######## otter_ifetch_flat ########
otter_ifetch_flat, met2 routing:
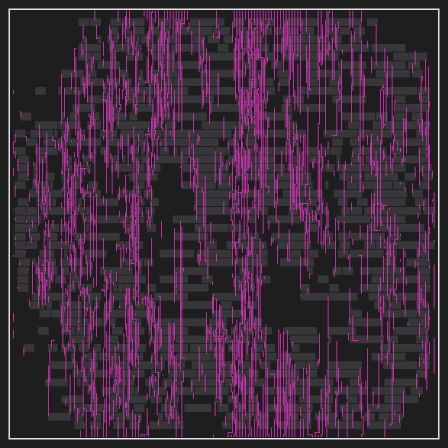
## config.mk

```make
export PLATFORM = sky130hd
export DESIGN_NAME = otter_ifetch_flat
export DESIGN_NICKNAME = d
export VERILOG_FILES = /design/src/rtl/otter_ifetch_if.sv /design/src/rtl/otter_ifetch.sv /design/src/flat_wrapper.sv
export SDC_FILE = /design/constraint.sdc
export NUM_CORES = 1
export LEC_CHECK = 0
export CORE_UTILIZATION = 45
export DETAILED_ROUTE_END_ITERATION = 6
export PLACE_DENSITY = 0.77
export REMOVE_ABC_BUFFERS = 1
export SETUP_SLACK_MARGIN = 0.02
export SLEW_MARGIN = 40
export SYNTH_ARGS = -nofsm -noshare
export SYNTH_HDL_FRONTEND = slang
export SYNTH_SLANG_ARGS = --single-unit
```

## constraint.sdc

```tcl
create_clock -name clk -period 6.3 [get_ports clk]
set_input_delay 1.26 -clock clk [delete_from_list [all_inputs] [get_ports clk]]
set_output_delay 1.26 -clock clk [all_outputs]
set_load 0.005 [all_outputs]
```

## src/rtl/otter_ifetch_if.sv

```systemverilog
// Fetch-side bus bundle: instruction memory request/response
// and the decode valid/ready handshake.
interface otter_ifetch_if;
  logic        imem_req_valid;
  logic        imem_req_ready;
  logic [31:0] imem_req_addr;
  logic        imem_rsp_valid;
  logic [31:0] imem_rsp_data;
  logic        inst_valid;
  logic        inst_ready;
  logic [31:0] inst_data;
  logic [31:0] inst_pc;
  logic [31:0] inst_pc_inc;

  modport master (
    output imem_req_valid,
    output imem_req_addr,
    input  imem_req_ready,
    input  imem_rsp_valid,
    input  imem_rsp_data,
    output inst_valid,
    output inst_data,
    output inst_pc,
    output inst_pc_inc,
    input  inst_ready
  );

  modport slave (
    input  imem_req_valid,
    input  imem_req_addr,
    output imem_req_ready,
    output imem_rsp_valid,
    output imem_rsp_data,
    input  inst_valid,
    input  inst_data,
    input  inst_pc,
    input  inst_pc_inc,
    output inst_ready
  );
endinterface

```

## src/rtl/otter_ifetch.sv

```systemverilog
// Instruction fetch front end: PC, credit-limited imem
// requests, redirect flush and a small decode buffer.
module otter_ifetch #(
  parameter int          DEPTH     = 2,
  parameter logic [31:0] RESET_VEC = 32'h0000_0000
) (
  input  logic          clk,
  input  logic          rst,
  input  logic          redirect_valid,
  input  logic [31:0]   redirect_addr,
  otter_ifetch_if.master bus
);
  localparam int AW = $clog2(DEPTH);
  localparam int CW = AW + 1;
  localparam logic [31:0] AMASK = 32'hFFFF_FFFC;

  typedef enum logic {S_RESET, S_RUN} state_t;

  state_t        state_q, state_d;
  logic [31:0]   fetch_pc;
  logic [CW-1:0] outst_q, outst_d;
  logic [CW-1:0] drop_q;
  logic [CW-1:0] occ_q;
  logic [AW-1:0] wr_ptr, rd_ptr;
  logic [31:0]   buf_data [DEPTH];
  logic [31:0]   buf_pc   [DEPTH];
  logic [CW:0]   credit;
  logic [31:0]   rsp_pc;
  logic [31:0]   head_pc;
  logic          req_valid, accept, rsp;
  logic          drop_rsp, push, pop;

  always_comb begin
    state_d   = state_q;
    req_valid = 1'b0;
    unique case (1'b1)
      (state_q == S_RESET): state_d = S_RUN;
      default: req_valid = (credit < (CW+1)'(DEPTH));
    endcase
  end

  assign credit   = {1'b0, occ_q} + {1'b0, outst_q};
  assign accept   = req_valid && bus.imem_req_ready;
  assign rsp      = bus.imem_rsp_valid;
  assign drop_rsp = rsp && (drop_q != '0);
  assign push     = rsp && !drop_rsp && !redirect_valid;
  assign pop      = bus.inst_valid && bus.inst_ready
                 && !redirect_valid;
  assign outst_d  = outst_q + CW'(accept) - CW'(rsp);

  // With nothing left to drop, every outstanding request is on
  // the current sequential path ending just below fetch_pc.
  assign rsp_pc = fetch_pc - (32'(outst_q) << 2);

  always_ff @(posedge clk) begin
    if (rst) begin
      state_q  <= S_RESET;
      fetch_pc <= RESET_VEC & AMASK;
      outst_q  <= '0;
      drop_q   <= '0;
      occ_q    <= '0;
      wr_ptr   <= '0;
      rd_ptr   <= '0;
    end else begin
      state_q <= state_d;
      outst_q <= outst_d;
      if (redirect_valid) begin
        fetch_pc <= redirect_addr & AMASK;
        drop_q   <= outst_d;
        occ_q    <= '0;
        wr_ptr   <= '0;
        rd_ptr   <= '0;
      end else begin
        if (accept)   fetch_pc <= fetch_pc + 32'd4;
        if (drop_rsp) drop_q   <= drop_q - CW'(1);
        if (push)     wr_ptr   <= wr_ptr + AW'(1);
        if (pop)      rd_ptr   <= rd_ptr + AW'(1);
        occ_q <= occ_q + CW'(push) - CW'(pop);
      end
    end
  end

  always_ff @(posedge clk) begin
    if (push) begin
      buf_data[wr_ptr] <= bus.imem_rsp_data;
      buf_pc[wr_ptr]   <= rsp_pc;
    end
  end

  assign head_pc            = buf_pc[rd_ptr];
  assign bus.imem_req_valid = req_valid;
  assign bus.imem_req_addr  = fetch_pc;
  assign bus.inst_valid     = (occ_q != '0);
  assign bus.inst_data      = buf_data[rd_ptr];
  assign bus.inst_pc        = head_pc;
  assign bus.inst_pc_inc    = head_pc + 32'd4;

  a_no_overflow: assert property (
    @(posedge clk) disable iff (rst)
    !(push && occ_q == CW'(DEPTH))
  );
endmodule

```

## src/flat_wrapper.sv

```systemverilog
// flat-port wrapper written by rule: the top's interface ports become plain ports
module otter_ifetch_flat 
#(
  parameter int          DEPTH     = 2,
  parameter logic [31:0] RESET_VEC = 32'h0000_0000
)
  (clk, rst, redirect_valid, redirect_addr, bus_imem_req_valid, bus_imem_req_addr, bus_imem_req_ready, bus_imem_rsp_valid, bus_imem_rsp_data, bus_inst_valid, bus_inst_data, bus_inst_pc, bus_inst_pc_inc, bus_inst_ready);
  otter_ifetch_if bus_i ();
  input  logic clk;
  input  logic rst;
  input  logic redirect_valid;
  input  logic [31:0] redirect_addr;
  output wire logic [$bits(bus_i.imem_req_valid)-1:0] bus_imem_req_valid;
  output wire logic [$bits(bus_i.imem_req_addr)-1:0] bus_imem_req_addr;
  input wire logic [$bits(bus_i.imem_req_ready)-1:0] bus_imem_req_ready;
  input wire logic [$bits(bus_i.imem_rsp_valid)-1:0] bus_imem_rsp_valid;
  input wire logic [$bits(bus_i.imem_rsp_data)-1:0] bus_imem_rsp_data;
  output wire logic [$bits(bus_i.inst_valid)-1:0] bus_inst_valid;
  output wire logic [$bits(bus_i.inst_data)-1:0] bus_inst_data;
  output wire logic [$bits(bus_i.inst_pc)-1:0] bus_inst_pc;
  output wire logic [$bits(bus_i.inst_pc_inc)-1:0] bus_inst_pc_inc;
  input wire logic [$bits(bus_i.inst_ready)-1:0] bus_inst_ready;
  assign bus_imem_req_valid = bus_i.imem_req_valid;
  assign bus_imem_req_addr = bus_i.imem_req_addr;
  assign bus_i.imem_req_ready = bus_imem_req_ready;
  assign bus_i.imem_rsp_valid = bus_imem_rsp_valid;
  assign bus_i.imem_rsp_data = bus_imem_rsp_data;
  assign bus_inst_valid = bus_i.inst_valid;
  assign bus_inst_data = bus_i.inst_data;
  assign bus_inst_pc = bus_i.inst_pc;
  assign bus_inst_pc_inc = bus_i.inst_pc_inc;
  assign bus_i.inst_ready = bus_inst_ready;
  otter_ifetch #(.DEPTH(DEPTH), .RESET_VEC(RESET_VEC)) u_core (.clk(clk), .rst(rst), .redirect_valid(redirect_valid), .redirect_addr(redirect_addr), .bus(bus_i));
endmodule
```

==> run notes <==
Flow results follow.

The run finished with clean final reports. Detailed placement reports a standard cell area of 10,100 um^2. The maximum ir drop on the vdd rail is between 0.15 and 0.2 mV. The fraction of power spent switching nets is 24.6%.

The share of flip-flops with an asynchronous set or reset is 0%. As reported, the later end of the worst-skew pair has a clock insertion delay of approximately 0.42 ns. The total track usage is 19.7%. The start point of the worst min-delay path is u_core.rd_ptr. The violation tally recorded at the end of detailed-routing iteration 0 is 226. Ranking logic cells in the layout by count gives the top entries sky130_fd_sc_hd__clkdlybuf4s50_1, sky130_fd_sc_hd__edfxtp_1, sky130_fd_sc_hd__xnor2_1. For this run, the number of Yosys warnings is 0. The highest clock frequency the design can meet is 201 MHz.

The synthesis stats list as the most numerous cell sky130_fd_sc_hd__edfxtp_1. The count of nets left with antenna violations once routing finished came out at 0. The cell chosen for the clock root is sky130_fd_sc_hd__clkbuf_16. The fraction of final layout cells sized beyond drive strength 1 is around an eighth. The power report lists cell-internal power as 2110 uW. The worst hold path depth is 2. The number of max-capacitance violations reported is 0.
Notes on 'met2 routing' of otter_ifetch_flat above:
nets with wire on the layer: 789
longest straight run: 61.5 um
wire length on this layer: 8,760 um
main direction: vertical
share of all routed wire: 49%

-- power by group through the flow --
stage	clock network, uW	registers [uW]	logic [uW]
after floorplan	0	1320	237
after global placement	0	1330	494
after detailed placement	0	1330	503
after CTS	1020	1310	506
after global routing	1060	1310	549
final	994	1310	502
-- final cells by class --
| type | count | area (um^2) |
|---|---|---|
| sequential | 164 | 4530 |
| clock buffer | 20 | 437 |
| tap | 225 | 282 |
| fill | 1436 | 6760 |
| timing repair buffer | 197 | 1960 |
| multi-input combinational | 445 | 3200 |
| inverter | 33 | 124 |
| clock inverter | 12 | 130 |
-- kinds of logic after synthesis --
group                      after synthesis
xor gates and xnor gates                83
other                                    1
and+or+nand+nor                        228
DFF                                    164
adders and majority gates               11
muxes                                   60
AOI/OAI and AO/OA                       57
buffers and inverters                   80
-- flip-flops by register name (all words and copies together) (netlist names), named ones only --
| register | cells |
|---|---|
| u_core.wr_ptr | 1 |
| u_core.drop_q | 2 |
| u_core.buf_pc | 60 |
| u_core.state_q | 1 |
| u_core.outst_q | 2 |
| u_core.occ_q | 2 |
| u_core.rd_ptr | 1 |
| u_core.bus.imem_req_addr | 30 |
| u_core.buf_data | 64 |

######## rand_arbiter ########
rand_arbiter, met2 routing:
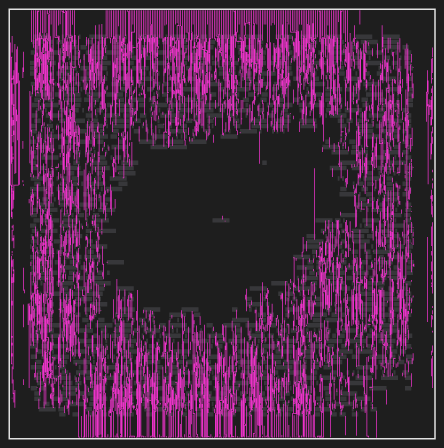
rand_arbiter, cell placement:
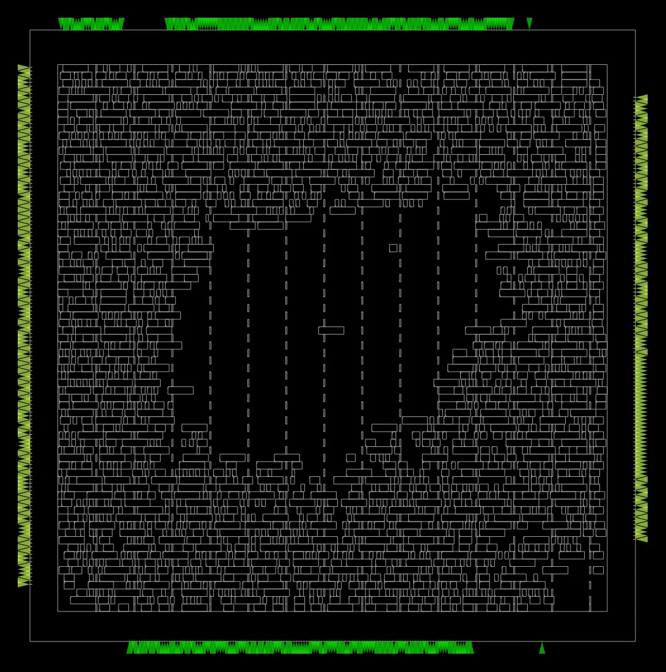
File: config.mk
export PLATFORM = sky130hd
export DESIGN_NAME = rand_arbiter
export DESIGN_NICKNAME = d
export VERILOG_FILES = /design/src/rtl/rand_arbiter.sv
export SDC_FILE = /design/constraint.sdc
export NUM_CORES = 1
export LEC_CHECK = 0
export CAP_MARGIN = 25
export CELL_PAD_IN_SITES_DETAIL_PLACEMENT = 1
export CELL_PAD_IN_SITES_GLOBAL_PLACEMENT = 1
export CORE_AREA = 10 10 210 212
export DETAILED_ROUTE_END_ITERATION = 8
export DIE_AREA = 0 0 220 222
export HOLD_SLACK_MARGIN = 0.06
export PLACE_DENSITY = 0.84
export SYNTH_ARGS = -nofsm -noshare
export SYNTH_HDL_FRONTEND = slang
export SYNTH_SLANG_ARGS = --single-unit
File: constraint.sdc
create_clock -name clk -period 21 [get_ports clk]
set_input_delay 2.1 -clock clk [delete_from_list [all_inputs] [get_ports clk]]
set_output_delay 2.1 -clock clk [all_outputs]
set_load 0.05 [all_outputs]
File: src/rtl/rand_arbiter.sv
// rand_arbiter: shares one 256-bit random generator among NREQ requesters.
// After a seed load, the generator must advance GAP cycles before a word may
// be handed out. A round-robin pick then selects one requester, which gets
// the current generator word together with a one-cycle grant pulse.
module rand_arbiter #(
  parameter int NREQ = 4,
  parameter int GAP  = 64
) (
  input  logic              clk,
  input  logic              rst,
  input  logic [NREQ-1:0]   req,
  input  logic              reseed,
  input  logic [255:0]      gen_data,
  output logic              gen_en,
  output logic              gen_load,
  output logic [NREQ-1:0]   gnt,
  output logic [255:0]      rnd_out,
  output logic              rnd_valid,
  output logic [31:0]       grant_cnt
);

  localparam int             PW       = (NREQ > 1) ? $clog2(NREQ) : 1;
  localparam logic [7:0]     GAP_LAST = 8'(GAP - 1);
  localparam logic [PW-1:0]  PTR_RST  = PW'(NREQ - 1);

  typedef enum logic [1:0] {
    LOAD  = 2'd0,
    WARM  = 2'd1,
    READY = 2'd2
  } state_t;

  state_t            state_q, state_d;
  logic [7:0]        gap_q, gap_d;
  logic [PW-1:0]     ptr_q, ptr_d;
  logic [NREQ-1:0]   gnt_q, gnt_d;
  logic [255:0]      rnd_q, rnd_d;
  logic              valid_q, valid_d;
  logic [31:0]       cnt_q, cnt_d;

  logic              pick_found;
  logic [PW-1:0]     pick_idx;
  logic [PW-1:0]     cand;

  // Round-robin search: start just after the last granted index and wrap.
  always_comb begin
    pick_found = 1'b0;
    pick_idx   = '0;
    cand       = '0;
    for (int i = 1; i <= NREQ; i++) begin
      cand = PW'((int'(ptr_q) + i) % NREQ);
      if (!pick_found && req[cand]) begin
        pick_found = 1'b1;
        pick_idx   = cand;
      end
    end
  end

  // Next-state logic: load, warm-up counting, and grant issue from READY.
  // A reseed overrides everything, including a grant decided this cycle.
  always_comb begin
    state_d = state_q;
    gap_d   = gap_q;
    ptr_d   = ptr_q;
    gnt_d   = '0;
    rnd_d   = rnd_q;
    valid_d = 1'b0;
    cnt_d   = cnt_q;

    case (state_q)
      LOAD: begin
        gap_d   = 8'd0;
        state_d = WARM;
      end
      WARM: begin
        gap_d = gap_q + 8'd1;
        if (gap_q == GAP_LAST) begin
          state_d = READY;
        end
      end
      READY: begin
        if (!reseed && pick_found) begin
          gnt_d[pick_idx] = 1'b1;
          rnd_d           = gen_data;
          valid_d         = 1'b1;
          cnt_d           = cnt_q + 32'd1;
          gap_d           = 8'd0;
          ptr_d           = pick_idx;
          state_d         = WARM;
        end
      end
      default: begin
        state_d = LOAD;
      end
    endcase

    if (reseed) begin
      state_d = LOAD;
    end
  end

  // State and output registers; reset leaves the pointer on the last index
  // so that requester 0 is searched first.
  always_ff @(posedge clk or posedge rst) begin
    if (rst) begin
      state_q <= LOAD;
      gap_q   <= 8'd0;
      ptr_q   <= PTR_RST;
      gnt_q   <= '0;
      rnd_q   <= '0;
      valid_q <= 1'b0;
      cnt_q   <= 32'd0;
    end else begin
      state_q <= state_d;
      gap_q   <= gap_d;
      ptr_q   <= ptr_d;
      gnt_q   <= gnt_d;
      rnd_q   <= rnd_d;
      valid_q <= valid_d;
      cnt_q   <= cnt_d;
    end
  end

  // Generator controls are straight decodes of the state register.
  assign gen_load  = (state_q == LOAD);
  assign gen_en    = (state_q == WARM) || (state_q == READY);
  assign gnt       = gnt_q;
  assign rnd_out   = rnd_q;
  assign rnd_valid = valid_q;
  assign grant_cnt = cnt_q;

endmodule

==> run notes <==
Flow results follow.

The sequential share of cell area is 39.8%. In this run the layout overhead on the synthesized area is reported as 61.3%. The final report lists a non-filler cell total of 2,402. In this run the cell area of the synthesized design comes to 11,900 um^2. The max-slew check reports its worst relative slack as between 30% and 40%.

Setup slack on the worst path after placement came out at between 15 and 20 ns. The floorplan step defined a die boundary enclosing 48,800 um^2. The leftover overflow at the end of global routing is 0. The initial antenna violation count is 5. The first-pass iteration count of the detailed router is 5. The final timing report lists clock skew as 0.00828 ns. The data arrival time at the worst-slack endpoint is 5.46 ns. Detailed placement ended at an HPWL of 37,100 um. The run finished with clean final reports. The main area contributors are sky130_fd_sc_hd__dfrtp_1, sky130_fd_sc_hd__nand2_1, sky130_fd_sc_hd__xnor2_1. The die height is 222 um. Per the synthesis report, the AND-OR/OR-AND share of the synthesized area is 1.31%. The overall power after layout is 1330 uW. Per the cell usage report, the commonest logic cell in the layout is sky130_fd_sc_hd__nand2_1. According to the CTS report, the clock sink count is 305. The share of the Yosys chip area taken by registers is 64.1%. The final tally of setup violations is 0. For the worst flop-to-flop path, the logic depth is 8. Counting instances, the worst hold path has a depth of 2. According to the timing report, the critical path is captured at rnd_out[193].
Notes on 'met2 routing' of rand_arbiter above:
wire length on this layer: 26.0 mm
main direction: vertical

Notes on 'cell placement' of rand_arbiter above:
Filler Cell Count: 4,523
count of sequential standard cells: 305
Cell Rows: 73

==> state kept, by name, summed over array words and instances, names as in the netlist <==
register,cells
gnt,4
rnd_out,256
rnd_valid,1
grant_cnt,32
gap_q,8
state_q,2
ptr_q,2
==> power by group through the flow <==
stage          clock network, uW  registers [uW]  logic, uW
2_1_floorplan                  0             601       17.6
3_3_place_gp                   0             601       73.5
3_5_place_dp                   0             601       75.1
4_1_cts                      679             590       75.9
5_1_grt                      706             590       80.6
6_report                     663             590       74.4
==> worst min-delay path, stage by stage, from the launching register on <==
cell,delay [ns]
sky130_fd_sc_hd__dfrtp_1,0.34
sky130_fd_sc_hd__nand2_1,0.05
sky130_fd_sc_hd__nand2_1,0.05
==> kinds of logic after synthesis <==
group | count (synthesis)
compound gates | 23
xor+xnor | 31
fa+ha+maj | 6
buf+inv | 70
flops | 305
mux | 4
simple gates | 865
==> per-layer routing <==
| layer | vias to the layer above | GRT usage (%) | wire length, um |
|---|---|---|---|
| met5 | - | 0 | 27 |
| met4 | 4 | 9.42 | 2060 |
| met3 | 106 | 6.75 | 4280 |
| met2 | 413 | 35.5 | 26000 |
| met1 | 5505 | 20.8 | 18200 |
| li1 | 5101 | - | - |

######## rr_arbiter4 ########
**src/rtl/arb_pkg.sv**
```systemverilog
// Shared types and sizing for the four-way round-robin arbiter.
package arb_pkg;
  typedef enum logic {IDLE, GRANT} state_t;
  localparam int N_REQ  = 4;
  localparam int HOLD_W = 8;
endpackage

```
**src/rtl/pri_enc4.sv**
```systemverilog
// Lowest-set-bit priority encoder; pos reads 0 when no input bit is set.
module pri_enc4 (
  input  logic [3:0] in,
  output logic [1:0] pos,
  output logic       valid
);
  always_comb begin
    pos   = 2'd0;
    valid = |in;
    if (in[0])      pos = 2'd0;
    else if (in[1]) pos = 2'd1;
    else if (in[2]) pos = 2'd2;
    else if (in[3]) pos = 2'd3;
  end
endmodule

```
**src/rtl/rr_arbiter4.sv**
```systemverilog
// Four-way round-robin arbiter with registered one-hot grant, one cycle grant latency,
// owner holds until it drops req (or MAX_HOLD expires); one idle cycle between grants.
module rr_arbiter4
  import arb_pkg::*;
#(
  parameter int MAX_HOLD = 0
) (
  input  logic             clk,
  input  logic             reset,
  input  logic [N_REQ-1:0] req,
  output logic [N_REQ-1:0] grant,
  output logic [1:0]       grant_id,
  output logic             busy
);
  localparam logic [HOLD_W-1:0] MaxHoldC = HOLD_W'(MAX_HOLD);

  state_t             state_q;
  logic [1:0]         ptr_q;
  logic [HOLD_W-1:0]  hold_q;
  logic [N_REQ-1:0]   grant_q;
  logic [1:0]         id_q;

  logic [N_REQ-1:0]   rot_req;
  logic [1:0]         enc_pos;
  logic               enc_vld;
  logic [1:0]         win_d;
  logic [HOLD_W-1:0]  hold_d;
  logic               hold_expired;

  // Rotate right so that index ptr lands on bit 0 and is searched first.
  always_comb begin
    rot_req = req;
    case (ptr_q)
      2'd0: rot_req = req;
      2'd1: rot_req = {req[0],   req[3:1]};
      2'd2: rot_req = {req[1:0], req[3:2]};
      2'd3: rot_req = {req[2:0], req[3]};
      default: rot_req = req;
    endcase
  end

  pri_enc4 u_enc (
    .in    (rot_req),
    .pos   (enc_pos),
    .valid (enc_vld)
  );

  assign win_d        = enc_pos + ptr_q;
  assign hold_d       = (hold_q == {HOLD_W{1'b1}}) ? hold_q : hold_q + 1'b1;
  assign hold_expired = (MAX_HOLD != 0) && (hold_q == MaxHoldC);

  always_ff @(posedge clk or posedge reset) begin
    if (reset) begin
      state_q <= IDLE;
      ptr_q   <= 2'd0;
      hold_q  <= '0;
      grant_q <= '0;
      id_q    <= 2'd0;
    end else begin
      case (state_q)
        IDLE: begin
          if (enc_vld) begin
            grant_q <= N_REQ'(1) << win_d;
            id_q    <= win_d;
            ptr_q   <= win_d + 2'd1;
            hold_q  <= HOLD_W'(1);
            state_q <= GRANT;
          end else begin
            grant_q <= '0;
          end
        end
        GRANT: begin
          // Owner drop and limit expiry release identically, so one branch covers both.
          if (!req[id_q] || hold_expired) begin
            grant_q <= '0;
            hold_q  <= '0;
            state_q <= IDLE;
          end else begin
            hold_q  <= hold_d;
          end
        end
        default: begin
          grant_q <= '0;
          state_q <= IDLE;
        end
      endcase
    end
  end

  assign grant    = grant_q;
  assign grant_id = id_q;
  assign busy     = |grant_q;
endmodule

```
**config.mk**
```make
export PLATFORM = sky130hd
export DESIGN_NAME = rr_arbiter4
export DESIGN_NICKNAME = d
export VERILOG_FILES = /design/src/rtl/arb_pkg.sv /design/src/rtl/pri_enc4.sv /design/src/rtl/rr_arbiter4.sv
export SDC_FILE = /design/constraint.sdc
export NUM_CORES = 1
export LEC_CHECK = 0
export CAP_MARGIN = 20
export CELL_PAD_IN_SITES_DETAIL_PLACEMENT = 0
export CELL_PAD_IN_SITES_GLOBAL_PLACEMENT = 1
export CORE_MARGIN = 3
export CORE_UTILIZATION = 35
export DETAILED_ROUTE_END_ITERATION = 8
export PLACE_DENSITY_LB_ADDON = 0.1
export RECOVER_POWER = 50
export SLEW_MARGIN = 0
export SYNTH_ARGS = -nofsm -noshare
export SYNTH_HDL_FRONTEND = slang
export SYNTH_SLANG_ARGS = --single-unit
```
**constraint.sdc**
```tcl
create_clock -name clk -period 2.1 [get_ports clk]
set_input_delay 0.63 -clock clk [delete_from_list [all_inputs] [get_ports clk]]
set_output_delay 0.63 -clock clk [all_outputs]
set_load 0.02 [all_outputs]
```
rr_arbiter4, cell area per tile:
9 x 9 tiles, from white (low) to dark blue (high), 0 to 100% covered.
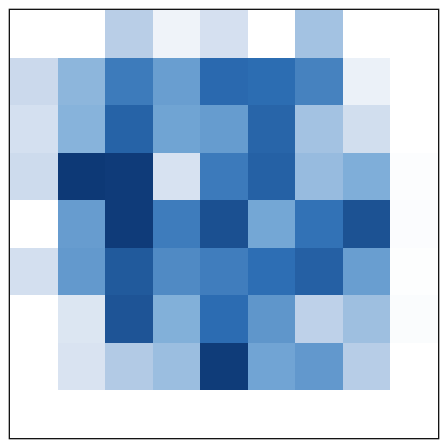
tiles over 75% full: 19%
densest ninth of the die: middle
mean over tiles: 38%
nearly empty tiles: 28%
fullest tile: 96%

==> run notes <==
Flow results follow.

Detailed routing placed a total of 673 um of wire on met2. The total clock network power is 132 uW. The number of I/O pins is 13. The count of routing violations after the opening detailed-route iteration is 12. TritonCTS built the clock tree. Before any placement, the netlist area is recorded as 582 um^2. In the synthesized netlist, the number of instances is 62. The largest buffer count on any clock path is 2.

The met1 routing resource usage after global routing is 18.9%. The post-cts hold buffer count is 0. The clock-pin slew reported for the worst setup and hold paths after clock tree synthesis is roughly 0.060 ns. The final count of pins violating max slew is 0. Measured against the total synthesized area, the mux share comes to roughly 4.5%. The critical path is of the reg2out type. For the worst flop-to-flop path, the logic depth is 9. The average cell area after synthesis is 9.38 um^2.

The timing report gives the worst reg2reg path a setup slack of 0.18 ns. The clock net in this run drives a total of 9 sinks. The run finished with clean final reports. Counting flops with a built-in enable in the synthesized netlist gives 0. The total track usage is 14.3%. The post-synthesis sequential element count is 9.

The maximum ir drop on the vdd rail is around 0.85 mV. Switching power as a fraction of the total was reported as between 40% and 50%. The placement summary gives the final routability congestion estimate as 0.769. The capture instance of the worst register-to-register path is ptr_q[1]. The critical path goes through or4_1, clkdlybuf4s15_2. The capturing element type of the critical path is an output pin.
==> registers in the layout (all words and copies together) (netlist names) <==
signal	flops
ptr_q	2
grant_id	2
state_q	1
grant	4
==> worst register-to-register path, delay by kind of cell, from the launching register on <==
kind                       cells  cell delay [ns]
AOI/OAI and AO/OA              2             0.21
adders and majority gates      1             0.21
xor gates and xnor gates       3             0.44
and+or+nand+nor                3             0.33
DFF                            1             0.60
==> what timing repair did <==
item / CTS / global route
setup endpoints to repair: 9 / 6
gates resized: 15 / 4
gates cloned: 0 / 0
pin swaps: 5 / 4
buffers inserted: 0 / 0
hold endpoints to repair: 0 / 0
==> how the worst max path moves through the flow <==
stage             start       end  slack (ns)  depth (start not counted)
3_3_place_gp     req[0]  grant[1]       -0.54                          9
6_report       grant[0]      busy        0.05                          2
3_5_place_dp     req[0]  grant[0]       -0.54                          9
4_1_cts        grant[0]      busy        0.03                          2
5_1_grt          req[3]  ptr_q[1]       0.006                         11
2_1_floorplan    req[2]  ptr_q[1]        0.02                          9
==> area by class of cell <==
cell class                 instances  area share (%)
inverter                           2           0.884
timing repair buffer              23            23.6
clock buffer                       4            3.09
tap                               16            2.36
multi-input combinational         48            43.6
sequential                         9            26.5

######## mult_operand_feeder ########
==> src/rtl/mult_operand_feeder.sv <==
// Operand sequencer for the repeated-addition multiplier: buffers (A, B) pairs,
// plays the start/A/B bus schedule, waits for done and retires or aborts each job.
module mult_operand_feeder #(
   parameter int WIDTH   = 16,
   parameter int DEPTH   = 4,
   parameter int TIMEOUT = 65600,
   parameter int TO_W    = 17
) (
   input  logic             clk,
   input  logic             rst_n,
   input  logic             in_valid,
   output logic             in_ready,
   input  logic [WIDTH-1:0] in_a,
   input  logic [WIDTH-1:0] in_b,
   output logic             mul_start,
   output logic [WIDTH-1:0] mul_data,
   output logic             mul_clear,
   input  logic             mul_done,
   output logic             job_done,
   output logic [7:0]       job_tag,
   output logic             timeout_err,
   output logic             busy,
   output logic [2:0]       dbg_state
);

   localparam int PTR_W = (DEPTH > 1) ? $clog2(DEPTH) : 1;
   localparam int CNT_W = PTR_W + 1;

   typedef enum logic [2:0] {
      S_IDLE   = 3'd0,
      S_ISSUE  = 3'd1,
      S_LOAD_A = 3'd2,
      S_LOAD_B = 3'd3,
      S_WAIT   = 3'd4,
      S_RETIRE = 3'd5,
      S_ABORT  = 3'd6
   } state_t;

   state_t           state_q, state_d;
   logic [WIDTH-1:0] mem_a_q [DEPTH];
   logic [WIDTH-1:0] mem_b_q [DEPTH];
   logic [PTR_W-1:0] wr_ptr_q, rd_ptr_q;
   logic [CNT_W-1:0] count_q;
   logic [WIDTH-1:0] b_h_q, mul_data_q;
   logic [TO_W-1:0]  wd_q;
   logic [7:0]       tag_q, job_tag_q;
   logic             mul_start_q, mul_clear_q, job_done_q, timeout_err_q, busy_q;
   logic             push, pop, wd_hit;

   // Handshake: a pair transfers on a rising edge where in_valid and in_ready are both high.
   assign in_ready = (count_q != CNT_W'(DEPTH));
   assign push     = in_valid & in_ready;
   assign pop      = (state_q == S_IDLE) && (count_q != '0);
   assign wd_hit   = (wd_q == TO_W'(TIMEOUT - 1));

   always_ff @(posedge clk) begin
      if (push) begin
         mem_a_q[wr_ptr_q] <= in_a;
         mem_b_q[wr_ptr_q] <= in_b;
      end
   end

   always_ff @(posedge clk or negedge rst_n) begin
      if (!rst_n) begin
         wr_ptr_q <= '0;
         rd_ptr_q <= '0;
         count_q  <= '0;
      end else begin
         if (push) wr_ptr_q <= wr_ptr_q + PTR_W'(1);
         if (pop)  rd_ptr_q <= rd_ptr_q + PTR_W'(1);
         count_q <= count_q + CNT_W'(push) - CNT_W'(pop);
      end
   end

   always_comb begin
      state_d = state_q;
      case (state_q)
         S_IDLE:   if (count_q != '0) state_d = S_ISSUE;
         S_ISSUE:  state_d = S_LOAD_A;
         S_LOAD_A: state_d = S_LOAD_B;
         S_LOAD_B: state_d = S_WAIT;
         S_WAIT: begin
            // done takes priority over a watchdog expiring in the same cycle
            if (mul_done)    state_d = S_RETIRE;
            else if (wd_hit) state_d = S_ABORT;
         end
         S_RETIRE: state_d = S_IDLE;
         S_ABORT:  state_d = S_IDLE;
         default:  state_d = S_IDLE;
      endcase
   end

   // Outputs are registered from the next state so they line up with the state they describe.
   always_ff @(posedge clk or negedge rst_n) begin
      if (!rst_n) begin
         state_q       <= S_IDLE;
         wd_q          <= '0;
         tag_q         <= '0;
         job_tag_q     <= '0;
         b_h_q         <= '0;
         mul_data_q    <= '0;
         mul_start_q   <= 1'b0;
         mul_clear_q   <= 1'b0;
         job_done_q    <= 1'b0;
         timeout_err_q <= 1'b0;
         busy_q        <= 1'b0;
      end else begin
         state_q       <= state_d;
         mul_start_q   <= (state_d == S_ISSUE);
         mul_clear_q   <= (state_d == S_RETIRE) || (state_d == S_ABORT);
         job_done_q    <= (state_d == S_RETIRE);
         timeout_err_q <= (state_d == S_ABORT);
         busy_q        <= (state_d != S_IDLE);

         if (state_q == S_LOAD_B)    wd_q <= '0;
         else if (state_q == S_WAIT) wd_q <= wd_q + TO_W'(1);

         if (pop) begin
            mul_data_q <= mem_a_q[rd_ptr_q];
            b_h_q      <= mem_b_q[rd_ptr_q];
         end else if (state_q == S_LOAD_A) begin
            mul_data_q <= b_h_q;
         end

         if ((state_d == S_RETIRE) || (state_d == S_ABORT)) begin
            job_tag_q <= tag_q;
            tag_q     <= tag_q + 8'd1;
         end
      end
   end

   assign mul_start   = mul_start_q;
   assign mul_data    = mul_data_q;
   assign mul_clear   = mul_clear_q;
   assign job_done    = job_done_q;
   assign job_tag     = job_tag_q;
   assign timeout_err = timeout_err_q;
   assign busy        = busy_q;
   assign dbg_state   = state_q;

endmodule

==> config.mk <==
export PLATFORM = sky130hd
export DESIGN_NAME = mult_operand_feeder
export DESIGN_NICKNAME = d
export VERILOG_FILES = /design/src/rtl/mult_operand_feeder.sv
export SDC_FILE = /design/constraint.sdc
export NUM_CORES = 1
export LEC_CHECK = 0
export CAP_MARGIN = 10
export CELL_PAD_IN_SITES_DETAIL_PLACEMENT = 2
export CELL_PAD_IN_SITES_GLOBAL_PLACEMENT = 2
export CORE_MARGIN = 2
export CORE_UTILIZATION = 30
export DETAILED_ROUTE_END_ITERATION = 8
export PLACE_DENSITY_LB_ADDON = 0.08
export SYNTH_ARGS = -nofsm -noshare
export SYNTH_HDL_FRONTEND = slang
export SYNTH_SLANG_ARGS = --single-unit
==> constraint.sdc <==
create_clock -name clk -period 2.7 [get_ports clk]
set_clock_uncertainty 0.1 [all_clocks]
set_input_delay 0.405 -clock clk [delete_from_list [all_inputs] [get_ports clk]]
set_output_delay 0.405 -clock clk [all_outputs]
set_load 0.01 [all_outputs]
mult_operand_feeder, met2 routing:
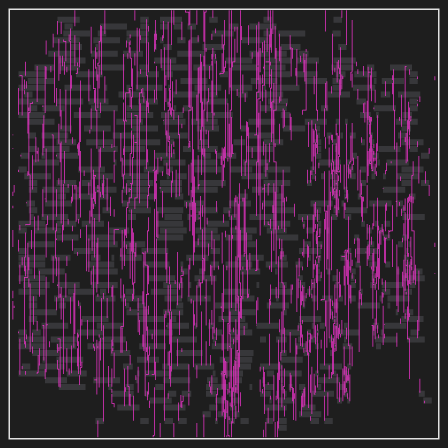
main direction: vertical
nets with wire on the layer: 610
longest straight run: 67.0 um
share of all routed wire: 51%
wire length on this layer: 10,200 um

mult_operand_feeder, cell placement:
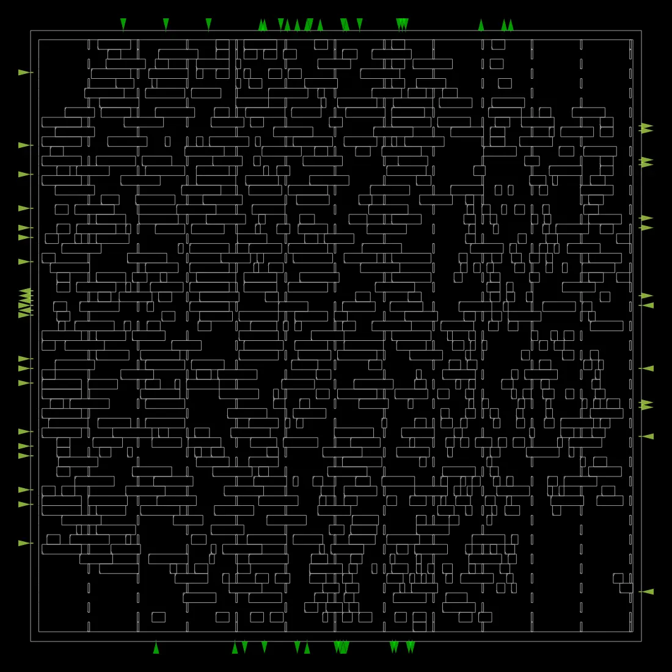
standard cell core area: 27,600 um^2
proportion of cell area occupied by registers: 55.5%
Tapcell Cnt: 378

mult_operand_feeder, cell area per tile:
17 x 17 tiles, from white (low) to dark blue (high), 0 to 100% covered.
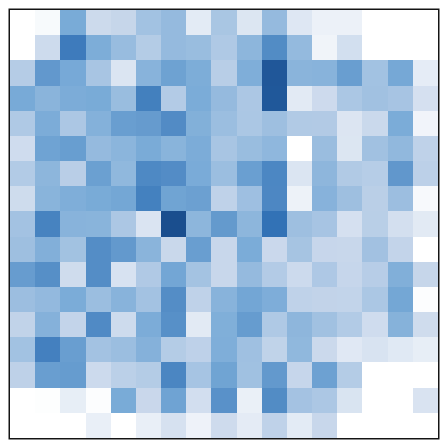
mean over tiles: 34%
tiles over 75% full: 1.0%
fullest tile: 88%
emptiest ninth of the die: bottom right
nearly empty tiles: 9.3%

## per-stage QoR
| stage | instances | instance area [um^2] | util (%) |
|---|---|---|---|
| 6_report | 1005 | 10500 | 38.1 |
| 5_1_grt | 1005 | 10500 | 38.1 |
| 4_1_cts | 1005 | 10500 | 38.1 |
| 3_5_place_dp | 956 | 9680 | 35.0 |
| 3_3_place_gp | 956 | 9680 | 35.0 |
| 2_1_floorplan | 514 | 8400 | - |
## per-layer routing
layer / up-vias / share of wire (%)
met3: 29 / 3.0
met4: 0 / 2.4
met5: - / 0
met1: 2507 / 44
met2: 75 / 51
li1: 2169 / -
## final timing paths
| check | start | to | slack [ns] | depth (start not counted) |
|---|---|---|---|---|
| worst max-delay path | dbg_state[1] | count_q[2] | 0.32 | 9 |
| worst min-delay path | rst_n | wd_q[10] | 0.31 | 2 |
| worst max register to register | dbg_state[1] | count_q[2] | 0.32 | 9 |
| worst min register to register | tag_q[7] | tag_q[7] | 0.39 | 1 |
| max in group asynchronous | rst_n | b_h_q[15] | 1.52 | 3 |
| min in group clk | tag_q[7] | tag_q[7] | 0.39 | 1 |
==> run notes <==
Flow results follow.

In this design, the stage delay of the slowest critical-path cell is 0.38 ns. The transition time at the pin with the least slew margin is 0.671 ns. The layout contains a multi-input combinational cell count of roughly 270. The flow ran to the end, and the final reports show no timing, DRC or antenna violations. Global routing used 25.1% of the available met2 tracks. The gate count of the mapped netlist is 514. Yosys reported that registers with async set or reset make up 38.5%.

The dominant register cell is sky130_fd_sc_hd__edfxtp_1. The number of core rows is 61. Internal power comes to 8040 uW. The starting density of the core is 30.4%.

The highest clock frequency the design can meet is about 420 MHz. The area taken by sequential standard cells is reported as 5850 um^2. The final count of pins violating max slew is 0. In this run the tools logged warnings totalling 29. The average cell area after synthesis is 16.3 um^2.

Leaving out fill and tap cells, the most frequent cell in the layout is sky130_fd_sc_hd__edfxtp_1. The cell chosen for the clock root is sky130_fd_sc_hd__clkbuf_16. The area of the mapped netlist is 8390 um^2. The met1 routing resource usage after global routing is 18.8%. Synthesis produced a netlist with a net count of 559. The cell taking the most area after synthesis is sky130_fd_sc_hd__edfxtp_1. Setup repair after global routing left no endpoint under its margin. The final sequential cell count is 208. The number of I/O pins is 69.

The chip occupies 29,300 um^2. The clock-cell share of area is 7.98%.

######## plot_clip_fifo_flat ########
<file path="src/rtl/pixel_pkg.sv">
// Shared pixel definitions for the circle engine, the plot clip FIFO and their benches.
package pixel_pkg;

    localparam int SCREEN_W = 160;
    localparam int SCREEN_H = 120;

    // One on-screen pixel as stored in the plot queue and presented to the VGA adapter.
    typedef struct packed {
        logic [7:0] x;
        logic [6:0] y;
        logic [2:0] colour;
    } pixel_t;

endpackage

</file>
<file path="src/rtl/plot_clip_fifo_if.sv">
// Pixel stream between the circle engine (master) and the plot clip FIFO (slave),
// including the adapter-side plot handshake and the drop counter.
interface plot_clip_fifo_if;

    logic [9:0]  in_x;
    logic [8:0]  in_y;
    logic [2:0]  in_colour;
    logic        in_valid;
    logic        in_ready;
    logic [7:0]  out_x;
    logic [6:0]  out_y;
    logic [2:0]  out_colour;
    logic        out_plot;
    logic        out_ready;
    logic [15:0] drop_count;

    modport slave (
        input  in_x, in_y, in_colour, in_valid, out_ready,
        output in_ready, out_x, out_y, out_colour, out_plot, drop_count
    );

    modport master (
        output in_x, in_y, in_colour, in_valid, out_ready,
        input  in_ready, out_x, out_y, out_colour, out_plot, drop_count
    );

endinterface

</file>
<file path="src/rtl/sync_fifo.sv">
// Generic first-word-fall-through FIFO: rdata always shows the head entry.
// Push is ignored when full, pop is ignored when empty, clear flushes synchronously.
module sync_fifo #(
    parameter int  DEPTH = 8,
    parameter type T     = logic [7:0]
) (
    input  logic                     clk,
    input  logic                     rst_n,
    input  logic                     clear,
    input  logic                     push,
    input  logic                     pop,
    input  T                         wdata,
    output T                         rdata,
    output logic                     full,
    output logic                     empty,
    output logic [$clog2(DEPTH):0]   count
);

    localparam int PW = $clog2(DEPTH);
    localparam int CW = PW + 1;

    T               mem [DEPTH];
    logic [PW-1:0]  wr_ptr;
    logic [PW-1:0]  rd_ptr;
    logic           push_en;
    logic           pop_en;

    assign push_en = push && !full && !clear;
    assign pop_en  = pop && !empty && !clear;

    assign full  = (count == CW'(DEPTH));
    assign empty = (count == '0);
    assign rdata = mem[rd_ptr];

    // Storage write; the array is deliberately left out of reset.
    always_ff @(posedge clk) begin
        if (push_en) begin
            mem[wr_ptr] <= wdata;
        end
    end

    // Pointer and occupancy tracking; pointers wrap naturally since DEPTH is a power of two.
    always_ff @(posedge clk or negedge rst_n) begin
        if (!rst_n) begin
            wr_ptr <= '0;
            rd_ptr <= '0;
            count  <= '0;
        end else if (clear) begin
            wr_ptr <= '0;
            rd_ptr <= '0;
            count  <= '0;
        end else begin
            if (push_en) begin
                wr_ptr <= wr_ptr + PW'(1);
            end
            if (pop_en) begin
                rd_ptr <= rd_ptr + PW'(1);
            end
            case ({push_en, pop_en})
                2'b10:   count <= count + CW'(1);
                2'b01:   count <= count - CW'(1);
                default: count <= count;
            endcase
        end
    end

endmodule

</file>
<file path="src/rtl/plot_clip_fifo.sv">
// Clips signed engine pixels to the visible screen, counts discarded pixels
// (saturating) and queues visible ones for the VGA adapter's plot port.
module plot_clip_fifo #(
    parameter int DEPTH    = 8,
    parameter int SCREEN_W = pixel_pkg::SCREEN_W,
    parameter int SCREEN_H = pixel_pkg::SCREEN_H
) (
    input  logic             clk,
    input  logic             rst_n,
    input  logic             clear,
    plot_clip_fifo_if.slave  bus
);

    import pixel_pkg::*;

    pixel_t                 wr_px;
    pixel_t                 rd_px;
    logic                   full;
    logic                   empty;
    logic [$clog2(DEPTH):0] fifo_count;
    logic                   in_xfer;
    logic                   on_screen;
    logic                   pop;

    // Sign bit set means negative; otherwise an unsigned compare against the limit suffices.
    assign on_screen = !bus.in_x[9] && (bus.in_x < 10'(SCREEN_W)) &&
                       !bus.in_y[8] && (bus.in_y < 9'(SCREEN_H));

    assign bus.in_ready = !full;
    assign in_xfer      = bus.in_valid && bus.in_ready;
    assign pop          = bus.out_plot && bus.out_ready;

    assign wr_px.x      = bus.in_x[7:0];
    assign wr_px.y      = bus.in_y[6:0];
    assign wr_px.colour = bus.in_colour;

    sync_fifo #(
        .DEPTH (DEPTH),
        .T     (pixel_t)
    ) u_fifo (
        .clk   (clk),
        .rst_n (rst_n),
        .clear (clear),
        .push  (in_xfer && on_screen),
        .pop   (pop),
        .wdata (wr_px),
        .rdata (rd_px),
        .full  (full),
        .empty (empty),
        .count (fifo_count)
    );

    assign bus.out_plot   = !empty;
    assign bus.out_x      = empty ? '0 : rd_px.x;
    assign bus.out_y      = empty ? '0 : rd_px.y;
    assign bus.out_colour = empty ? '0 : rd_px.colour;

    // Saturating count of off-screen pixels consumed; clear wins over a same-cycle drop.
    always_ff @(posedge clk or negedge rst_n) begin
        if (!rst_n) begin
            bus.drop_count <= '0;
        end else if (clear) begin
            bus.drop_count <= '0;
        end else if (in_xfer && !on_screen && (bus.drop_count != '1)) begin
            bus.drop_count <= bus.drop_count + 16'd1;
        end
    end

    a_empty_matches_count: assert property (
        @(posedge clk) disable iff (!rst_n) empty == (fifo_count == '0)
    );

endmodule

</file>
<file path="src/flat_wrapper.sv">
// flat-port wrapper written by rule: the top's interface ports become plain ports
module plot_clip_fifo_flat import pixel_pkg::*;
#(
    parameter int DEPTH    = 8,
    parameter int SCREEN_W = pixel_pkg::SCREEN_W,
    parameter int SCREEN_H = pixel_pkg::SCREEN_H
)
  (clk, rst_n, clear, bus_in_x, bus_in_y, bus_in_colour, bus_in_valid, bus_out_ready, bus_in_ready, bus_out_x, bus_out_y, bus_out_colour, bus_out_plot, bus_drop_count);
  plot_clip_fifo_if bus_i ();
  input  logic clk;
  input  logic rst_n;
  input  logic clear;
  input wire logic [$bits(bus_i.in_x)-1:0] bus_in_x;
  input wire logic [$bits(bus_i.in_y)-1:0] bus_in_y;
  input wire logic [$bits(bus_i.in_colour)-1:0] bus_in_colour;
  input wire logic [$bits(bus_i.in_valid)-1:0] bus_in_valid;
  input wire logic [$bits(bus_i.out_ready)-1:0] bus_out_ready;
  output wire logic [$bits(bus_i.in_ready)-1:0] bus_in_ready;
  output wire logic [$bits(bus_i.out_x)-1:0] bus_out_x;
  output wire logic [$bits(bus_i.out_y)-1:0] bus_out_y;
  output wire logic [$bits(bus_i.out_colour)-1:0] bus_out_colour;
  output wire logic [$bits(bus_i.out_plot)-1:0] bus_out_plot;
  output wire logic [$bits(bus_i.drop_count)-1:0] bus_drop_count;
  assign bus_i.in_x = bus_in_x;
  assign bus_i.in_y = bus_in_y;
  assign bus_i.in_colour = bus_in_colour;
  assign bus_i.in_valid = bus_in_valid;
  assign bus_i.out_ready = bus_out_ready;
  assign bus_in_ready = bus_i.in_ready;
  assign bus_out_x = bus_i.out_x;
  assign bus_out_y = bus_i.out_y;
  assign bus_out_colour = bus_i.out_colour;
  assign bus_out_plot = bus_i.out_plot;
  assign bus_drop_count = bus_i.drop_count;
  plot_clip_fifo #(.DEPTH(DEPTH), .SCREEN_W(SCREEN_W), .SCREEN_H(SCREEN_H)) u_core (.clk(clk), .rst_n(rst_n), .clear(clear), .bus(bus_i));
endmodule
</file>
<file path="config.mk">
export PLATFORM = sky130hd
export DESIGN_NAME = plot_clip_fifo_flat
export DESIGN_NICKNAME = d
export VERILOG_FILES = /design/src/rtl/pixel_pkg.sv /design/src/rtl/plot_clip_fifo_if.sv /design/src/rtl/sync_fifo.sv /design/src/rtl/plot_clip_fifo.sv /design/src/flat_wrapper.sv
export SDC_FILE = /design/constraint.sdc
export NUM_CORES = 1
export LEC_CHECK = 0
export ABC_AREA = 1
export CORE_ASPECT_RATIO = 1.25
export CORE_MARGIN = 1
export CORE_UTILIZATION = 61
export CTS_BUF_LIST = sky130_fd_sc_hd__clkbuf_2 sky130_fd_sc_hd__clkbuf_4 sky130_fd_sc_hd__clkbuf_8
export CTS_CLUSTER_SIZE = 20
export DETAILED_ROUTE_END_ITERATION = 12
export PLACE_DENSITY_LB_ADDON = 0.1
export SLEW_MARGIN = 40
export SYNTH_ARGS = -nofsm -noshare
export SYNTH_HDL_FRONTEND = slang
export SYNTH_HIERARCHICAL = 1
export SYNTH_SLANG_ARGS = --single-unit
</file>
<file path="constraint.sdc">
create_clock -name clk -period 5.7 [get_ports clk]
set_input_delay 0.57 -clock clk [delete_from_list [all_inputs] [get_ports clk]]
set_output_delay 0.57 -clock clk [all_outputs]
set_load 0.005 [all_outputs]
</file>
==> run notes <==
Flow results follow.

The capture instance of the worst register-to-register path is u_core/u_fifo/count[3]. The gate count of the mapped netlist is 672. Per the OpenROAD floorplan log, the area of the die is 13,100 um^2. In the placement report, post-DP HPWL is listed as 9480 um. The fraction of power consumed by sequential logic is 45.9%. The combinational share of power is 27.5%. The TritonCTS clock tree is done.

For the worst reg-to-reg path, the startpoint reported by OpenROAD is u_core/u_fifo/count[1]. Per the power-grid run, VDD falls by no more than ~0.22 mV. The number of hold violations in the final report is 0. The final sum of negative setup slack is 0 ns. met2 is the most crowded layer. The worst path in the final design needs a cycle of 3.72 ns, including I/O delays and setup. The total inserted antenna cells is 0. The first global-routing pass estimated 24,500 um of wire.

The depth of the most critical reg-to-reg path is 16. The pin count of the biggest net entering global routing is 75. The highest routed metal layer is met4. Compared with the post-synthesis result, the final layout area differs by 14.4%.

The flow ran to the end, and the final reports show no timing, DRC or antenna violations. The total length of routed met3 wires is 666 um. The worst-path cell with the longest stage delay is sky130_fd_sc_hd__dfrtp_4. The vias per cell is 5.65.

Per the detail_route log, met2 wirelength is about 8400 um.
## area by class of cell
class | count | area, um^2 | area share [%]
flip-flops and latches | 170 | 4980 | 56.5
multi-input cells | 422 | 2390 | 27.2
repair buffers | 65 | 643 | 7.30
clock buffers | 18 | 241 | 2.74
well taps | 164 | 205 | 2.33
inverters | 49 | 198 | 2.24
clock inverters | 13 | 153 | 1.73
## worst min-delay path by stage
stage | from | end | slack (ns) | depth (start not counted)
6_report | rst_n | u_core/u_fifo/count[1] | 0.48 | 2
5_1_grt | rst_n | u_core/u_fifo/count[1] | 0.53 | 2
4_1_cts | rst_n | u_core/u_fifo/count[1] | 0.49 | 2
3_5_place_dp | u_core/bus.drop_count[1] | u_core/bus.drop_count[1] | 0.55 | 2
3_3_place_gp | u_core/u_fifo/count[3] | u_core/u_fifo/count[3] | 0.55 | 2
2_1_floorplan | rst_n | u_core/bus.drop_count[0] | 0.27 | 0
## registers in the layout, summed over array words and instances (netlist names)
register,cells
u_core/u_fifo/mem,144
u_core/bus.drop_count,16
u_core/u_fifo/count,4
u_core/u_fifo/rd_ptr,3
u_core/u_fifo/wr_ptr,3
plot_clip_fifo_flat, met2 routing:
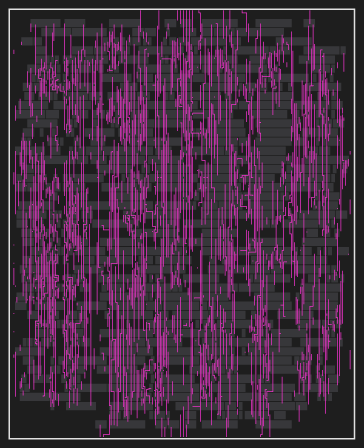
share of all routed wire: 54%
nets with wire on the layer: 617
longest straight run: 64.4 um
main direction: vertical


######## machine_timer ########
machine_timer, cell placement:
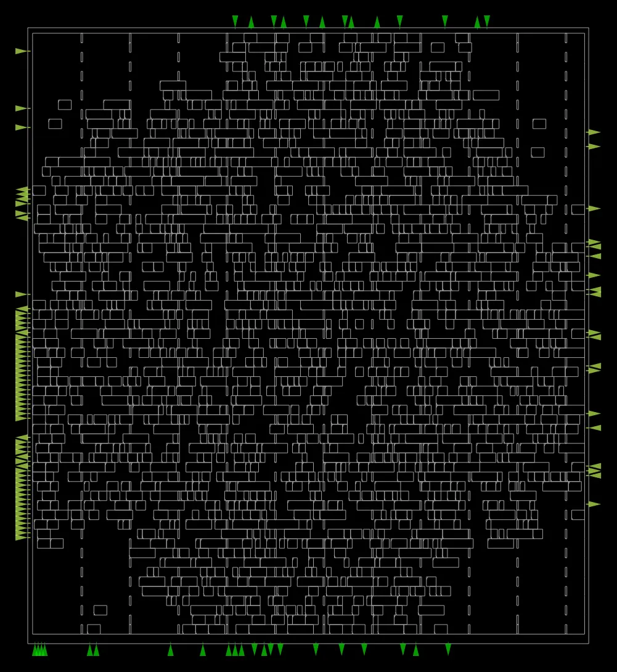
machine_timer, cell area per tile:
16 x 18 tiles, from white (low) to dark blue (high), 0 to 100% covered.
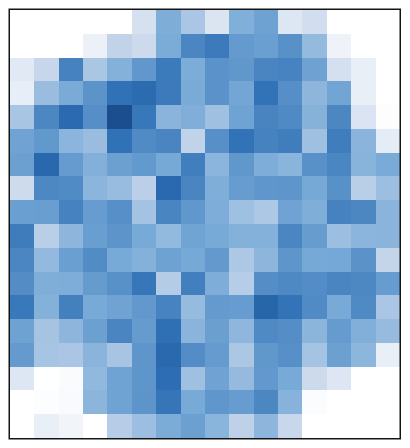
File: src/rtl/machine_timer.sv
// RISC-V machine timer: 64-bit mtime behind a programmable prescaler, 64-bit
// mtimecmp, level interrupt; responder on the pre-decoded 20-bit offset bus.
module machine_timer #(
  parameter int unsigned PRESCALE_W = 8
) (
  input  logic        clk_i,
  input  logic        rst_i,
  input  logic        timer_wr_en_i,
  input  logic [19:0] timer_wr_addr_i,
  input  logic [31:0] timer_wr_data_i,
  input  logic        timer_rd_en_i,
  input  logic [19:0] timer_rd_addr_i,
  output logic [31:0] timer_rd_data_o,
  output logic        timer_irq_o
);

  localparam logic [2:0] IDX_MTIME_LO    = 3'd0;
  localparam logic [2:0] IDX_MTIME_HI    = 3'd1;
  localparam logic [2:0] IDX_MTIMECMP_LO = 3'd2;
  localparam logic [2:0] IDX_MTIMECMP_HI = 3'd3;
  localparam logic [2:0] IDX_CTRL        = 3'd4;
  localparam logic [2:0] IDX_STATUS      = 3'd5;

  logic [63:0]           mtime_q,     mtime_d;
  logic [31:0]           hi_shadow_q, hi_shadow_d;
  logic [63:0]           mtimecmp_q,  mtimecmp_d;
  logic                  en_q,        en_d;
  logic [PRESCALE_W-1:0] prescale_q,  prescale_d;
  logic [PRESCALE_W-1:0] presc_cnt_q, presc_cnt_d;
  logic                  irq_q,       irq_d;

  logic       wr_hit, rd_hit;
  logic [2:0] wr_idx, rd_idx;
  logic       wr_mtime, wr_ctrl;
  logic       tick;
  logic       unused_addr_bits;

  assign unused_addr_bits = ^{timer_wr_addr_i[1:0], timer_rd_addr_i[1:0]};

  assign wr_hit   = timer_wr_en_i && (timer_wr_addr_i[19:5] == '0);
  assign rd_hit   = timer_rd_en_i && (timer_rd_addr_i[19:5] == '0);
  assign wr_idx   = timer_wr_addr_i[4:2];
  assign rd_idx   = timer_rd_addr_i[4:2];
  assign wr_mtime = wr_hit && ((wr_idx == IDX_MTIME_LO) || (wr_idx == IDX_MTIME_HI));
  assign wr_ctrl  = wr_hit && (wr_idx == IDX_CTRL);
  assign tick     = en_q && (presc_cnt_q == prescale_q);

  // Read mux sees current register values; writes in the same cycle land at the edge.
  always_comb begin
    timer_rd_data_o = '0;
    if (rd_hit) begin
      case (rd_idx)
        IDX_MTIME_LO:    timer_rd_data_o = mtime_q[31:0];
        IDX_MTIME_HI:    timer_rd_data_o = hi_shadow_q;
        IDX_MTIMECMP_LO: timer_rd_data_o = mtimecmp_q[31:0];
        IDX_MTIMECMP_HI: timer_rd_data_o = mtimecmp_q[63:32];
        IDX_CTRL: begin
          timer_rd_data_o[0]              = en_q;
          timer_rd_data_o[PRESCALE_W+7:8] = prescale_q;
        end
        IDX_STATUS:      timer_rd_data_o[0] = irq_q;
        default:         timer_rd_data_o = '0;
      endcase
    end
  end

  always_comb begin
    mtime_d     = mtime_q;
    hi_shadow_d = hi_shadow_q;
    mtimecmp_d  = mtimecmp_q;
    en_d        = en_q;
    prescale_d  = prescale_q;
    presc_cnt_d = presc_cnt_q;
    irq_d       = (mtime_q >= mtimecmp_q);

    if (en_q) begin
      presc_cnt_d = tick ? '0 : presc_cnt_q + 1'b1;
    end

    // An mtime write wins over the tick; both mtime and CTRL writes restart the prescaler.
    if (wr_mtime || wr_ctrl) begin
      presc_cnt_d = '0;
    end

    if (wr_mtime) begin
      if (wr_idx == IDX_MTIME_LO) begin
        mtime_d[31:0] = timer_wr_data_i;
      end else begin
        mtime_d[63:32] = timer_wr_data_i;
      end
    end else if (tick) begin
      mtime_d = mtime_q + 64'd1;
    end

    if (wr_hit && (wr_idx == IDX_MTIMECMP_LO)) begin
      mtimecmp_d[31:0] = timer_wr_data_i;
    end
    if (wr_hit && (wr_idx == IDX_MTIMECMP_HI)) begin
      mtimecmp_d[63:32] = timer_wr_data_i;
    end

    if (wr_ctrl) begin
      en_d       = timer_wr_data_i[0];
      prescale_d = timer_wr_data_i[PRESCALE_W+7:8];
    end

    if (rd_hit && (rd_idx == IDX_MTIME_LO)) begin
      hi_shadow_d = mtime_q[63:32];
    end
  end

  always_ff @(posedge clk_i) begin
    if (rst_i) begin
      mtime_q     <= '0;
      hi_shadow_q <= '0;
      mtimecmp_q  <= '1;
      en_q        <= 1'b0;
      prescale_q  <= '0;
      presc_cnt_q <= '0;
      irq_q       <= 1'b0;
    end else begin
      mtime_q     <= mtime_d;
      hi_shadow_q <= hi_shadow_d;
      mtimecmp_q  <= mtimecmp_d;
      en_q        <= en_d;
      prescale_q  <= prescale_d;
      presc_cnt_q <= presc_cnt_d;
      irq_q       <= irq_d;
    end
  end

  assign timer_irq_o = irq_q;

endmodule

File: config.mk
export PLATFORM = sky130hd
export DESIGN_NAME = machine_timer
export DESIGN_NICKNAME = d
export VERILOG_FILES = /design/src/rtl/machine_timer.sv
export SDC_FILE = /design/constraint.sdc
export NUM_CORES = 1
export LEC_CHECK = 0
export CORE_ASPECT_RATIO = 1.1
export CORE_UTILIZATION = 40
export DETAILED_ROUTE_END_ITERATION = 10
export RECOVER_POWER = 25
export SETUP_SLACK_MARGIN = 0.4
export SYNTH_ARGS = -nofsm -noshare
export SYNTH_HDL_FRONTEND = slang
export SYNTH_SLANG_ARGS = --single-unit
File: constraint.sdc
create_clock -name clk_i -period 7 [get_ports clk_i]
set_clock_uncertainty 0.05 [all_clocks]
set_input_delay 1.4 -clock clk_i [delete_from_list [all_inputs] [get_ports clk_i]]
set_output_delay 1.4 -clock clk_i [all_outputs]
set_load 0.03 [all_outputs]
==> run notes <==
Flow results follow.

After floorplanning, the core was sized to cover 27,000 um^2. The tool flagged a number of max-cap violations equal to 4. Summed over all instances, the cell type with the most area after synthesis is sky130_fd_sc_hd__dfxtp_1. The total leakage power is slightly below 0.005 uW.

The initial antenna violation count is 0. Counting instances in the post-synthesis netlist gives the leading cell types as sky130_fd_sc_hd__nand2_1, sky130_fd_sc_hd__dfxtp_1, sky130_fd_sc_hd__a21oi_1. The total clock network power is 1040 uW. After technology mapping, the gate count stands at 1,433. The pin count of the biggest net entering global routing is 65.

In the final timing run, aggregate negative setup slack is 0 ns. The power report lists cell-internal power as 1640 uW. The transition time recorded at the tightest slew-check pin is ~3 ns.

The final count of pins violating max slew is around 210. The final reports fail on max-capacitance violations, max-slew violations. Leaving out fill and tap cells, the most frequent cell in the layout is sky130_fd_sc_hd__nand2_1. The run finished, with violations left. The worst-path cell with the longest stage delay is sky130_fd_sc_hd__clkdlybuf4s50_1. Once synthesis finished, the tally of register bits stood at 178. The clock-pin slew reported for the worst setup and hold paths after clock tree synthesis is 0.07 ns. For this design the total switching power over the nets is 530 uW. The cell chosen for the clock root is sky130_fd_sc_hd__clkbuf_16. The met3 global-route usage is 3.92%.
About 'cell placement' of machine_timer:
utilization of the core after routing: 47.9%
Filler Cell Count: 2,734

About 'cell area per tile' of machine_timer:
mean over tiles: 44%
fullest tile: 88%
tiles over 75% full: 2.8%
nearly empty tiles: 11%

==> logic make-up (layout without fill, tap and decap cells) <==
group	count (synthesis)	count (layout)	synth area share, %
buf+inv	170	238	6.07
compound gates	446	446	25.7
xor+xnor	19	19	1.52
mux	20	20	1.86
fa+ha+maj	66	66	7.53
simple gates	534	534	24.8
flops	178	178	32.5
==> worst max-delay path: cells and delay by family <==
kind	cells	cell delay [ns]
simple gates	2	0.66
buf+inv	4	1.80
compound gates	2	0.35
==> stage by stage <==
stage / util, % / instances
floorplan: - / 1433
global placement: 45.7 / 1826
detailed placement: 45.7 / 1826
CTS: 48.0 / 1858
global route: 47.9 / 1858
finish: 47.9 / 1858
==> worst max-delay path by stage <==
stage	from	cells after the start	to	slack [ns]
5_1_grt	timer_rd_addr_i[2]	8	timer_rd_data_o[7]	1.17
2_1_floorplan	timer_rd_addr_i[2]	7	timer_rd_data_o[16]	2.17
6_report	timer_rd_addr_i[2]	8	timer_rd_data_o[7]	1.30
3_3_place_gp	timer_rd_addr_i[2]	8	timer_rd_data_o[7]	1.36
4_1_cts	timer_rd_addr_i[2]	8	timer_rd_data_o[7]	1.37
3_5_place_dp	timer_rd_addr_i[2]	8	timer_rd_data_o[7]	1.39

######## cmp_sweep_ctrl ########
cmp_sweep_ctrl, met2 routing:
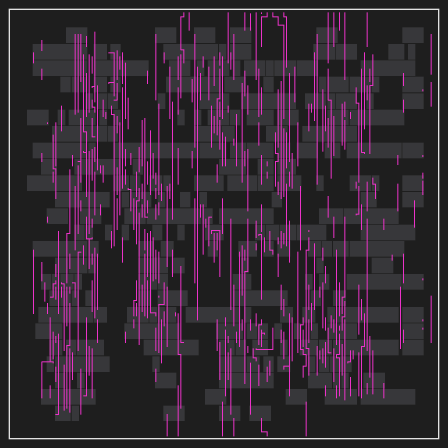
cmp_sweep_ctrl, cell placement:
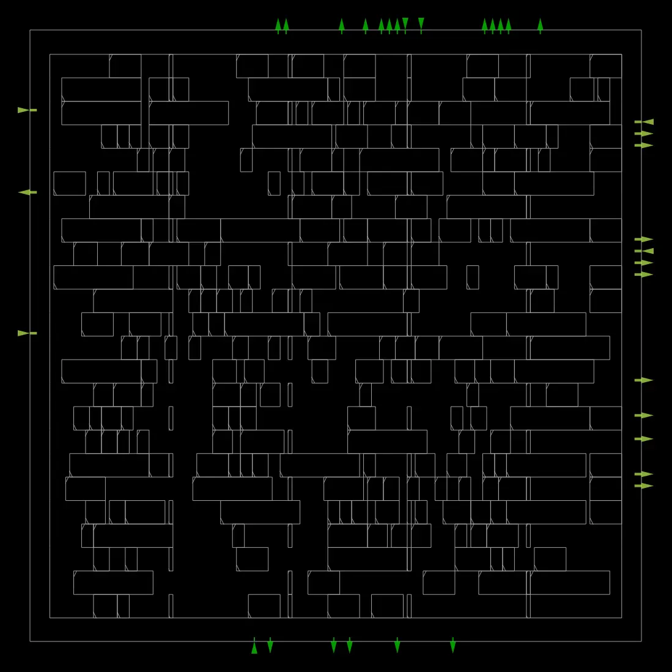
--- config.mk ---
export PLATFORM = sky130hd
export DESIGN_NAME = cmp_sweep_ctrl
export DESIGN_NICKNAME = d
export VERILOG_FILES = /design/src/rtl/cmp_sweep_ctrl.sv
export SDC_FILE = /design/constraint.sdc
export NUM_CORES = 1
export LEC_CHECK = 0
export ABC_CLOCK_PERIOD_IN_PS = 6040
export CELL_PAD_IN_SITES_DETAIL_PLACEMENT = 0
export CELL_PAD_IN_SITES_GLOBAL_PLACEMENT = 1
export CORE_MARGIN = 2
export CORE_UTILIZATION = 42
export CTS_CLUSTER_DIAMETER = 100
export DETAILED_ROUTE_END_ITERATION = 7
export PLACE_DENSITY_LB_ADDON = 0.1
export SYNTH_ARGS = -nofsm -noshare
export SYNTH_HDL_FRONTEND = slang
export SYNTH_SLANG_ARGS = --single-unit
--- constraint.sdc ---
create_clock -name clk -period 6.04 [get_ports clk]
set_input_delay 0.906 -clock clk [delete_from_list [all_inputs] [get_ports clk]]
set_output_delay 0.906 -clock clk [all_outputs]
set_load 0.01 [all_outputs]
--- src/rtl/cmp_sweep_ctrl.sv ---
// cmp_sweep_ctrl: sweeps every (A,B) operand pair through an external comparator and tallies flag mismatches.
module cmp_sweep_ctrl #(
  parameter int WIDTH  = 4,
  parameter int SETTLE = 2
) (
  input  logic             clk,
  input  logic             reset,
  input  logic             enable,
  input  logic             start,
  output logic [WIDTH-1:0] a_out,
  output logic [WIDTH-1:0] b_out,
  input  logic [2:0]       flags_in,
  output logic             busy,
  output logic             done,
  output logic             pass,
  output logic [7:0]       err_count,
  output logic             err_valid,
  output logic [WIDTH-1:0] first_err_a,
  output logic [WIDTH-1:0] first_err_b
);
  typedef enum logic [1:0] {IDLE, WAIT, CHECK, DONE} state_t;
  state_t state, state_nxt;
  logic [3:0] cnt;
  logic [2:0] expect_flags;
  logic       mismatch, last;
  always_ff @(posedge clk or posedge reset)
    if (reset) state <= IDLE;
    else       state <= state_nxt;
  always_comb begin
    expect_flags = {a_out > b_out, a_out == b_out, a_out < b_out};
    mismatch     = flags_in != expect_flags;
    last         = &a_out && &b_out;
    state_nxt    = !enable         ? state :
                   state == IDLE   ? (start ? WAIT : IDLE) :
                   state == WAIT   ? (cnt == 4'd1 ? CHECK : WAIT) :
                   state == CHECK  ? (last ? DONE : WAIT) : IDLE;
  end
  always_comb begin
    busy = state != IDLE;
  end
  // done is a registered pulse, so a freeze while sitting in DONE drops it after one cycle
  always_ff @(posedge clk or posedge reset)
    if (reset) begin
      a_out       <= '0;
      b_out       <= '0;
      cnt         <= '0;
      done        <= 1'b0;
      pass        <= 1'b0;
      err_count   <= '0;
      err_valid   <= 1'b0;
      first_err_a <= '0;
      first_err_b <= '0;
    end else if (!enable) begin
      done <= 1'b0;
    end else begin
      done <= state == CHECK && last;
      if (state == IDLE && start) begin
        a_out       <= '0;
        b_out       <= '0;
        cnt         <= 4'(SETTLE);
        pass        <= 1'b0;
        err_count   <= '0;
        err_valid   <= 1'b0;
        first_err_a <= '0;
        first_err_b <= '0;
      end
      if (state == WAIT) cnt <= cnt - 4'd1;
      if (state == CHECK) begin
        if (mismatch) err_count <= &err_count ? err_count : err_count + 8'd1;
        if (mismatch && !err_valid) begin
          err_valid   <= 1'b1;
          first_err_a <= a_out;
          first_err_b <= b_out;
        end
        if (last) pass <= err_count == 8'd0 && !mismatch;
        else begin
          a_out <= a_out + 1'b1;
          b_out <= &a_out ? b_out + 1'b1 : b_out;
          cnt   <= 4'(SETTLE);
        end
      end
    end
endmodule

==> run notes <==
Flow results follow.

From synthesis to final layout, the design area changed by 25.8%. The post-route antenna net violation count is 0. After routing, the total negative slack on setup checks comes to 0 ns. The highest layer touched by signal routing is met4. The power density normalized to cell area is 275 nW/um^2.

The type of the worst min-delay path is reg2reg. The final count of pins violating max slew is 0. The final instance area is 2360 um^2. The insertion delay at the late pin of the worst-skew pair is 0.29 ns. The clock tree has to reach 33 sinks. Before placement the cells fill 43.4% of the core. The Yosys chip area is 1880 um^2. The count of warnings emitted by yosys is 0.

In this run the count of I/O pins placed on the die edge is 35. OpenSTA, run right after detailed placement, puts the worst setup slack at about 2.8 ns. The run finished with clean final reports. Synthesis inferred 33 register bits. The area of the mapped netlist is 1880 um^2. Per the synthesis report, the adder-cell share of the synthesized area is roughly 6.7%.

The post-cts hold buffer count is 0. By count the netlist is led by sky130_fd_sc_hd__dfrtp_1, sky130_fd_sc_hd__inv_1, sky130_fd_sc_hd__nand2_1.
## Picture notes: 'met2 routing' of cmp_sweep_ctrl
wire length on this layer: 2,230 um
nets with wire on the layer: 223
main direction: vertical
share of all routed wire: 49%
longest straight run: 41.8 um

## Picture notes: 'cell placement' of cmp_sweep_ctrl
Filler Cell Count: 415
proportion of cell area occupied by registers: 35.0%
number of standard cells in the layout, taps in and fillers out: 296
standard cell core area: 4320 um^2

metal layers:
layer  vias to the layer above  global-route usage [%]
li1                        809                       -
met1                       829                    27.0
met2                        23                    31.5
met3                         5                    4.27
met4                         0                    3.14
met5                         -                       0
area by class of cell:
| type | instances | area, um^2 |
|---|---|---|
| clock buffers | 6 | 72.6 |
| clock inverters | 2 | 10.0 |
| fillers | 415 | 1970 |
| inverters | 24 | 90.1 |
| multi-input cells | 144 | 947 |
| flip-flops and latches | 33 | 826 |
| well taps | 52 | 65.1 |
| repair buffers | 35 | 348 |
final timing paths:
check	cells past startpoint	endpoint
min	1	cnt[2]
max	5	err_count[4]
min reg2reg	1	cnt[2]
max in group asynchronous	3	state[0]
min in group asynchronous	3	first_err_a[1]
max reg2reg	8	err_count[4]
registers in the layout (all words and copies together) (netlist names):
register / count
cnt: 4
first_err_a: 4
b_out: 4
done: 1
err_valid: 1
err_count: 8
pass: 1
a_out: 4
first_err_b: 4
state: 2
power by group:
part | internal, uW | switching (uW)
sequential | 251 | 36.2
combinational | 89.9 | 107
clock | 79.9 | 83.5
total | 421 | 227

######## mips_multicycle_ctrl ########
<file path="config.mk">
export PLATFORM = sky130hd
export DESIGN_NAME = mips_multicycle_ctrl
export DESIGN_NICKNAME = d
export VERILOG_FILES = /design/src/rtl/mips_multicycle_ctrl.sv
export SDC_FILE = /design/constraint.sdc
export NUM_CORES = 1
export LEC_CHECK = 0
export ABC_AREA = 0
export CAP_MARGIN = 20
export CORE_MARGIN = 10
export CORE_UTILIZATION = 40
export DETAILED_ROUTE_END_ITERATION = 6
export HOLD_SLACK_MARGIN = 0.15
export PLACE_DENSITY = 0.7
export SKIP_LAST_GASP = 1
export SYNTH_ARGS = -nofsm -noshare
export SYNTH_HDL_FRONTEND = slang
export SYNTH_SLANG_ARGS = --single-unit
</file>
<file path="constraint.sdc">
create_clock -name clk_i -period 3.2 [get_ports clk_i]
set_clock_uncertainty 0.1 [all_clocks]
set_input_delay 0.64 -clock clk_i [delete_from_list [all_inputs] [get_ports clk_i]]
set_output_delay 0.64 -clock clk_i [all_outputs]
set_load 0.01 [all_outputs]
</file>
<file path="src/rtl/mips_multicycle_ctrl.sv">
// Multi-cycle MIPS sequencer: one FSM steps fetch/decode/execute/memory/write-back over a shared ALU and memory port.
// Latency: 3 cycles (branch/jump), 4 (R-type/imm), 4 (sw), 5 (lw) plus any memory wait cycles.
// Backpressure: FETCH, MEM_RD and MEM_WR hold with mem_req_o stable until mem_ready_i; no other stall.
// Optional build macro MIPS_MC_ILLEGAL_TRAP_EN: unknown opcodes park in TRAP (illegal_o=1) until reset.
module mips_multicycle_ctrl #(
  parameter int CNT_W = 32,
  parameter int OP_W  = 6
) (
  input  logic             clk_i,
  input  logic             rst_i,
  input  logic [OP_W-1:0]  instr_op_i,
  input  logic             zero_i,
  input  logic             mem_ready_i,
  output logic             mem_req_o,
  output logic             mem_we_o,
  output logic             iord_o,
  output logic             ir_write_o,
  output logic             pc_write_o,
  output logic [1:0]       pc_src_o,
  output logic             alu_src_a_o,
  output logic [1:0]       alu_src_b_o,
  output logic [2:0]       alu_op_o,
  output logic             reg_write_o,
  output logic             reg_dst_o,
  output logic             mem_to_reg_o,
  output logic             zero_extend_o,
  output logic             lui_ctrl_o,
  output logic             sltiu_ctrl_o,
  output logic [3:0]       state_o,
  output logic [CNT_W-1:0] instret_o,
  output logic             illegal_o
);

  typedef enum logic [3:0] {
    S_FETCH    = 4'd0,
    S_DECODE   = 4'd1,
    S_MEM_ADDR = 4'd2,
    S_MEM_RD   = 4'd3,
    S_MEM_WB   = 4'd4,
    S_MEM_WR   = 4'd5,
    S_EXEC_R   = 4'd6,
    S_WB_R     = 4'd7,
    S_EXEC_I   = 4'd8,
    S_WB_I     = 4'd9,
    S_BRANCH   = 4'd10,
    S_JUMP     = 4'd11,
    S_TRAP     = 4'd12
  } state_t;

  localparam logic [OP_W-1:0] OP_RTYPE = OP_W'(6'b000000);
  localparam logic [OP_W-1:0] OP_LW    = OP_W'(6'b100011);
  localparam logic [OP_W-1:0] OP_SW    = OP_W'(6'b101011);
  localparam logic [OP_W-1:0] OP_BEQ   = OP_W'(6'b000100);
  localparam logic [OP_W-1:0] OP_BNE   = OP_W'(6'b000101);
  localparam logic [OP_W-1:0] OP_J     = OP_W'(6'b000010);
  localparam logic [OP_W-1:0] OP_ADDI  = OP_W'(6'b001000);
  localparam logic [OP_W-1:0] OP_LUI   = OP_W'(6'b001111);
  localparam logic [OP_W-1:0] OP_ORI   = OP_W'(6'b001101);
  localparam logic [OP_W-1:0] OP_SLTIU = OP_W'(6'b001011);

  state_t           state_q, state_n;
  logic [CNT_W-1:0] instret_q;

  // State register; reset drops any in-flight access and returns to FETCH
  always_ff @(posedge clk_i or posedge rst_i) begin
    if (rst_i) state_q <= S_FETCH;
    else       state_q <= state_n;
  end

  // Retired-instruction counter: one count per return to FETCH (free-running wrap)
  always_ff @(posedge clk_i or posedge rst_i) begin
    if (rst_i)                                       instret_q <= '0;
    else if (state_q != S_FETCH && state_n == S_FETCH) instret_q <= instret_q + CNT_W'(1);
  end

  // Next-state and state-decoded datapath controls
  always_comb begin
    state_n       = state_q;
    mem_req_o     = 1'b0;
    mem_we_o      = 1'b0;
    iord_o        = 1'b0;
    ir_write_o    = 1'b0;
    pc_write_o    = 1'b0;
    pc_src_o      = 2'b00;
    alu_src_a_o   = 1'b0;
    alu_src_b_o   = 2'b00;
    alu_op_o      = 3'b000;
    reg_write_o   = 1'b0;
    reg_dst_o     = 1'b0;
    mem_to_reg_o  = 1'b0;
    zero_extend_o = 1'b0;
    lui_ctrl_o    = 1'b0;
    sltiu_ctrl_o  = 1'b0;
    case (state_q)
      S_FETCH: begin
        mem_req_o   = 1'b1;
        alu_src_b_o = 2'b01;
        alu_op_o    = 3'b001;
        if (mem_ready_i) begin
          ir_write_o = 1'b1;
          pc_write_o = 1'b1;
          state_n    = S_DECODE;
        end
      end
      S_DECODE: begin
        // ALUOut captures PC+4 + (imm<<2) as a speculative branch target
        alu_src_b_o = 2'b11;
        alu_op_o    = 3'b001;
        case (instr_op_i)
          OP_RTYPE:                           state_n = S_EXEC_R;
          OP_LW, OP_SW:                       state_n = S_MEM_ADDR;
          OP_BEQ, OP_BNE:                     state_n = S_BRANCH;
          OP_J:                               state_n = S_JUMP;
          OP_ADDI, OP_LUI, OP_ORI, OP_SLTIU:  state_n = S_EXEC_I;
`ifdef MIPS_MC_ILLEGAL_TRAP_EN
          default:                            state_n = S_TRAP;
`else
          default:                            state_n = S_FETCH;
`endif
        endcase
      end
      S_EXEC_R: begin
        alu_src_a_o = 1'b1;
        state_n     = S_WB_R;
      end
      S_WB_R: begin
        reg_write_o = 1'b1;
        reg_dst_o   = 1'b1;
        state_n     = S_FETCH;
      end
      S_EXEC_I, S_WB_I: begin
        // Immediate-op selects stay up through write-back so the ALU result is stable
        alu_src_a_o = 1'b1;
        alu_src_b_o = 2'b10;
        case (instr_op_i)
          OP_LUI:   begin alu_op_o = 3'b100; lui_ctrl_o = 1'b1; end
          OP_ORI:   begin alu_op_o = 3'b101; zero_extend_o = 1'b1; end
          OP_SLTIU: begin alu_op_o = 3'b110; zero_extend_o = 1'b1; sltiu_ctrl_o = 1'b1; end
          default:  alu_op_o = 3'b001;
        endcase
        if (state_q == S_WB_I) begin
          reg_write_o = 1'b1;
          state_n     = S_FETCH;
        end else begin
          state_n     = S_WB_I;
        end
      end
      S_MEM_ADDR: begin
        alu_src_a_o = 1'b1;
        alu_src_b_o = 2'b10;
        alu_op_o    = 3'b001;
        state_n     = (instr_op_i == OP_LW) ? S_MEM_RD : S_MEM_WR;
      end
      S_MEM_RD: begin
        mem_req_o = 1'b1;
        iord_o    = 1'b1;
        if (mem_ready_i) state_n = S_MEM_WB;
      end
      S_MEM_WB: begin
        reg_write_o  = 1'b1;
        mem_to_reg_o = 1'b1;
        state_n      = S_FETCH;
      end
      S_MEM_WR: begin
        mem_req_o = 1'b1;
        mem_we_o  = 1'b1;
        iord_o    = 1'b1;
        if (mem_ready_i) state_n = S_FETCH;
      end
      S_BRANCH: begin
        alu_src_a_o = 1'b1;
        pc_src_o    = 2'b01;
        if (instr_op_i == OP_BNE) begin
          alu_op_o   = 3'b011;
          pc_write_o = !zero_i;
        end else begin
          alu_op_o   = 3'b010;
          pc_write_o = zero_i;
        end
        state_n = S_FETCH;
      end
      S_JUMP: begin
        pc_write_o = 1'b1;
        pc_src_o   = 2'b10;
        state_n    = S_FETCH;
      end
`ifdef MIPS_MC_ILLEGAL_TRAP_EN
      S_TRAP:  state_n = S_TRAP;
`endif
      default: state_n = S_FETCH;
    endcase
  end

  assign state_o   = state_q;
  assign instret_o = instret_q;
`ifdef MIPS_MC_ILLEGAL_TRAP_EN
  assign illegal_o = (state_q == S_TRAP);
`else
  assign illegal_o = 1'b0;
`endif

endmodule

</file>
mips_multicycle_ctrl, met1 routing:
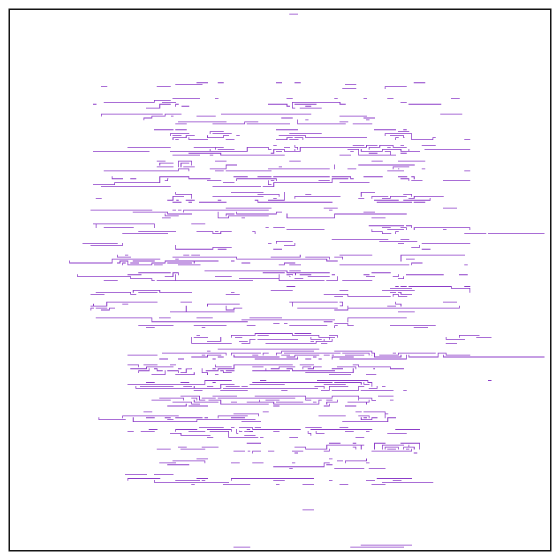
main direction: horizontal
wire length on this layer: 2,480 um

mips_multicycle_ctrl, met2 routing:
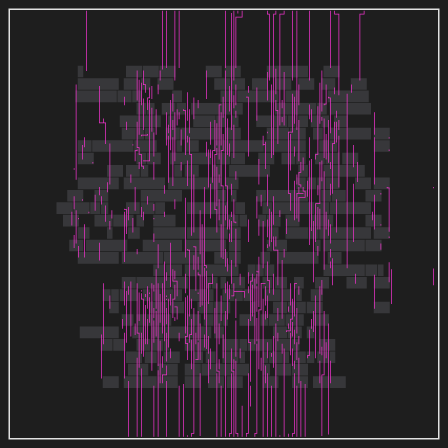
share of all routed wire: 51%
main direction: vertical
wire length on this layer: 2,940 um
longest straight run: 38.1 um

==> run notes <==
Flow results follow.

The run finished with clean final reports. The endpoint with the worst hold slack is instret_o[31]. The flow inserted 70 tap cells.

Detailed placement ended at an HPWL of 4280 um. The leftover overflow at the end of global routing is 0. The largest buffer count on any clock path is 2.

The count of inverters not on the clock network in the layout is 4. The cell taking the most area after synthesis is sky130_fd_sc_hd__dfrtp_1. For this run, the top clock speed supported by timing is 318 MHz.

The total track usage is approximately an eighth. The maximum ir drop on the vdd rail is 0.489 mV. The total die area is 8780 um^2. The worst hold path depth is 1. The fraction of cell area in sequential cells is reported as between 20% and 30%. The multiplexer share of the synthesized area is 2.01%. Sequential elements use 41.5% of the synthesized area. The worst path uses a little over nine tenths of the clock period. The most common cell after layout, fill and taps aside is sky130_fd_sc_hd__clkdlybuf4s50_1. The logic area is 1180 um^2. The launching element type of the critical path is an input port.

The fraction of the mapped netlist area in simple logic gates is ~29%. According to the finish report, the design has a final net count of 307. The post-route antenna net violation count is 0. The share of synthesized cell area in and-or and or-and compound cells is 6.51%.
per-stage QoR:
| step | TNS (ns) | cell area, um^2 |
|---|---|---|
| final | 0 | 3050 |
| after global routing | 0 | 3050 |
| after CTS | -0.0521 | 3020 |
| after detailed placement | -0.481 | 2930 |
| after global placement | -0.345 | 2930 |
| after floorplan | 0 | 2170 |
metal layers:
layer,global-route usage (%),vias up
li1,-,941
met1,16.4,919
met2,21.5,40
met3,3.76,4
met4,3.42,0
met5,0,-
what timing repair did:
action / in CTS / in global routing
hold buffers: 0 / 0
resized: 4 / 7
hold endpoints to repair: 0 / 0
pin swaps: 0 / 2
endpoints found under the setup margin: 5 / 5
worst max-delay path, cell delays in order:
cell and delay, ns:
sky130_fd_sc_hd__clkdlybuf4s50_1 0.47, sky130_fd_sc_hd__buf_4 0.21, sky130_fd_sc_hd__xor2_1 0.16, sky130_fd_sc_hd__and3_1 0.18
sky130_fd_sc_hd__or2_2 0.26, sky130_fd_sc_hd__clkdlybuf4s50_1 0.48
report_power, final:
group,total [uW],internal (uW),switching (uW)
sequential,601,505,95.5
combinational,752,388,364
clock,280,140,140
total,1630,1030,599
registers in the layout, summed over array words and instances (netlist names):
signal / count
instret_o: 32
state_o: 4

######## lcd_frame_sequencer ########
lcd_frame_sequencer, met2 routing:
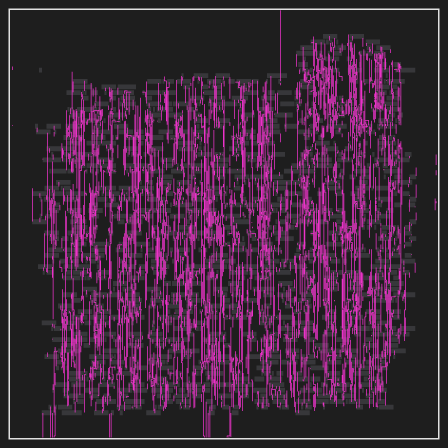
lcd_frame_sequencer, met1 routing:
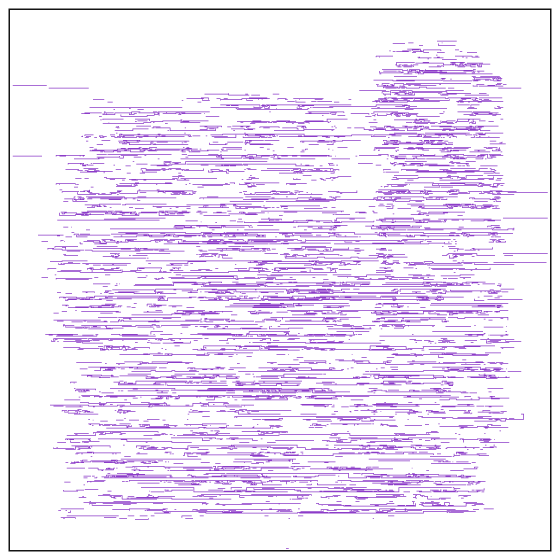
$ cat config.mk
export PLATFORM = sky130hd
export DESIGN_NAME = lcd_frame_sequencer
export DESIGN_NICKNAME = d
export VERILOG_FILES = /design/src/rtl/lcd_frame_sequencer.sv
export SDC_FILE = /design/constraint.sdc
export NUM_CORES = 1
export LEC_CHECK = 0
export CORE_MARGIN = 10
export CORE_UTILIZATION = 40
export CTS_CLUSTER_SIZE = 30
export DETAILED_ROUTE_END_ITERATION = 10
export GPL_TIMING_DRIVEN = 0
export HOLD_SLACK_MARGIN = 0.02
export PLACE_DENSITY_LB_ADDON = 0.1
export REMOVE_ABC_BUFFERS = 1
export SLEW_MARGIN = 20
export SYNTH_ARGS = -nofsm -noshare
export SYNTH_HDL_FRONTEND = slang
export SYNTH_SLANG_ARGS = --single-unit
$ cat constraint.sdc
create_clock -name clk -period 5.9 [get_ports clk]
set_input_delay 1.18 -clock clk [delete_from_list [all_inputs] [get_ports clk]]
set_output_delay 1.18 -clock clk [all_outputs]
set_load 0.05 [all_outputs]
$ cat src/rtl/lcd_frame_sequencer.sv
// HD44780 frame sequencer: power-on wait, init command list, then redraws dirty
// lines of a 2x16 character buffer through lcd_controller one byte at a time.
module lcd_frame_sequencer #(
  parameter int DELAY_SHORT = 2000,
  parameter int DELAY_LONG  = 205000,
  parameter int DELAY_PWR   = 750000,
  parameter int CNT_W       = 20
) (
  input  logic       clk,
  input  logic       reset,
  input  logic       wr_en,
  input  logic [4:0] wr_addr,
  input  logic [7:0] wr_data,
  input  logic       refresh,
  output logic       ready,
  output logic       busy,
  output logic       start,
  output logic       RS,
  output logic [7:0] data,
  input  logic       done
);

  typedef enum logic [2:0] {
    PWR_WAIT, INIT, IDLE, LINE_ADDR, LINE_CHAR, ISSUE, WAIT_DONE, DELAY
  } state_t;

  state_t                  state, state_n, ret, ret_n;
  logic [CNT_W-1:0]        cnt, cnt_n;
  logic [1:0]              init_idx, init_idx_n;
  logic                    line, line_n;
  logic [3:0]              col, col_n;
  logic                    rdy, rdy_n;
  logic [1:0]              dirty, dirty_n;
  logic                    rs_q, rs_n;
  logic [7:0]              data_q, data_n;
  logic [1:0][15:0][7:0]   fb;
  logic                    cmd_rs;
  logic [7:0]              cmd_byte;
  logic                    dirty_clr;

  // Byte for the pending transaction, chosen by the phase that requested it.
  always_comb begin
    cmd_rs   = 1'b0;
    cmd_byte = 8'h00;
    case (ret)
      INIT: begin
        case (init_idx)
          2'd0:    cmd_byte = 8'h38;
          2'd1:    cmd_byte = 8'h0C;
          2'd2:    cmd_byte = 8'h06;
          default: cmd_byte = 8'h01;
        endcase
      end
      LINE_ADDR: cmd_byte = line ? 8'hC0 : 8'h80;
      LINE_CHAR: begin
        cmd_rs   = 1'b1;
        cmd_byte = fb[line][col];
      end
      default: ;
    endcase
  end

  always_comb begin
    state_n    = state;
    ret_n      = ret;
    cnt_n      = cnt;
    init_idx_n = init_idx;
    line_n     = line;
    col_n      = col;
    rdy_n      = rdy;
    rs_n       = rs_q;
    data_n     = data_q;
    case (state)
      PWR_WAIT: begin
        if (cnt == '0) begin
          state_n    = INIT;
          init_idx_n = 2'd0;
        end else begin
          cnt_n = cnt - 1'b1;
        end
      end
      INIT: begin
        ret_n   = INIT;
        state_n = ISSUE;
      end
      IDLE: begin
        if (dirty[0]) begin
          line_n  = 1'b0;
          state_n = LINE_ADDR;
        end else if (dirty[1]) begin
          line_n  = 1'b1;
          state_n = LINE_ADDR;
        end
      end
      LINE_ADDR: begin
        ret_n   = LINE_ADDR;
        state_n = ISSUE;
      end
      LINE_CHAR: begin
        ret_n   = LINE_CHAR;
        state_n = ISSUE;
      end
      ISSUE: begin
        rs_n    = cmd_rs;
        data_n  = cmd_byte;
        state_n = WAIT_DONE;
      end
      WAIT_DONE: begin
        if (done) begin
          state_n = DELAY;
          cnt_n   = (ret == INIT) ? CNT_W'(DELAY_LONG) : CNT_W'(DELAY_SHORT);
        end
      end
      DELAY: begin
        if (cnt != '0) begin
          cnt_n = cnt - 1'b1;
        end else begin
          case (ret)
            INIT: begin
              if (init_idx == 2'd3) begin
                rdy_n   = 1'b1;
                state_n = IDLE;
              end else begin
                init_idx_n = init_idx + 2'd1;
                state_n    = INIT;
              end
            end
            LINE_ADDR: begin
              col_n   = 4'd0;
              state_n = LINE_CHAR;
            end
            LINE_CHAR: begin
              if (col == 4'd15) begin
                state_n = IDLE;
              end else begin
                col_n   = col + 4'd1;
                state_n = LINE_CHAR;
              end
            end
            default: state_n = IDLE;
          endcase
        end
      end
      default: state_n = PWR_WAIT;
    endcase
  end

  // Later setters win: a write or refresh landing on the clear keeps the line dirty.
  assign dirty_clr = (state == ISSUE) && (ret == LINE_ADDR);

  always_comb begin
    dirty_n = dirty;
    if (dirty_clr) dirty_n[line] = 1'b0;
    if (wr_en)     dirty_n[wr_addr[4]] = 1'b1;
    if (refresh)   dirty_n = 2'b11;
  end

  always_ff @(posedge clk) begin
    if (reset) begin
      state    <= PWR_WAIT;
      ret      <= IDLE;
      cnt      <= CNT_W'(DELAY_PWR);
      init_idx <= 2'd0;
      line     <= 1'b0;
      col      <= 4'd0;
      rdy      <= 1'b0;
      dirty    <= 2'b11;
      rs_q     <= 1'b0;
      data_q   <= 8'h00;
      fb       <= {32{8'h20}};
    end else begin
      state    <= state_n;
      ret      <= ret_n;
      cnt      <= cnt_n;
      init_idx <= init_idx_n;
      line     <= line_n;
      col      <= col_n;
      rdy      <= rdy_n;
      dirty    <= dirty_n;
      rs_q     <= rs_n;
      data_q   <= data_n;
      if (wr_en) fb[wr_addr[4]][wr_addr[3:0]] <= wr_data;
    end
  end

  // RS/data come straight from the source during ISSUE, then from the latch.
  assign start = (state == ISSUE);
  assign RS    = start ? cmd_rs : rs_q;
  assign data  = start ? cmd_byte : data_q;
  assign ready = rdy;
  assign busy  = !((state == IDLE) && (dirty == 2'b00));

endmodule

==> run notes <==
Flow results follow.

The run finished with clean final reports. The number of max-capacitance violations reported is 0. The part of the cycle the worst path needs is 88.9%. Of the post-synthesis cell area, the dominant cell type holds 43.0%. The total track usage is 18.2%. Summing all multi-input logic gate instances after layout gives 7500 um^2. The die width is around 210 um.

Endpoints with negative setup slack in the final report add up to 0. In this run the power density over the cells is about 310 nW/um^2. The via count of the first global-routing pass came to 10.7k. The endpoint with the worst hold slack is fb[64]. Detailed routing inserted a total of 11.0k vias. The level count of the clock H-tree is 2. The beginning of the worst register-to-register path is line. The fraction of final layout cells sized beyond drive strength 1 is about 13%. In this run the standard cell core region covers 34,500 um^2.

The die covers 43,000 um^2. Wires add up to 40,600 um. The number of hold violations in the final report is 0. The die height is 207 um.

The portion of synthesized area spent on multiplexers is approximately 23%. After layout, the worst setup slack is 0.657 ns. The number of core rows is 68. The post-synth tally of flip-flops with integrated enable is 0.

The initial antenna violation count is 1. In the final run the clock tree shows a worst skew of 0.00915 ns. Global routing finished with a remaining overflow of 0.
Notes on 'met2 routing' of lcd_frame_sequencer above:
main direction: vertical
longest straight run: 67.7 um
wire length on this layer: 18,200 um
share of all routed wire: 45%
nets with wire on the layer: 1,138

Notes on 'met1 routing' of lcd_frame_sequencer above:
nets with wire on the layer: 1,435
wire length on this layer: 19,500 um

-- critical path, delay by kind of cell, from the launching register on --
kind	cells	cell delay, ns
flops	1	0.80
compound gates	3	0.66
simple gates	2	0.85
buf+inv	2	1.20
-- how the worst max path moves through the flow --
stage / start / endpoint / slack (ns) / cells past startpoint
after floorplan: line / data[2] / 0.29 / 5
after global placement: reset / data_q[2] / -9.68 / 6
after detailed placement: wr_addr[2] / fb[181] / 1.13 / 6
after CTS: line / data[2] / 0.65 / 7
after global routing: line / data[2] / 0.38 / 7
final: line / data[2] / 0.66 / 7
-- layout make-up --
type	instances	area share (%)
timing repair buffer	45	3.74
multi-input combinational	1073	47.4
tap	455	3.59
sequential	301	38.1
inverter	11	0.261
clock buffer	50	6.59
clock inverter	5	0.355
-- registers in the layout, summed over array words and instances, names as in the netlist --
| signal | flops |
|---|---|
| data_q | 8 |
| rs_q | 1 |
| ready | 1 |
| init_idx | 2 |
| ret | 3 |
| state | 3 |
| line | 1 |
| cnt | 20 |
| fb | 256 |
| col | 4 |
| dirty | 2 |
-- report_power, final --
group / internal (uW) / switching [uW] / total, uW
registers: 2090 / 125 / 2210
clock network: 1270 / 839 / 2110
logic: 229 / 409 / 639

######## fwd_hazard_unit ########
### src/rtl/fwd_hazard_unit.sv
// Forwarding select and load-use hazard detection for an in-order pipeline decode stage.
// Latency: fwd_sel/stall are combinational from decode inputs and tracked slots; slots update each edge.
// Backpressure: stall holds fetch/decode for one cycle on a load-use; flush squashes decode instead.
//
// Ports:
//   clk, rst          clock, asynchronous active-high reset
//   id_valid          instruction present in decode
//   id_src            NSRC source addresses, operand s at [s*AW +: AW]
//   id_src_used       per-operand read enable
//   id_dst            destination register of the decode instruction
//   id_regwrite       decode instruction writes a register
//   id_memtoreg       decode instruction is a load
//   flush             squash the decode instruction this cycle
//   fwd_sel           per-operand source: 0 = register file, k = slot k-1
//   stall             load-use stall request
//   stall_cnt         saturating count of stall cycles
module fwd_hazard_unit #(
    parameter int AW       = 4,
    parameter int NSRC     = 2,
    parameter int DEPTH    = 2,
    parameter int ZERO_REG = 1,
    localparam int SW      = $clog2(DEPTH + 1)
) (
    input  logic                 clk,
    input  logic                 rst,
    input  logic                 id_valid,
    input  logic [NSRC*AW-1:0]   id_src,
    input  logic [NSRC-1:0]      id_src_used,
    input  logic [AW-1:0]        id_dst,
    input  logic                 id_regwrite,
    input  logic                 id_memtoreg,
    input  logic                 flush,
    output logic [NSRC*SW-1:0]   fwd_sel,
    output logic                 stall,
    output logic [15:0]          stall_cnt
);

    typedef struct packed {
        logic          vld;
        logic          rw;
        logic          mem;
        logic [AW-1:0] dst;
    } slot_t;

    // slots[0] is the youngest writer (EX), slots[DEPTH-1] the oldest tracked.
    slot_t slots [DEPTH];

    logic          load_use;
    logic [AW-1:0] src_s;
    logic [SW-1:0] sel_s;

    always_comb begin
        fwd_sel  = '0;
        load_use = 1'b0;
        src_s    = '0;
        sel_s    = '0;
        for (int s = 0; s < NSRC; s++) begin
            src_s = id_src[s*AW +: AW];
            sel_s = '0;
            // Walk from oldest to youngest so the youngest matching writer
            // is the last assignment and therefore wins.
            for (int k = DEPTH - 1; k >= 0; k--) begin
                if (slots[k].vld && slots[k].rw && (slots[k].dst == src_s) &&
                    id_src_used[s] && !((ZERO_REG != 0) && (src_s == '0))) begin
                    sel_s = SW'(k + 1);
                end
            end
            if (id_valid) begin
                fwd_sel[s*SW +: SW] = sel_s;
                // Only a load still in EX cannot forward; one cycle later it can.
                if ((sel_s == SW'(1)) && slots[0].mem) begin
                    load_use = 1'b1;
                end
            end
        end
        stall = id_valid && !flush && load_use;
    end

    always_ff @(posedge clk or posedge rst) begin
        if (rst) begin
            for (int i = 0; i < DEPTH; i++) begin
                slots[i] <= '0;
            end
            stall_cnt <= '0;
        end else begin
            for (int i = DEPTH - 1; i >= 1; i--) begin
                slots[i] <= slots[i-1];
            end
            // A stalled or flushed decode instruction must not appear as a
            // writer; it re-enters (or vanishes) on a later cycle.
            if (id_valid && !stall && !flush) begin
                slots[0] <= '{vld: 1'b1, rw: id_regwrite, mem: id_memtoreg, dst: id_dst};
            end else begin
                slots[0] <= '0;
            end
            if (stall && (stall_cnt != 16'hFFFF)) begin
                stall_cnt <= stall_cnt + 16'd1;
            end
        end
    end

endmodule
### config.mk
export PLATFORM = sky130hd
export DESIGN_NAME = fwd_hazard_unit
export DESIGN_NICKNAME = d
export VERILOG_FILES = /design/src/rtl/fwd_hazard_unit.sv
export SDC_FILE = /design/constraint.sdc
export NUM_CORES = 1
export LEC_CHECK = 0
export ABC_AREA = 0
export ABC_CLOCK_PERIOD_IN_PS = 2430
export CAP_MARGIN = 10
export CELL_PAD_IN_SITES_DETAIL_PLACEMENT = 0
export CELL_PAD_IN_SITES_GLOBAL_PLACEMENT = 1
export CORE_AREA = 2 2 52 90
export DETAILED_ROUTE_END_ITERATION = 16
export DIE_AREA = 0 0 54 92
export GPL_TIMING_DRIVEN = 0
export PLACE_DENSITY = 0.81
export SLEW_MARGIN = 20
export SYNTH_ARGS = -nofsm -noshare
export SYNTH_HDL_FRONTEND = slang
export SYNTH_SLANG_ARGS = --single-unit
### constraint.sdc
create_clock -name clk -period 2.43 [get_ports clk]
set_input_delay 0.243 -clock clk [delete_from_list [all_inputs] [get_ports clk]]
set_output_delay 0.243 -clock clk [all_outputs]
set_load 0.03 [all_outputs]
fwd_hazard_unit, cell placement:
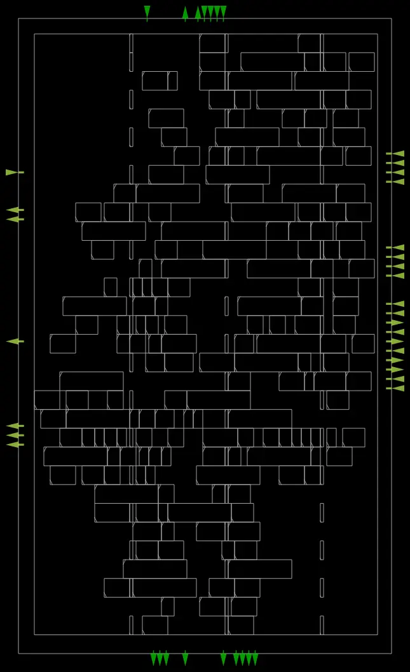
number of standard cells in the layout, taps in and fillers out: 234
Cell Rows: 32

fwd_hazard_unit, met2 routing:
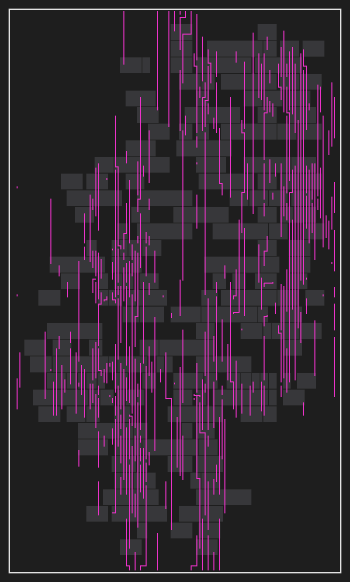
main direction: vertical
wire length on this layer: 2,090 um
nets with wire on the layer: 189
longest straight run: 37.1 um

fwd_hazard_unit, cell area per tile:
5 x 9 tiles, from white (low) to dark blue (high), 0 to 100% covered.
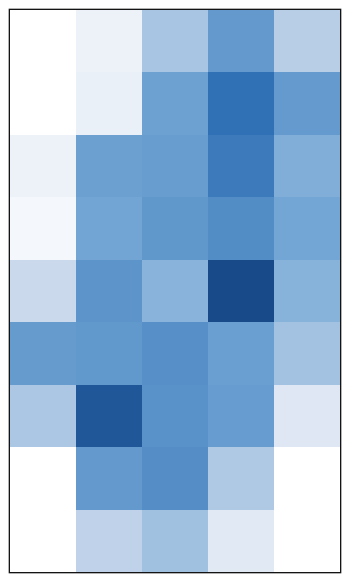
fullest tile: 89%
tiles over 75% full: 4.4%
mean over tiles: 40%
nearly empty tiles: 13%

==> run notes <==
Flow results follow.

The share of the synthesized area in the top cell type is 49.0%. In this run the worst setup path terminates at stall. At floorplan, the net count of the design was reported as 155. The STA report counts the stages on the worst setup path as 6. Final hold analysis gives a worst-case slack of 0.346 ns. The flow ran to the end, and the final reports show no timing, DRC or antenna violations.

The die height is 92 um. For this run the aggregate overflow at the end of global routing stands at 0. CTS added clock buffers totalling 5. The buffer and inverter count on the worst path is 3. The largest cell class by area is combinational gates. The final layout contains a sequential cell count of 29. The power share of the clock group is 42.2%. The synthesis log from Yosys contains 0 warnings. The first global-routing pass estimated 5550 um of wire. Among all flip-flop cells after synthesis, the most frequent one is sky130_fd_sc_hd__dfrtp_1. Looking at the reg2reg group, the worst path ends at stall_cnt[1].

The die width is 54 um. The post-route report lists met1 wire length as 1370 um.
==> metrics by stage <==
step / TNS, ns / power (uW)
finish: 0 / 1030
global route: 0 / 1080
floorplan: 0 / 555
CTS: -0.122 / 1050
detailed placement: -0.582 / 605
global placement: -0.460 / 601
==> worst register-to-register path: stages, from the launching register on <==
cell                      delay (ns)
sky130_fd_sc_hd__dfrtp_1        0.41
sky130_fd_sc_hd__ha_1           0.21
sky130_fd_sc_hd__and4_1         0.35
sky130_fd_sc_hd__nand2_1        0.15
sky130_fd_sc_hd__nor3_1         0.58
sky130_fd_sc_hd__nor3_1         0.17
sky130_fd_sc_hd__mux2_2         0.31
==> sequential cells by signal, indices dropped and copies added, names as in the netlist <==
name and count:
stall_cnt 16, slots 13
==> logic make-up (layout without fill, tap and decap cells) <==
kind of cell               Yosys count  count (layout)  share of synthesized area [%]
and+or+nand+nor                     61              61                           24.3
xor gates and xnor gates            30              30                           17.8
DFF                                 29              29                           49.0
AOI/OAI and AO/OA                    7               7                           4.82
buffers and inverters                4              53                           1.78
muxes                                2               2                           1.52
adders and majority gates            1               1                          0.845

######## ravenoc_pkt_tx_flat ########
ravenoc_pkt_tx_flat, sequential cells coloured by netlist name:
Other sequential cells in the stronger grey, the rest of the logic in the fainter grey.
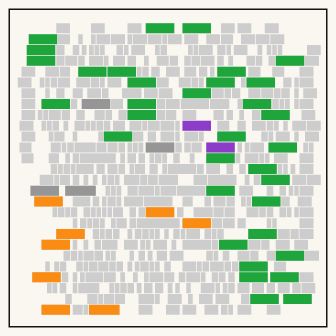
ravenoc_pkt_tx_flat, met2 routing:
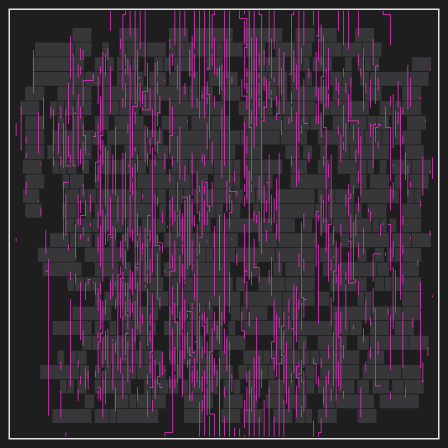
### src/rtl/ravenoc_pkt_tx_if.sv
// ravenoc_pkt_tx_if: cmd/payload/flit handshake bundle; master = transmitter, slave = core/router side
interface ravenoc_pkt_tx_if #(
   parameter int FLIT_WIDTH = 34,
   parameter int N_VIRT_CHN = 3,
   parameter int X_W = 2,
   parameter int Y_W = 2,
   parameter int LEN_W = 8
);
   localparam int VC_W = $clog2(N_VIRT_CHN > 2 ? N_VIRT_CHN : 2);
   logic cmd_valid_i;
   logic cmd_ready_o;
   logic [X_W-1:0] cmd_dst_x_i;
   logic [Y_W-1:0] cmd_dst_y_i;
   logic [LEN_W-1:0] cmd_len_i;
   logic [VC_W-1:0] cmd_vc_i;
   logic pld_valid_i;
   logic pld_ready_o;
   logic [FLIT_WIDTH-3:0] pld_data_i;
   logic flit_valid_o;
   logic [FLIT_WIDTH-1:0] flit_data_o;
   logic [VC_W-1:0] flit_vc_o;
   logic [N_VIRT_CHN-1:0] flit_ready_i;
   logic busy_o;
   logic err_o;
   modport master (
      input cmd_valid_i, cmd_dst_x_i, cmd_dst_y_i, cmd_len_i, cmd_vc_i, pld_valid_i, pld_data_i, flit_ready_i,
      output cmd_ready_o, pld_ready_o, flit_valid_o, flit_data_o, flit_vc_o, busy_o, err_o
   );
   modport slave (
      output cmd_valid_i, cmd_dst_x_i, cmd_dst_y_i, cmd_len_i, cmd_vc_i, pld_valid_i, pld_data_i, flit_ready_i,
      input cmd_ready_o, pld_ready_o, flit_valid_o, flit_data_o, flit_vc_o, busy_o, err_o
   );
endinterface

### src/rtl/ravenoc_pkt_tx.sv
// ravenoc_pkt_tx: NI transmitter; clk/arst plus bus (cmd, payload in; head/body/tail flits out per VC; busy, err)
module ravenoc_pkt_tx #(
   parameter int FLIT_WIDTH = 34,
   parameter int N_VIRT_CHN = 3,
   parameter int NOC_SZ_X = 2,
   parameter int NOC_SZ_Y = 2,
   parameter int X_W = 2,
   parameter int Y_W = 2,
   parameter int LEN_W = 8,
   parameter int SRC_X = 0,
   parameter int SRC_Y = 0
) (
   input logic clk,
   input logic arst,
   ravenoc_pkt_tx_if.master bus
);
   localparam int VC_W = $clog2(N_VIRT_CHN > 2 ? N_VIRT_CHN : 2);
   localparam int HW = 2*(X_W+Y_W)+LEN_W;
   localparam int PW = FLIT_WIDTH-2;
   if (PW < HW) begin : g_chk
      $error("ravenoc_pkt_tx: head fields do not fit in flit");
   end
   typedef enum logic [1:0] {IDLE, HEAD, BODY, DRAIN} state_t;
   state_t state, state_n;
   logic [VC_W-1:0] vc, vc_n, cvc;
   logic [LEN_W-1:0] rem, rem_n;
   logic fv, fv_n, err, err_n;
   logic [FLIT_WIDTH-1:0] fd, fd_n;
   logic [PW-1:0] head;
   logic bad, xfer, cmd_acc, pld_acc;
   assign xfer = fv & bus.flit_ready_i[vc];
   assign bad = ({1'b0, bus.cmd_dst_x_i} >= (X_W+1)'(NOC_SZ_X)) | ({1'b0, bus.cmd_dst_y_i} >= (Y_W+1)'(NOC_SZ_Y));
   assign cvc = ({1'b0, bus.cmd_vc_i} >= (VC_W+1)'(N_VIRT_CHN)) ? '0 : bus.cmd_vc_i;
   assign head = PW'({bus.cmd_dst_x_i, bus.cmd_dst_y_i, X_W'(SRC_X), Y_W'(SRC_Y), bus.cmd_len_i}) << (PW-HW);
   assign bus.cmd_ready_o = state == IDLE;
   assign bus.pld_ready_o = state == DRAIN | (state == BODY & rem != '0 & (!fv | bus.flit_ready_i[vc]));
   assign cmd_acc = bus.cmd_valid_i & bus.cmd_ready_o;
   assign pld_acc = bus.pld_valid_i & bus.pld_ready_o;
   assign bus.flit_valid_o = fv;
   assign bus.flit_data_o = fd;
   assign bus.flit_vc_o = vc;
   assign bus.busy_o = state != IDLE;
   assign bus.err_o = err;
   always_comb begin
      state_n = state;
      vc_n = vc;
      rem_n = rem;
      fv_n = fv;
      fd_n = fd;
      err_n = cmd_acc & bad;
      case (state)
         IDLE: if (cmd_acc) begin
            rem_n = bus.cmd_len_i;
            if (bad) state_n = bus.cmd_len_i != '0 ? DRAIN : IDLE;
            else begin
               state_n = HEAD;
               vc_n = cvc;
               fv_n = 1'b1;
               fd_n = {bus.cmd_len_i == '0 ? 2'b11 : 2'b00, head};
            end
         end
         HEAD: if (xfer) begin
            fv_n = 1'b0;
            state_n = rem == '0 ? IDLE : BODY;
         end
         BODY: begin
            if (xfer) fv_n = 1'b0;
            if (pld_acc) begin
               fv_n = 1'b1;
               rem_n = rem - 1'b1;
               fd_n = {rem == LEN_W'(1) ? 2'b10 : 2'b01, bus.pld_data_i};
            end
            if (xfer && rem == '0) state_n = IDLE;
         end
         DRAIN: if (pld_acc) begin
            rem_n = rem - 1'b1;
            if (rem == LEN_W'(1)) state_n = IDLE;
         end
      endcase
   end
   always_ff @(posedge clk)
      if (arst) begin
         state <= IDLE;
         vc <= '0;
         rem <= '0;
         fv <= 1'b0;
         fd <= '0;
         err <= 1'b0;
      end else begin
         state <= state_n;
         vc <= vc_n;
         rem <= rem_n;
         fv <= fv_n;
         fd <= fd_n;
         err <= err_n;
      end
endmodule
### src/flat_wrapper.sv
// flat-port wrapper written by rule: the top's interface ports become plain ports
module ravenoc_pkt_tx_flat 
#(
   parameter int FLIT_WIDTH = 34,
   parameter int N_VIRT_CHN = 3,
   parameter int NOC_SZ_X = 2,
   parameter int NOC_SZ_Y = 2,
   parameter int X_W = 2,
   parameter int Y_W = 2,
   parameter int LEN_W = 8,
   parameter int SRC_X = 0,
   parameter int SRC_Y = 0
)
  (clk, arst, bus_cmd_valid_i, bus_cmd_dst_x_i, bus_cmd_dst_y_i, bus_cmd_len_i, bus_cmd_vc_i, bus_pld_valid_i, bus_pld_data_i, bus_flit_ready_i, bus_cmd_ready_o, bus_pld_ready_o, bus_flit_valid_o, bus_flit_data_o, bus_flit_vc_o, bus_busy_o, bus_err_o);
  ravenoc_pkt_tx_if #(.FLIT_WIDTH(FLIT_WIDTH), .N_VIRT_CHN(N_VIRT_CHN), .X_W(X_W), .Y_W(Y_W), .LEN_W(LEN_W)) bus_i ();
  input logic clk;
  input logic arst;
  input wire logic [$bits(bus_i.cmd_valid_i)-1:0] bus_cmd_valid_i;
  input wire logic [$bits(bus_i.cmd_dst_x_i)-1:0] bus_cmd_dst_x_i;
  input wire logic [$bits(bus_i.cmd_dst_y_i)-1:0] bus_cmd_dst_y_i;
  input wire logic [$bits(bus_i.cmd_len_i)-1:0] bus_cmd_len_i;
  input wire logic [$bits(bus_i.cmd_vc_i)-1:0] bus_cmd_vc_i;
  input wire logic [$bits(bus_i.pld_valid_i)-1:0] bus_pld_valid_i;
  input wire logic [$bits(bus_i.pld_data_i)-1:0] bus_pld_data_i;
  input wire logic [$bits(bus_i.flit_ready_i)-1:0] bus_flit_ready_i;
  output wire logic [$bits(bus_i.cmd_ready_o)-1:0] bus_cmd_ready_o;
  output wire logic [$bits(bus_i.pld_ready_o)-1:0] bus_pld_ready_o;
  output wire logic [$bits(bus_i.flit_valid_o)-1:0] bus_flit_valid_o;
  output wire logic [$bits(bus_i.flit_data_o)-1:0] bus_flit_data_o;
  output wire logic [$bits(bus_i.flit_vc_o)-1:0] bus_flit_vc_o;
  output wire logic [$bits(bus_i.busy_o)-1:0] bus_busy_o;
  output wire logic [$bits(bus_i.err_o)-1:0] bus_err_o;
  assign bus_i.cmd_valid_i = bus_cmd_valid_i;
  assign bus_i.cmd_dst_x_i = bus_cmd_dst_x_i;
  assign bus_i.cmd_dst_y_i = bus_cmd_dst_y_i;
  assign bus_i.cmd_len_i = bus_cmd_len_i;
  assign bus_i.cmd_vc_i = bus_cmd_vc_i;
  assign bus_i.pld_valid_i = bus_pld_valid_i;
  assign bus_i.pld_data_i = bus_pld_data_i;
  assign bus_i.flit_ready_i = bus_flit_ready_i;
  assign bus_cmd_ready_o = bus_i.cmd_ready_o;
  assign bus_pld_ready_o = bus_i.pld_ready_o;
  assign bus_flit_valid_o = bus_i.flit_valid_o;
  assign bus_flit_data_o = bus_i.flit_data_o;
  assign bus_flit_vc_o = bus_i.flit_vc_o;
  assign bus_busy_o = bus_i.busy_o;
  assign bus_err_o = bus_i.err_o;
  ravenoc_pkt_tx #(.FLIT_WIDTH(FLIT_WIDTH), .N_VIRT_CHN(N_VIRT_CHN), .NOC_SZ_X(NOC_SZ_X), .NOC_SZ_Y(NOC_SZ_Y), .X_W(X_W), .Y_W(Y_W), .LEN_W(LEN_W), .SRC_X(SRC_X), .SRC_Y(SRC_Y)) u_core (.clk(clk), .arst(arst), .bus(bus_i));
endmodule
### config.mk
export PLATFORM = sky130hd
export DESIGN_NAME = ravenoc_pkt_tx_flat
export DESIGN_NICKNAME = d
export VERILOG_FILES = /design/src/rtl/ravenoc_pkt_tx_if.sv /design/src/rtl/ravenoc_pkt_tx.sv /design/src/flat_wrapper.sv
export SDC_FILE = /design/constraint.sdc
export NUM_CORES = 1
export LEC_CHECK = 0
export ABC_AREA = 1
export CORE_MARGIN = 1
export CORE_UTILIZATION = 47
export CTS_BUF_LIST = sky130_fd_sc_hd__clkbuf_4 sky130_fd_sc_hd__clkbuf_8
export CTS_CLUSTER_SIZE = 10
export DETAILED_ROUTE_END_ITERATION = 10
export PLACE_DENSITY = 0.79
export SYNTH_ARGS = -nofsm -noshare
export SYNTH_HDL_FRONTEND = slang
export SYNTH_SLANG_ARGS = --single-unit
### constraint.sdc
create_clock -name clk -period 2.1 [get_ports clk]
set_clock_uncertainty 0.2 [all_clocks]
set_input_delay 0.42 -clock clk [delete_from_list [all_inputs] [get_ports clk]]
set_output_delay 0.42 -clock clk [all_outputs]
set_load 0.01 [all_outputs]
==> run notes <==
Flow results follow.

The run finished with clean final reports. Per report_power, the Combinational row totals 2500 uW. The overall power after layout is 4330 uW.

The initial antenna violation count came to 0. The number of buffers added on ports is 93. The area of the mapped netlist is 2820 um^2. The total leakage power is 0.00176 uW. Summing the areas of all xor and xnor instances in the mapped netlist gives 0.311% of the synthesized area. The capture instance of the worst register-to-register path is u_core.bus.flit_data_o[27].

The endpoint with the worst hold slack is u_core.bus.flit_data_o[11]. The script logs the ratio of routed vias to standard cells as 4.98. After detailed routing, the met3 layer carries 381 um of wire. The end-of-flow timing check tallies setup violations at 0.

The number of I/O pins is 94. The clock net sink count is 48. After the last flow step, the layout net total stands at 573.
Notes on 'sequential cells coloured by netlist name' of ravenoc_pkt_tx_flat above:
legend:
  u_core.rem:
    colour: orange
    flops: 8
  u_core.bus.flit_vc_o:
    colour: purple
    flops: 2
  u_core.bus.flit_data_o:
    colour: green
    flops: 34
    where: spread over the die
not coloured: 4

Notes on 'met2 routing' of ravenoc_pkt_tx_flat above:
wire length on this layer: 3,580 um
main direction: vertical
longest straight run: 35.7 um
nets with wire on the layer: 444

per-stage QoR:
stage	worst slack [ns]	hold slack (ns)	utilization, %
6_report	0.0491	0.264	73.6
5_1_grt	-0.0186	0.278	73.6
4_1_cts	-0.0513	0.267	73.1
3_5_place_dp	-0.413	0.253	70.9
3_3_place_gp	-0.390	0.248	70.9
2_1_floorplan	0.122	0.267	-
cell families after synthesis:
| kind of cell | Yosys count |
|---|---|
| flops | 48 |
| simple gates | 198 |
| xor+xnor | 1 |
| compound gates | 75 |
| buf+inv | 71 |
| fa+ha+maj | 6 |
worst max-delay path, cell delays in order:
cell	delay (ns)
sky130_fd_sc_hd__clkdlybuf4s50_1	0.46
sky130_fd_sc_hd__inv_1	0.04
sky130_fd_sc_hd__nand2_1	0.07
sky130_fd_sc_hd__nand3_2	0.10
sky130_fd_sc_hd__nand3_2	0.10
sky130_fd_sc_hd__nand2_2	0.07
sky130_fd_sc_hd__nand2_4	0.07
sky130_fd_sc_hd__buf_6	0.10
flip-flops by register name, summed over array words and instances, names as in the netlist:
register                 count
u_core.rem                   8
u_core.state                 2
u_core.bus.err_o             1
u_core.bus.flit_vc_o         2
u_core.bus.flit_data_o      34
u_core.bus.flit_valid_o      1

######## spi_master_mcs ########
spi_master_mcs, met2 routing:
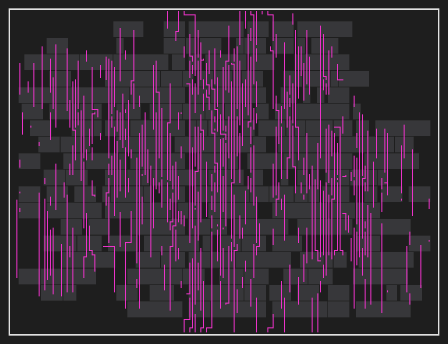
spi_master_mcs, cell area per tile:
7 x 5 tiles, from white (low) to dark blue (high), 0 to 100% covered.
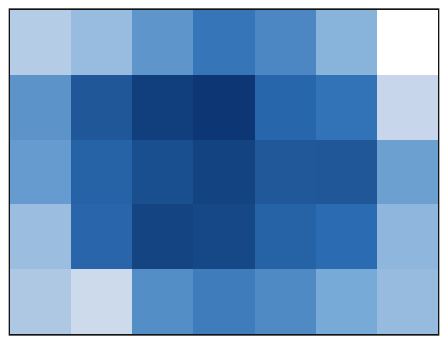
### config.mk
export PLATFORM = sky130hd
export DESIGN_NAME = spi_master_mcs
export DESIGN_NICKNAME = d
export VERILOG_FILES = /design/src/rtl/spi_master_mcs.sv
export SDC_FILE = /design/constraint.sdc
export NUM_CORES = 1
export LEC_CHECK = 0
export ABC_AREA = 0
export CAP_MARGIN = 20
export CORE_ASPECT_RATIO = 0.75
export CORE_UTILIZATION = 56
export DETAILED_ROUTE_END_ITERATION = 6
export PLACE_DENSITY = 0.95
export SKIP_CTS_REPAIR_TIMING = 1
export SLEW_MARGIN = 15
export SYNTH_ARGS = -nofsm -noshare
export SYNTH_HDL_FRONTEND = slang
export SYNTH_SLANG_ARGS = --single-unit
### constraint.sdc
create_clock -name clk -period 3.5 [get_ports clk]
set_input_delay 0.7 -clock clk [delete_from_list [all_inputs] [get_ports clk]]
set_output_delay 0.7 -clock clk [all_outputs]
set_load 0.02 [all_outputs]
### src/rtl/spi_master_mcs.sv
// spi_master_mcs: SPI master with NUM_CS chip selects, SPI modes 0-3 and CS-held back-to-back words.
// Optional LSB-first ordering is enabled with `define SPI_MASTER_LSB_FIRST_EN, which adds the lsb_first port.
module spi_master_mcs #(
    parameter int CLK_FREQ   = 50_000_000,
    parameter int SPI_FREQ   = 5_000_000,
    parameter int DATA_WIDTH = 8,
    parameter int NUM_CS     = 4,
    localparam int CSW       = (NUM_CS > 1) ? $clog2(NUM_CS) : 1
) (
    input  logic                  clk,
    input  logic                  arstn,
    input  logic [DATA_WIDTH-1:0] tx_data,
    input  logic                  tx_valid,
    output logic                  tx_ready,
    input  logic [CSW-1:0]        cs_sel,
    input  logic                  cpol,
    input  logic                  cpha,
    input  logic                  keep_cs,
`ifdef SPI_MASTER_LSB_FIRST_EN
    input  logic                  lsb_first,
`endif
    output logic                  sclk,
    output logic [NUM_CS-1:0]     csn,
    output logic                  mosi,
    input  logic                  miso,
    output logic [DATA_WIDTH-1:0] rx_data,
    output logic                  rx_valid,
    output logic                  busy
);

    localparam int HALF = CLK_FREQ / (2 * SPI_FREQ);
    localparam int CW   = (HALF > 1) ? $clog2(HALF) : 1;
    localparam int TW   = $clog2(2 * DATA_WIDTH);
    localparam logic [CW-1:0] HALF_M1   = CW'(HALF - 1);
    localparam logic [TW-1:0] TOG_LAST  = TW'(2 * DATA_WIDTH - 1);
    localparam logic [TW-1:0] TOG_FINAL = TW'(2 * DATA_WIDTH - 2);

    if (HALF < 1) begin : g_half_check
        $error("spi_master_mcs: CLK_FREQ/(2*SPI_FREQ) must be at least 1");
    end

    typedef enum logic [2:0] {IDLE, LEAD, XFER, TRAIL, GAP, CSH} state_t;

    state_t                  state_q, state_d;
    logic [CW-1:0]           cnt_q, cnt_d;
    logic [TW-1:0]           tog_q, tog_d;
    logic [DATA_WIDTH-1:0]   tx_sh_q, tx_sh_d;
    logic [DATA_WIDTH-1:0]   rx_sh_q, rx_sh_d;
    logic [DATA_WIDTH-1:0]   rx_data_q, rx_data_d;
    logic                    rx_valid_q, rx_valid_d;
    logic                    mosi_q, mosi_d;
    logic                    sclk_q, sclk_d;
    logic [CSW-1:0]          cs_q, cs_d;
    logic                    cpol_q, cpol_d;
    logic                    cpha_q, cpha_d;
    logic                    lsb_q, lsb_d;
    logic                    rdy_q;
    logic                    lsb_in, idle, accept, half_end, edge_ev, last_tog;
    logic                    lead_ev, trail_ev, sample_ev, shift_ev, final_ev;
    logic                    ld_pha, ld_lsb, cs_act;
    logic [DATA_WIDTH-1:0]   rx_shift;

`ifdef SPI_MASTER_LSB_FIRST_EN
    assign lsb_in = lsb_first;
`else
    assign lsb_in = 1'b0;
`endif

    function automatic logic first_bit(input logic [DATA_WIDTH-1:0] w, input logic lsb);
        return lsb ? w[0] : w[DATA_WIDTH-1];
    endfunction

    function automatic logic [DATA_WIDTH-1:0] advance(input logic [DATA_WIDTH-1:0] w, input logic lsb);
        return lsb ? (w >> 1) : (w << 1);
    endfunction

    assign idle      = state_q == IDLE;
    assign accept    = tx_valid && tx_ready;
    assign half_end  = cnt_q == HALF_M1;
    assign edge_ev   = (state_q == XFER) && half_end;
    assign last_tog  = tog_q == TOG_LAST;
    assign lead_ev   = edge_ev && !tog_q[0];
    assign trail_ev  = edge_ev && tog_q[0];
    assign sample_ev = cpha_q ? trail_ev : lead_ev;
    // In mode cpha=0 the final trailing edge would shift in a stale bit, so mosi is left holding the last one
    assign shift_ev  = cpha_q ? lead_ev : (trail_ev && !last_tog);
    assign final_ev  = sample_ev && (tog_q >= TOG_FINAL);
    // A word accepted in GAP reuses the frame's captured mode and bit order
    assign ld_pha    = idle ? cpha : cpha_q;
    assign ld_lsb    = idle ? lsb_in : lsb_q;
    assign rx_shift  = lsb_q ? {miso, rx_sh_q[DATA_WIDTH-1:1]} : {rx_sh_q[DATA_WIDTH-2:0], miso};

    assign sclk     = sclk_q;
    assign mosi     = mosi_q;
    assign rx_data  = rx_data_q;
    assign rx_valid = rx_valid_q;

    // State register
    always_ff @(posedge clk or negedge arstn) begin
        if (!arstn) state_q <= IDLE;
        else        state_q <= state_d;
    end

    // Next-state logic
    always_comb begin
        state_d = state_q;
        case (state_q)
            IDLE:    if (accept) state_d = LEAD;
            LEAD:    if (half_end) state_d = XFER;
            XFER:    if (half_end && last_tog) state_d = TRAIL;
            TRAIL:   if (half_end) state_d = keep_cs ? GAP : CSH;
            GAP:     state_d = accept ? XFER : (keep_cs ? GAP : CSH);
            CSH:     if (half_end) state_d = IDLE;
            default: state_d = IDLE;
        endcase
    end

    // Handshake and chip-select outputs decoded from state
    always_comb begin
        cs_act   = (state_q == LEAD) || (state_q == XFER) || (state_q == TRAIL) || (state_q == GAP);
        tx_ready = rdy_q && (idle || state_q == GAP);
        busy     = !idle;
        for (int i = 0; i < NUM_CS; i++) csn[i] = !(cs_act && cs_q == CSW'(i));
    end

    // Datapath next-state: half-period timer, edge counter, shifters and frame settings
    always_comb begin
        cnt_d      = (idle || state_q == GAP || half_end) ? '0 : cnt_q + 1'b1;
        tog_d      = edge_ev ? (last_tog ? '0 : tog_q + 1'b1) : tog_q;
        sclk_d     = idle ? cpol : (edge_ev ? ~sclk_q : sclk_q);
        cpol_d     = idle ? cpol : cpol_q;
        cs_d       = (idle && accept) ? cs_sel : cs_q;
        cpha_d     = (idle && accept) ? cpha : cpha_q;
        lsb_d      = (idle && accept) ? lsb_in : lsb_q;
        tx_sh_d    = accept ? (ld_pha ? tx_data : advance(tx_data, ld_lsb)) : (shift_ev ? advance(tx_sh_q, lsb_q) : tx_sh_q);
        mosi_d     = (accept && !ld_pha) ? first_bit(tx_data, ld_lsb) : (shift_ev ? first_bit(tx_sh_q, lsb_q) : mosi_q);
        rx_sh_d    = sample_ev ? rx_shift : rx_sh_q;
        rx_data_d  = final_ev ? rx_shift : rx_data_q;
        rx_valid_d = final_ev;
    end

    // Datapath registers; rdy_q keeps tx_ready low until the first edge after reset
    always_ff @(posedge clk or negedge arstn) begin
        if (!arstn) begin
            cnt_q      <= '0;
            tog_q      <= '0;
            tx_sh_q    <= '0;
            rx_sh_q    <= '0;
            rx_data_q  <= '0;
            rx_valid_q <= 1'b0;
            mosi_q     <= 1'b0;
            sclk_q     <= 1'b0;
            cs_q       <= '0;
            cpol_q     <= 1'b0;
            cpha_q     <= 1'b0;
            lsb_q      <= 1'b0;
            rdy_q      <= 1'b0;
        end else begin
            cnt_q      <= cnt_d;
            tog_q      <= tog_d;
            tx_sh_q    <= tx_sh_d;
            rx_sh_q    <= rx_sh_d;
            rx_data_q  <= rx_data_d;
            rx_valid_q <= rx_valid_d;
            mosi_q     <= mosi_d;
            sclk_q     <= sclk_d;
            cs_q       <= cs_d;
            cpol_q     <= cpol_d;
            cpha_q     <= cpha_d;
            lsb_q      <= lsb_d;
            rdy_q      <= 1'b1;
        end
    end

endmodule
==> run notes <==
Flow results follow.

The final weighted congestion in routability-driven placement is 0.847. The pin count of the biggest net entering global routing is 41. Counting instances in the post-synthesis netlist gives the leading cell types as sky130_fd_sc_hd__dfrtp_1, sky130_fd_sc_hd__nand2_1, sky130_fd_sc_hd__mux2_1, sky130_fd_sc_hd__mux2i_1. The final power report lists total power as around 1700 uW. The timing report lists the critical path depth as 5 cells. The library cell used most frequently in the layout, excluding fill and tap cells, is sky130_fd_sc_hd__dfrtp_1. The multiplexer share of the synthesized area is 20.8%. Summing all non-filler instances in the final layout gives an area of 2430 um^2. The gate count of the mapped netlist is 165. The post-route antenna net violation count is 0. The area added between synthesis and finish is 22.6%. The DRC violation count after routing is 2. The die width is approximately 71 um.

Of all cell types, the one taking the most synthesized area is sky130_fd_sc_hd__dfrtp_1. The flow ran to the end, but the final reports show violations. The worst hold path depth is 1.

Grouping non-sequential cells by family puts the most area in multiplexers. The final reports fail on design-rule violations. The sum of routed wire length over all layers is 4020 um. The power density normalized to cell area is 689 nW/um^2. Per the detail_route report, routed wire per instance is between 15 and 20 um.

The report lists the cells along the critical path as nor2_1, xnor2_1, nor2b_1, nand2b_1, clkdlybuf4s50_1. The area of the core is 3330 um^2. The total via count in the routed design is 1,420. Counting tap cells, the placed design contains a total of between 200 and 250 instances. The capturing element type of the critical path is an output pin. The distinct cell type count after synthesis is 42.
## Picture notes: 'met2 routing' of spi_master_mcs
main direction: vertical
wire length on this layer: 2,120 um

## Picture notes: 'cell area per tile' of spi_master_mcs
emptiest ninth of the die: top right
mean over tiles: 63%
fullest tile: 97%

worst paths after layout:
check | from | to | slack, ns
min in group asynchronous | arstn | rx_data[5] | 0.51
max | state_q[1] | csn[0] | 0.48
max in group asynchronous | arstn | tx_sh_q[6] | 2.44
min | cnt_q[0] | cnt_q[0] | 0.48
min reg2reg | cnt_q[0] | cnt_q[0] | 0.48
max reg2reg | cnt_q[0] | rx_data[1] | 1.02
power breakdown:
group | internal (uW) | leakage, uW | switching [uW] | total, uW
registers | 591 | 0.000515 | 117 | 708
logic | 298 | 0.000528 | 299 | 596
clock network | 211 | 0.0000552 | 158 | 369
final cells by class:
cell class | count | area, um^2 | share of cell area [%]
Sequential cell | 40 | 1000 | 41.2
Multi-Input combinational cell | 113 | 926 | 38.1
Timing Repair Buffer | 34 | 333 | 13.7
Clock buffer | 6 | 72.6 | 2.99
Tap cell | 40 | 50.0 | 2.06
Clock inverter | 2 | 35.0 | 1.44
Inverter | 3 | 11.3 | 0.464
registers in the layout, indices dropped and copies added (netlist names), 2 cells and up:
signal   cells
rx_data      8
tx_sh_q      8
rx_sh_q      7
tog_q        4
cnt_q        3
state_q      3
cs_q         2


==> notes/layouts.md <==
Pictures saved along the way, in no particular order.

Met1 routing.
image #1
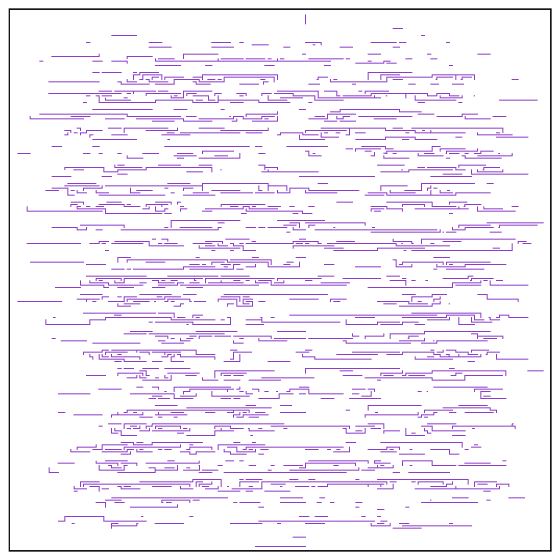
image #2
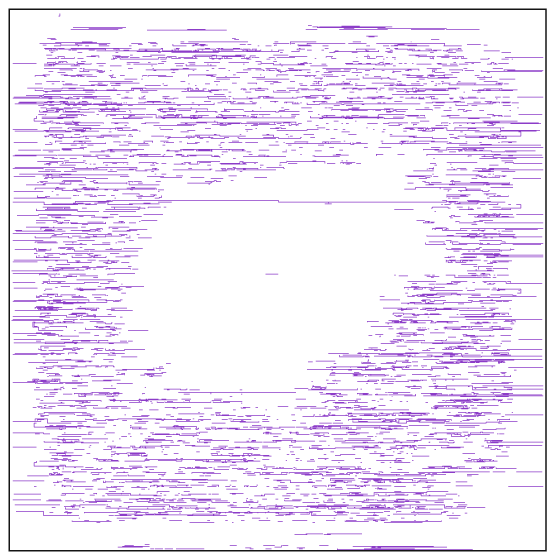
image #3
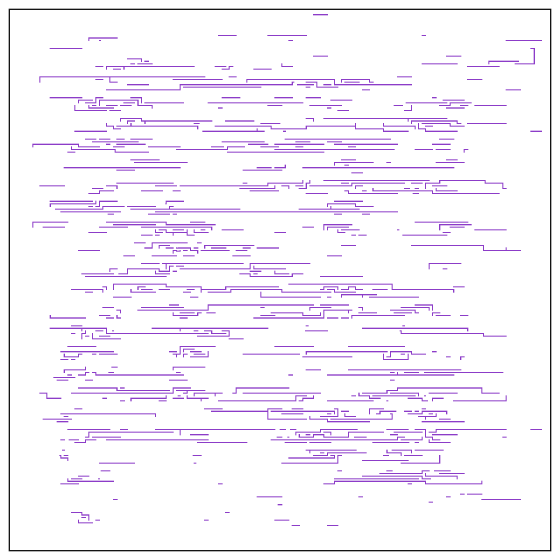
image #4
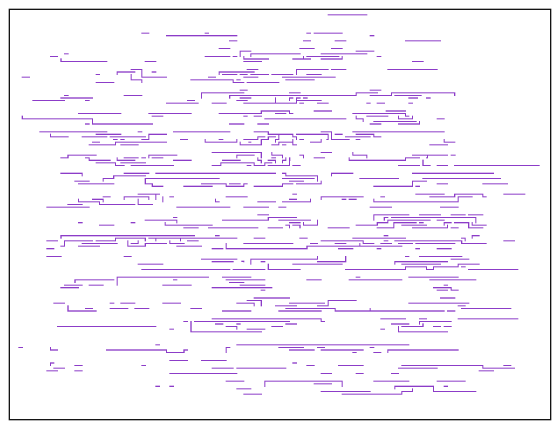
image #5
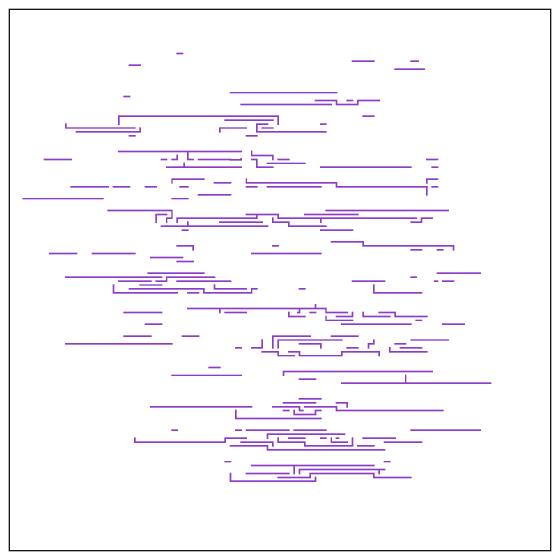
image #6
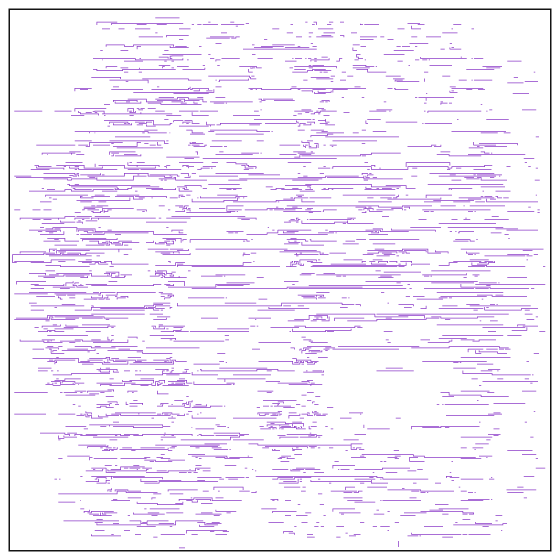
Image #2 comes from rand_arbiter.
Image #5 comes from rr_arbiter4.
Image #3 comes from cmp_sweep_ctrl.
Image #4 comes from spi_master_mcs.
Image #6 comes from otter_ifetch_flat.
Image #1 comes from ravenoc_pkt_tx_flat.


==> gallery <==
Cell placement.
(a)
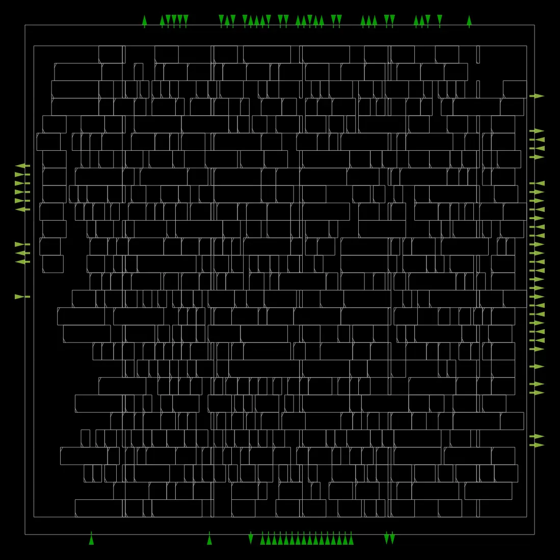
(b)
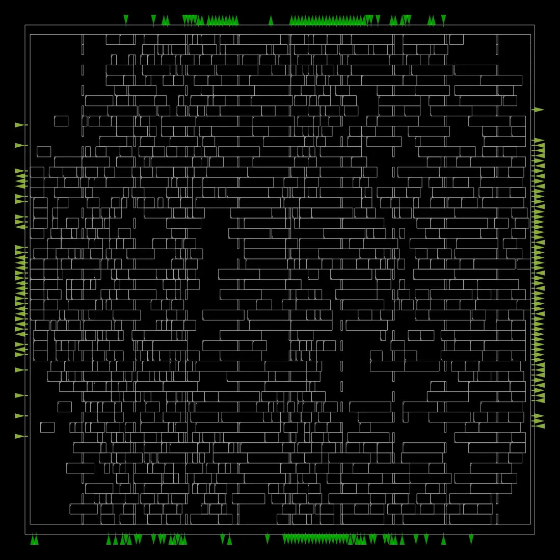
(c)
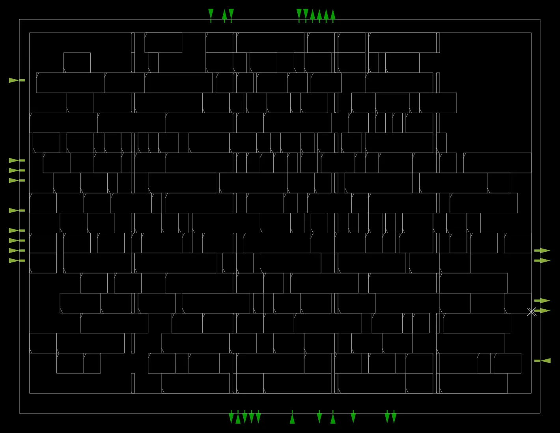
(d)
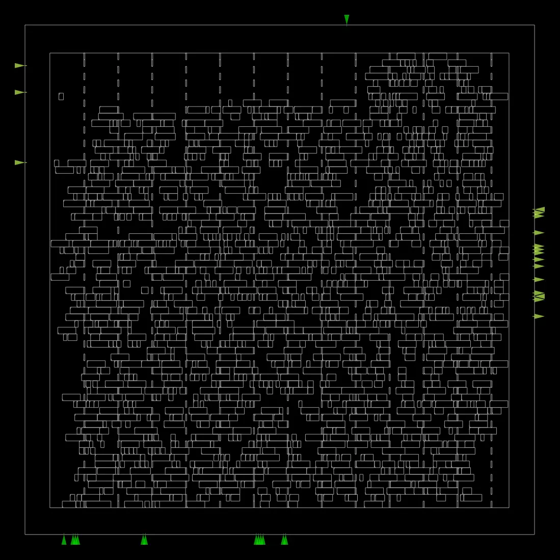
(e)
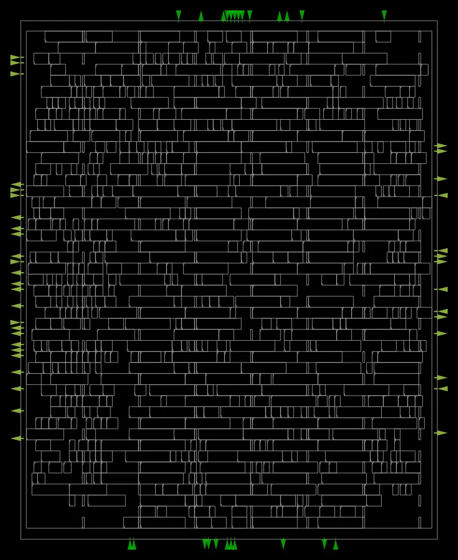
lcd_frame_sequencer -> (d)
ravenoc_pkt_tx_flat -> (a)
otter_ifetch_flat -> (b)
plot_clip_fifo_flat -> (e)
spi_master_mcs -> (c)
The one with the most sequential cells is (d).
The one with the lowest utilization is (d).

Power is estimated from default activity; no workload was simulated.
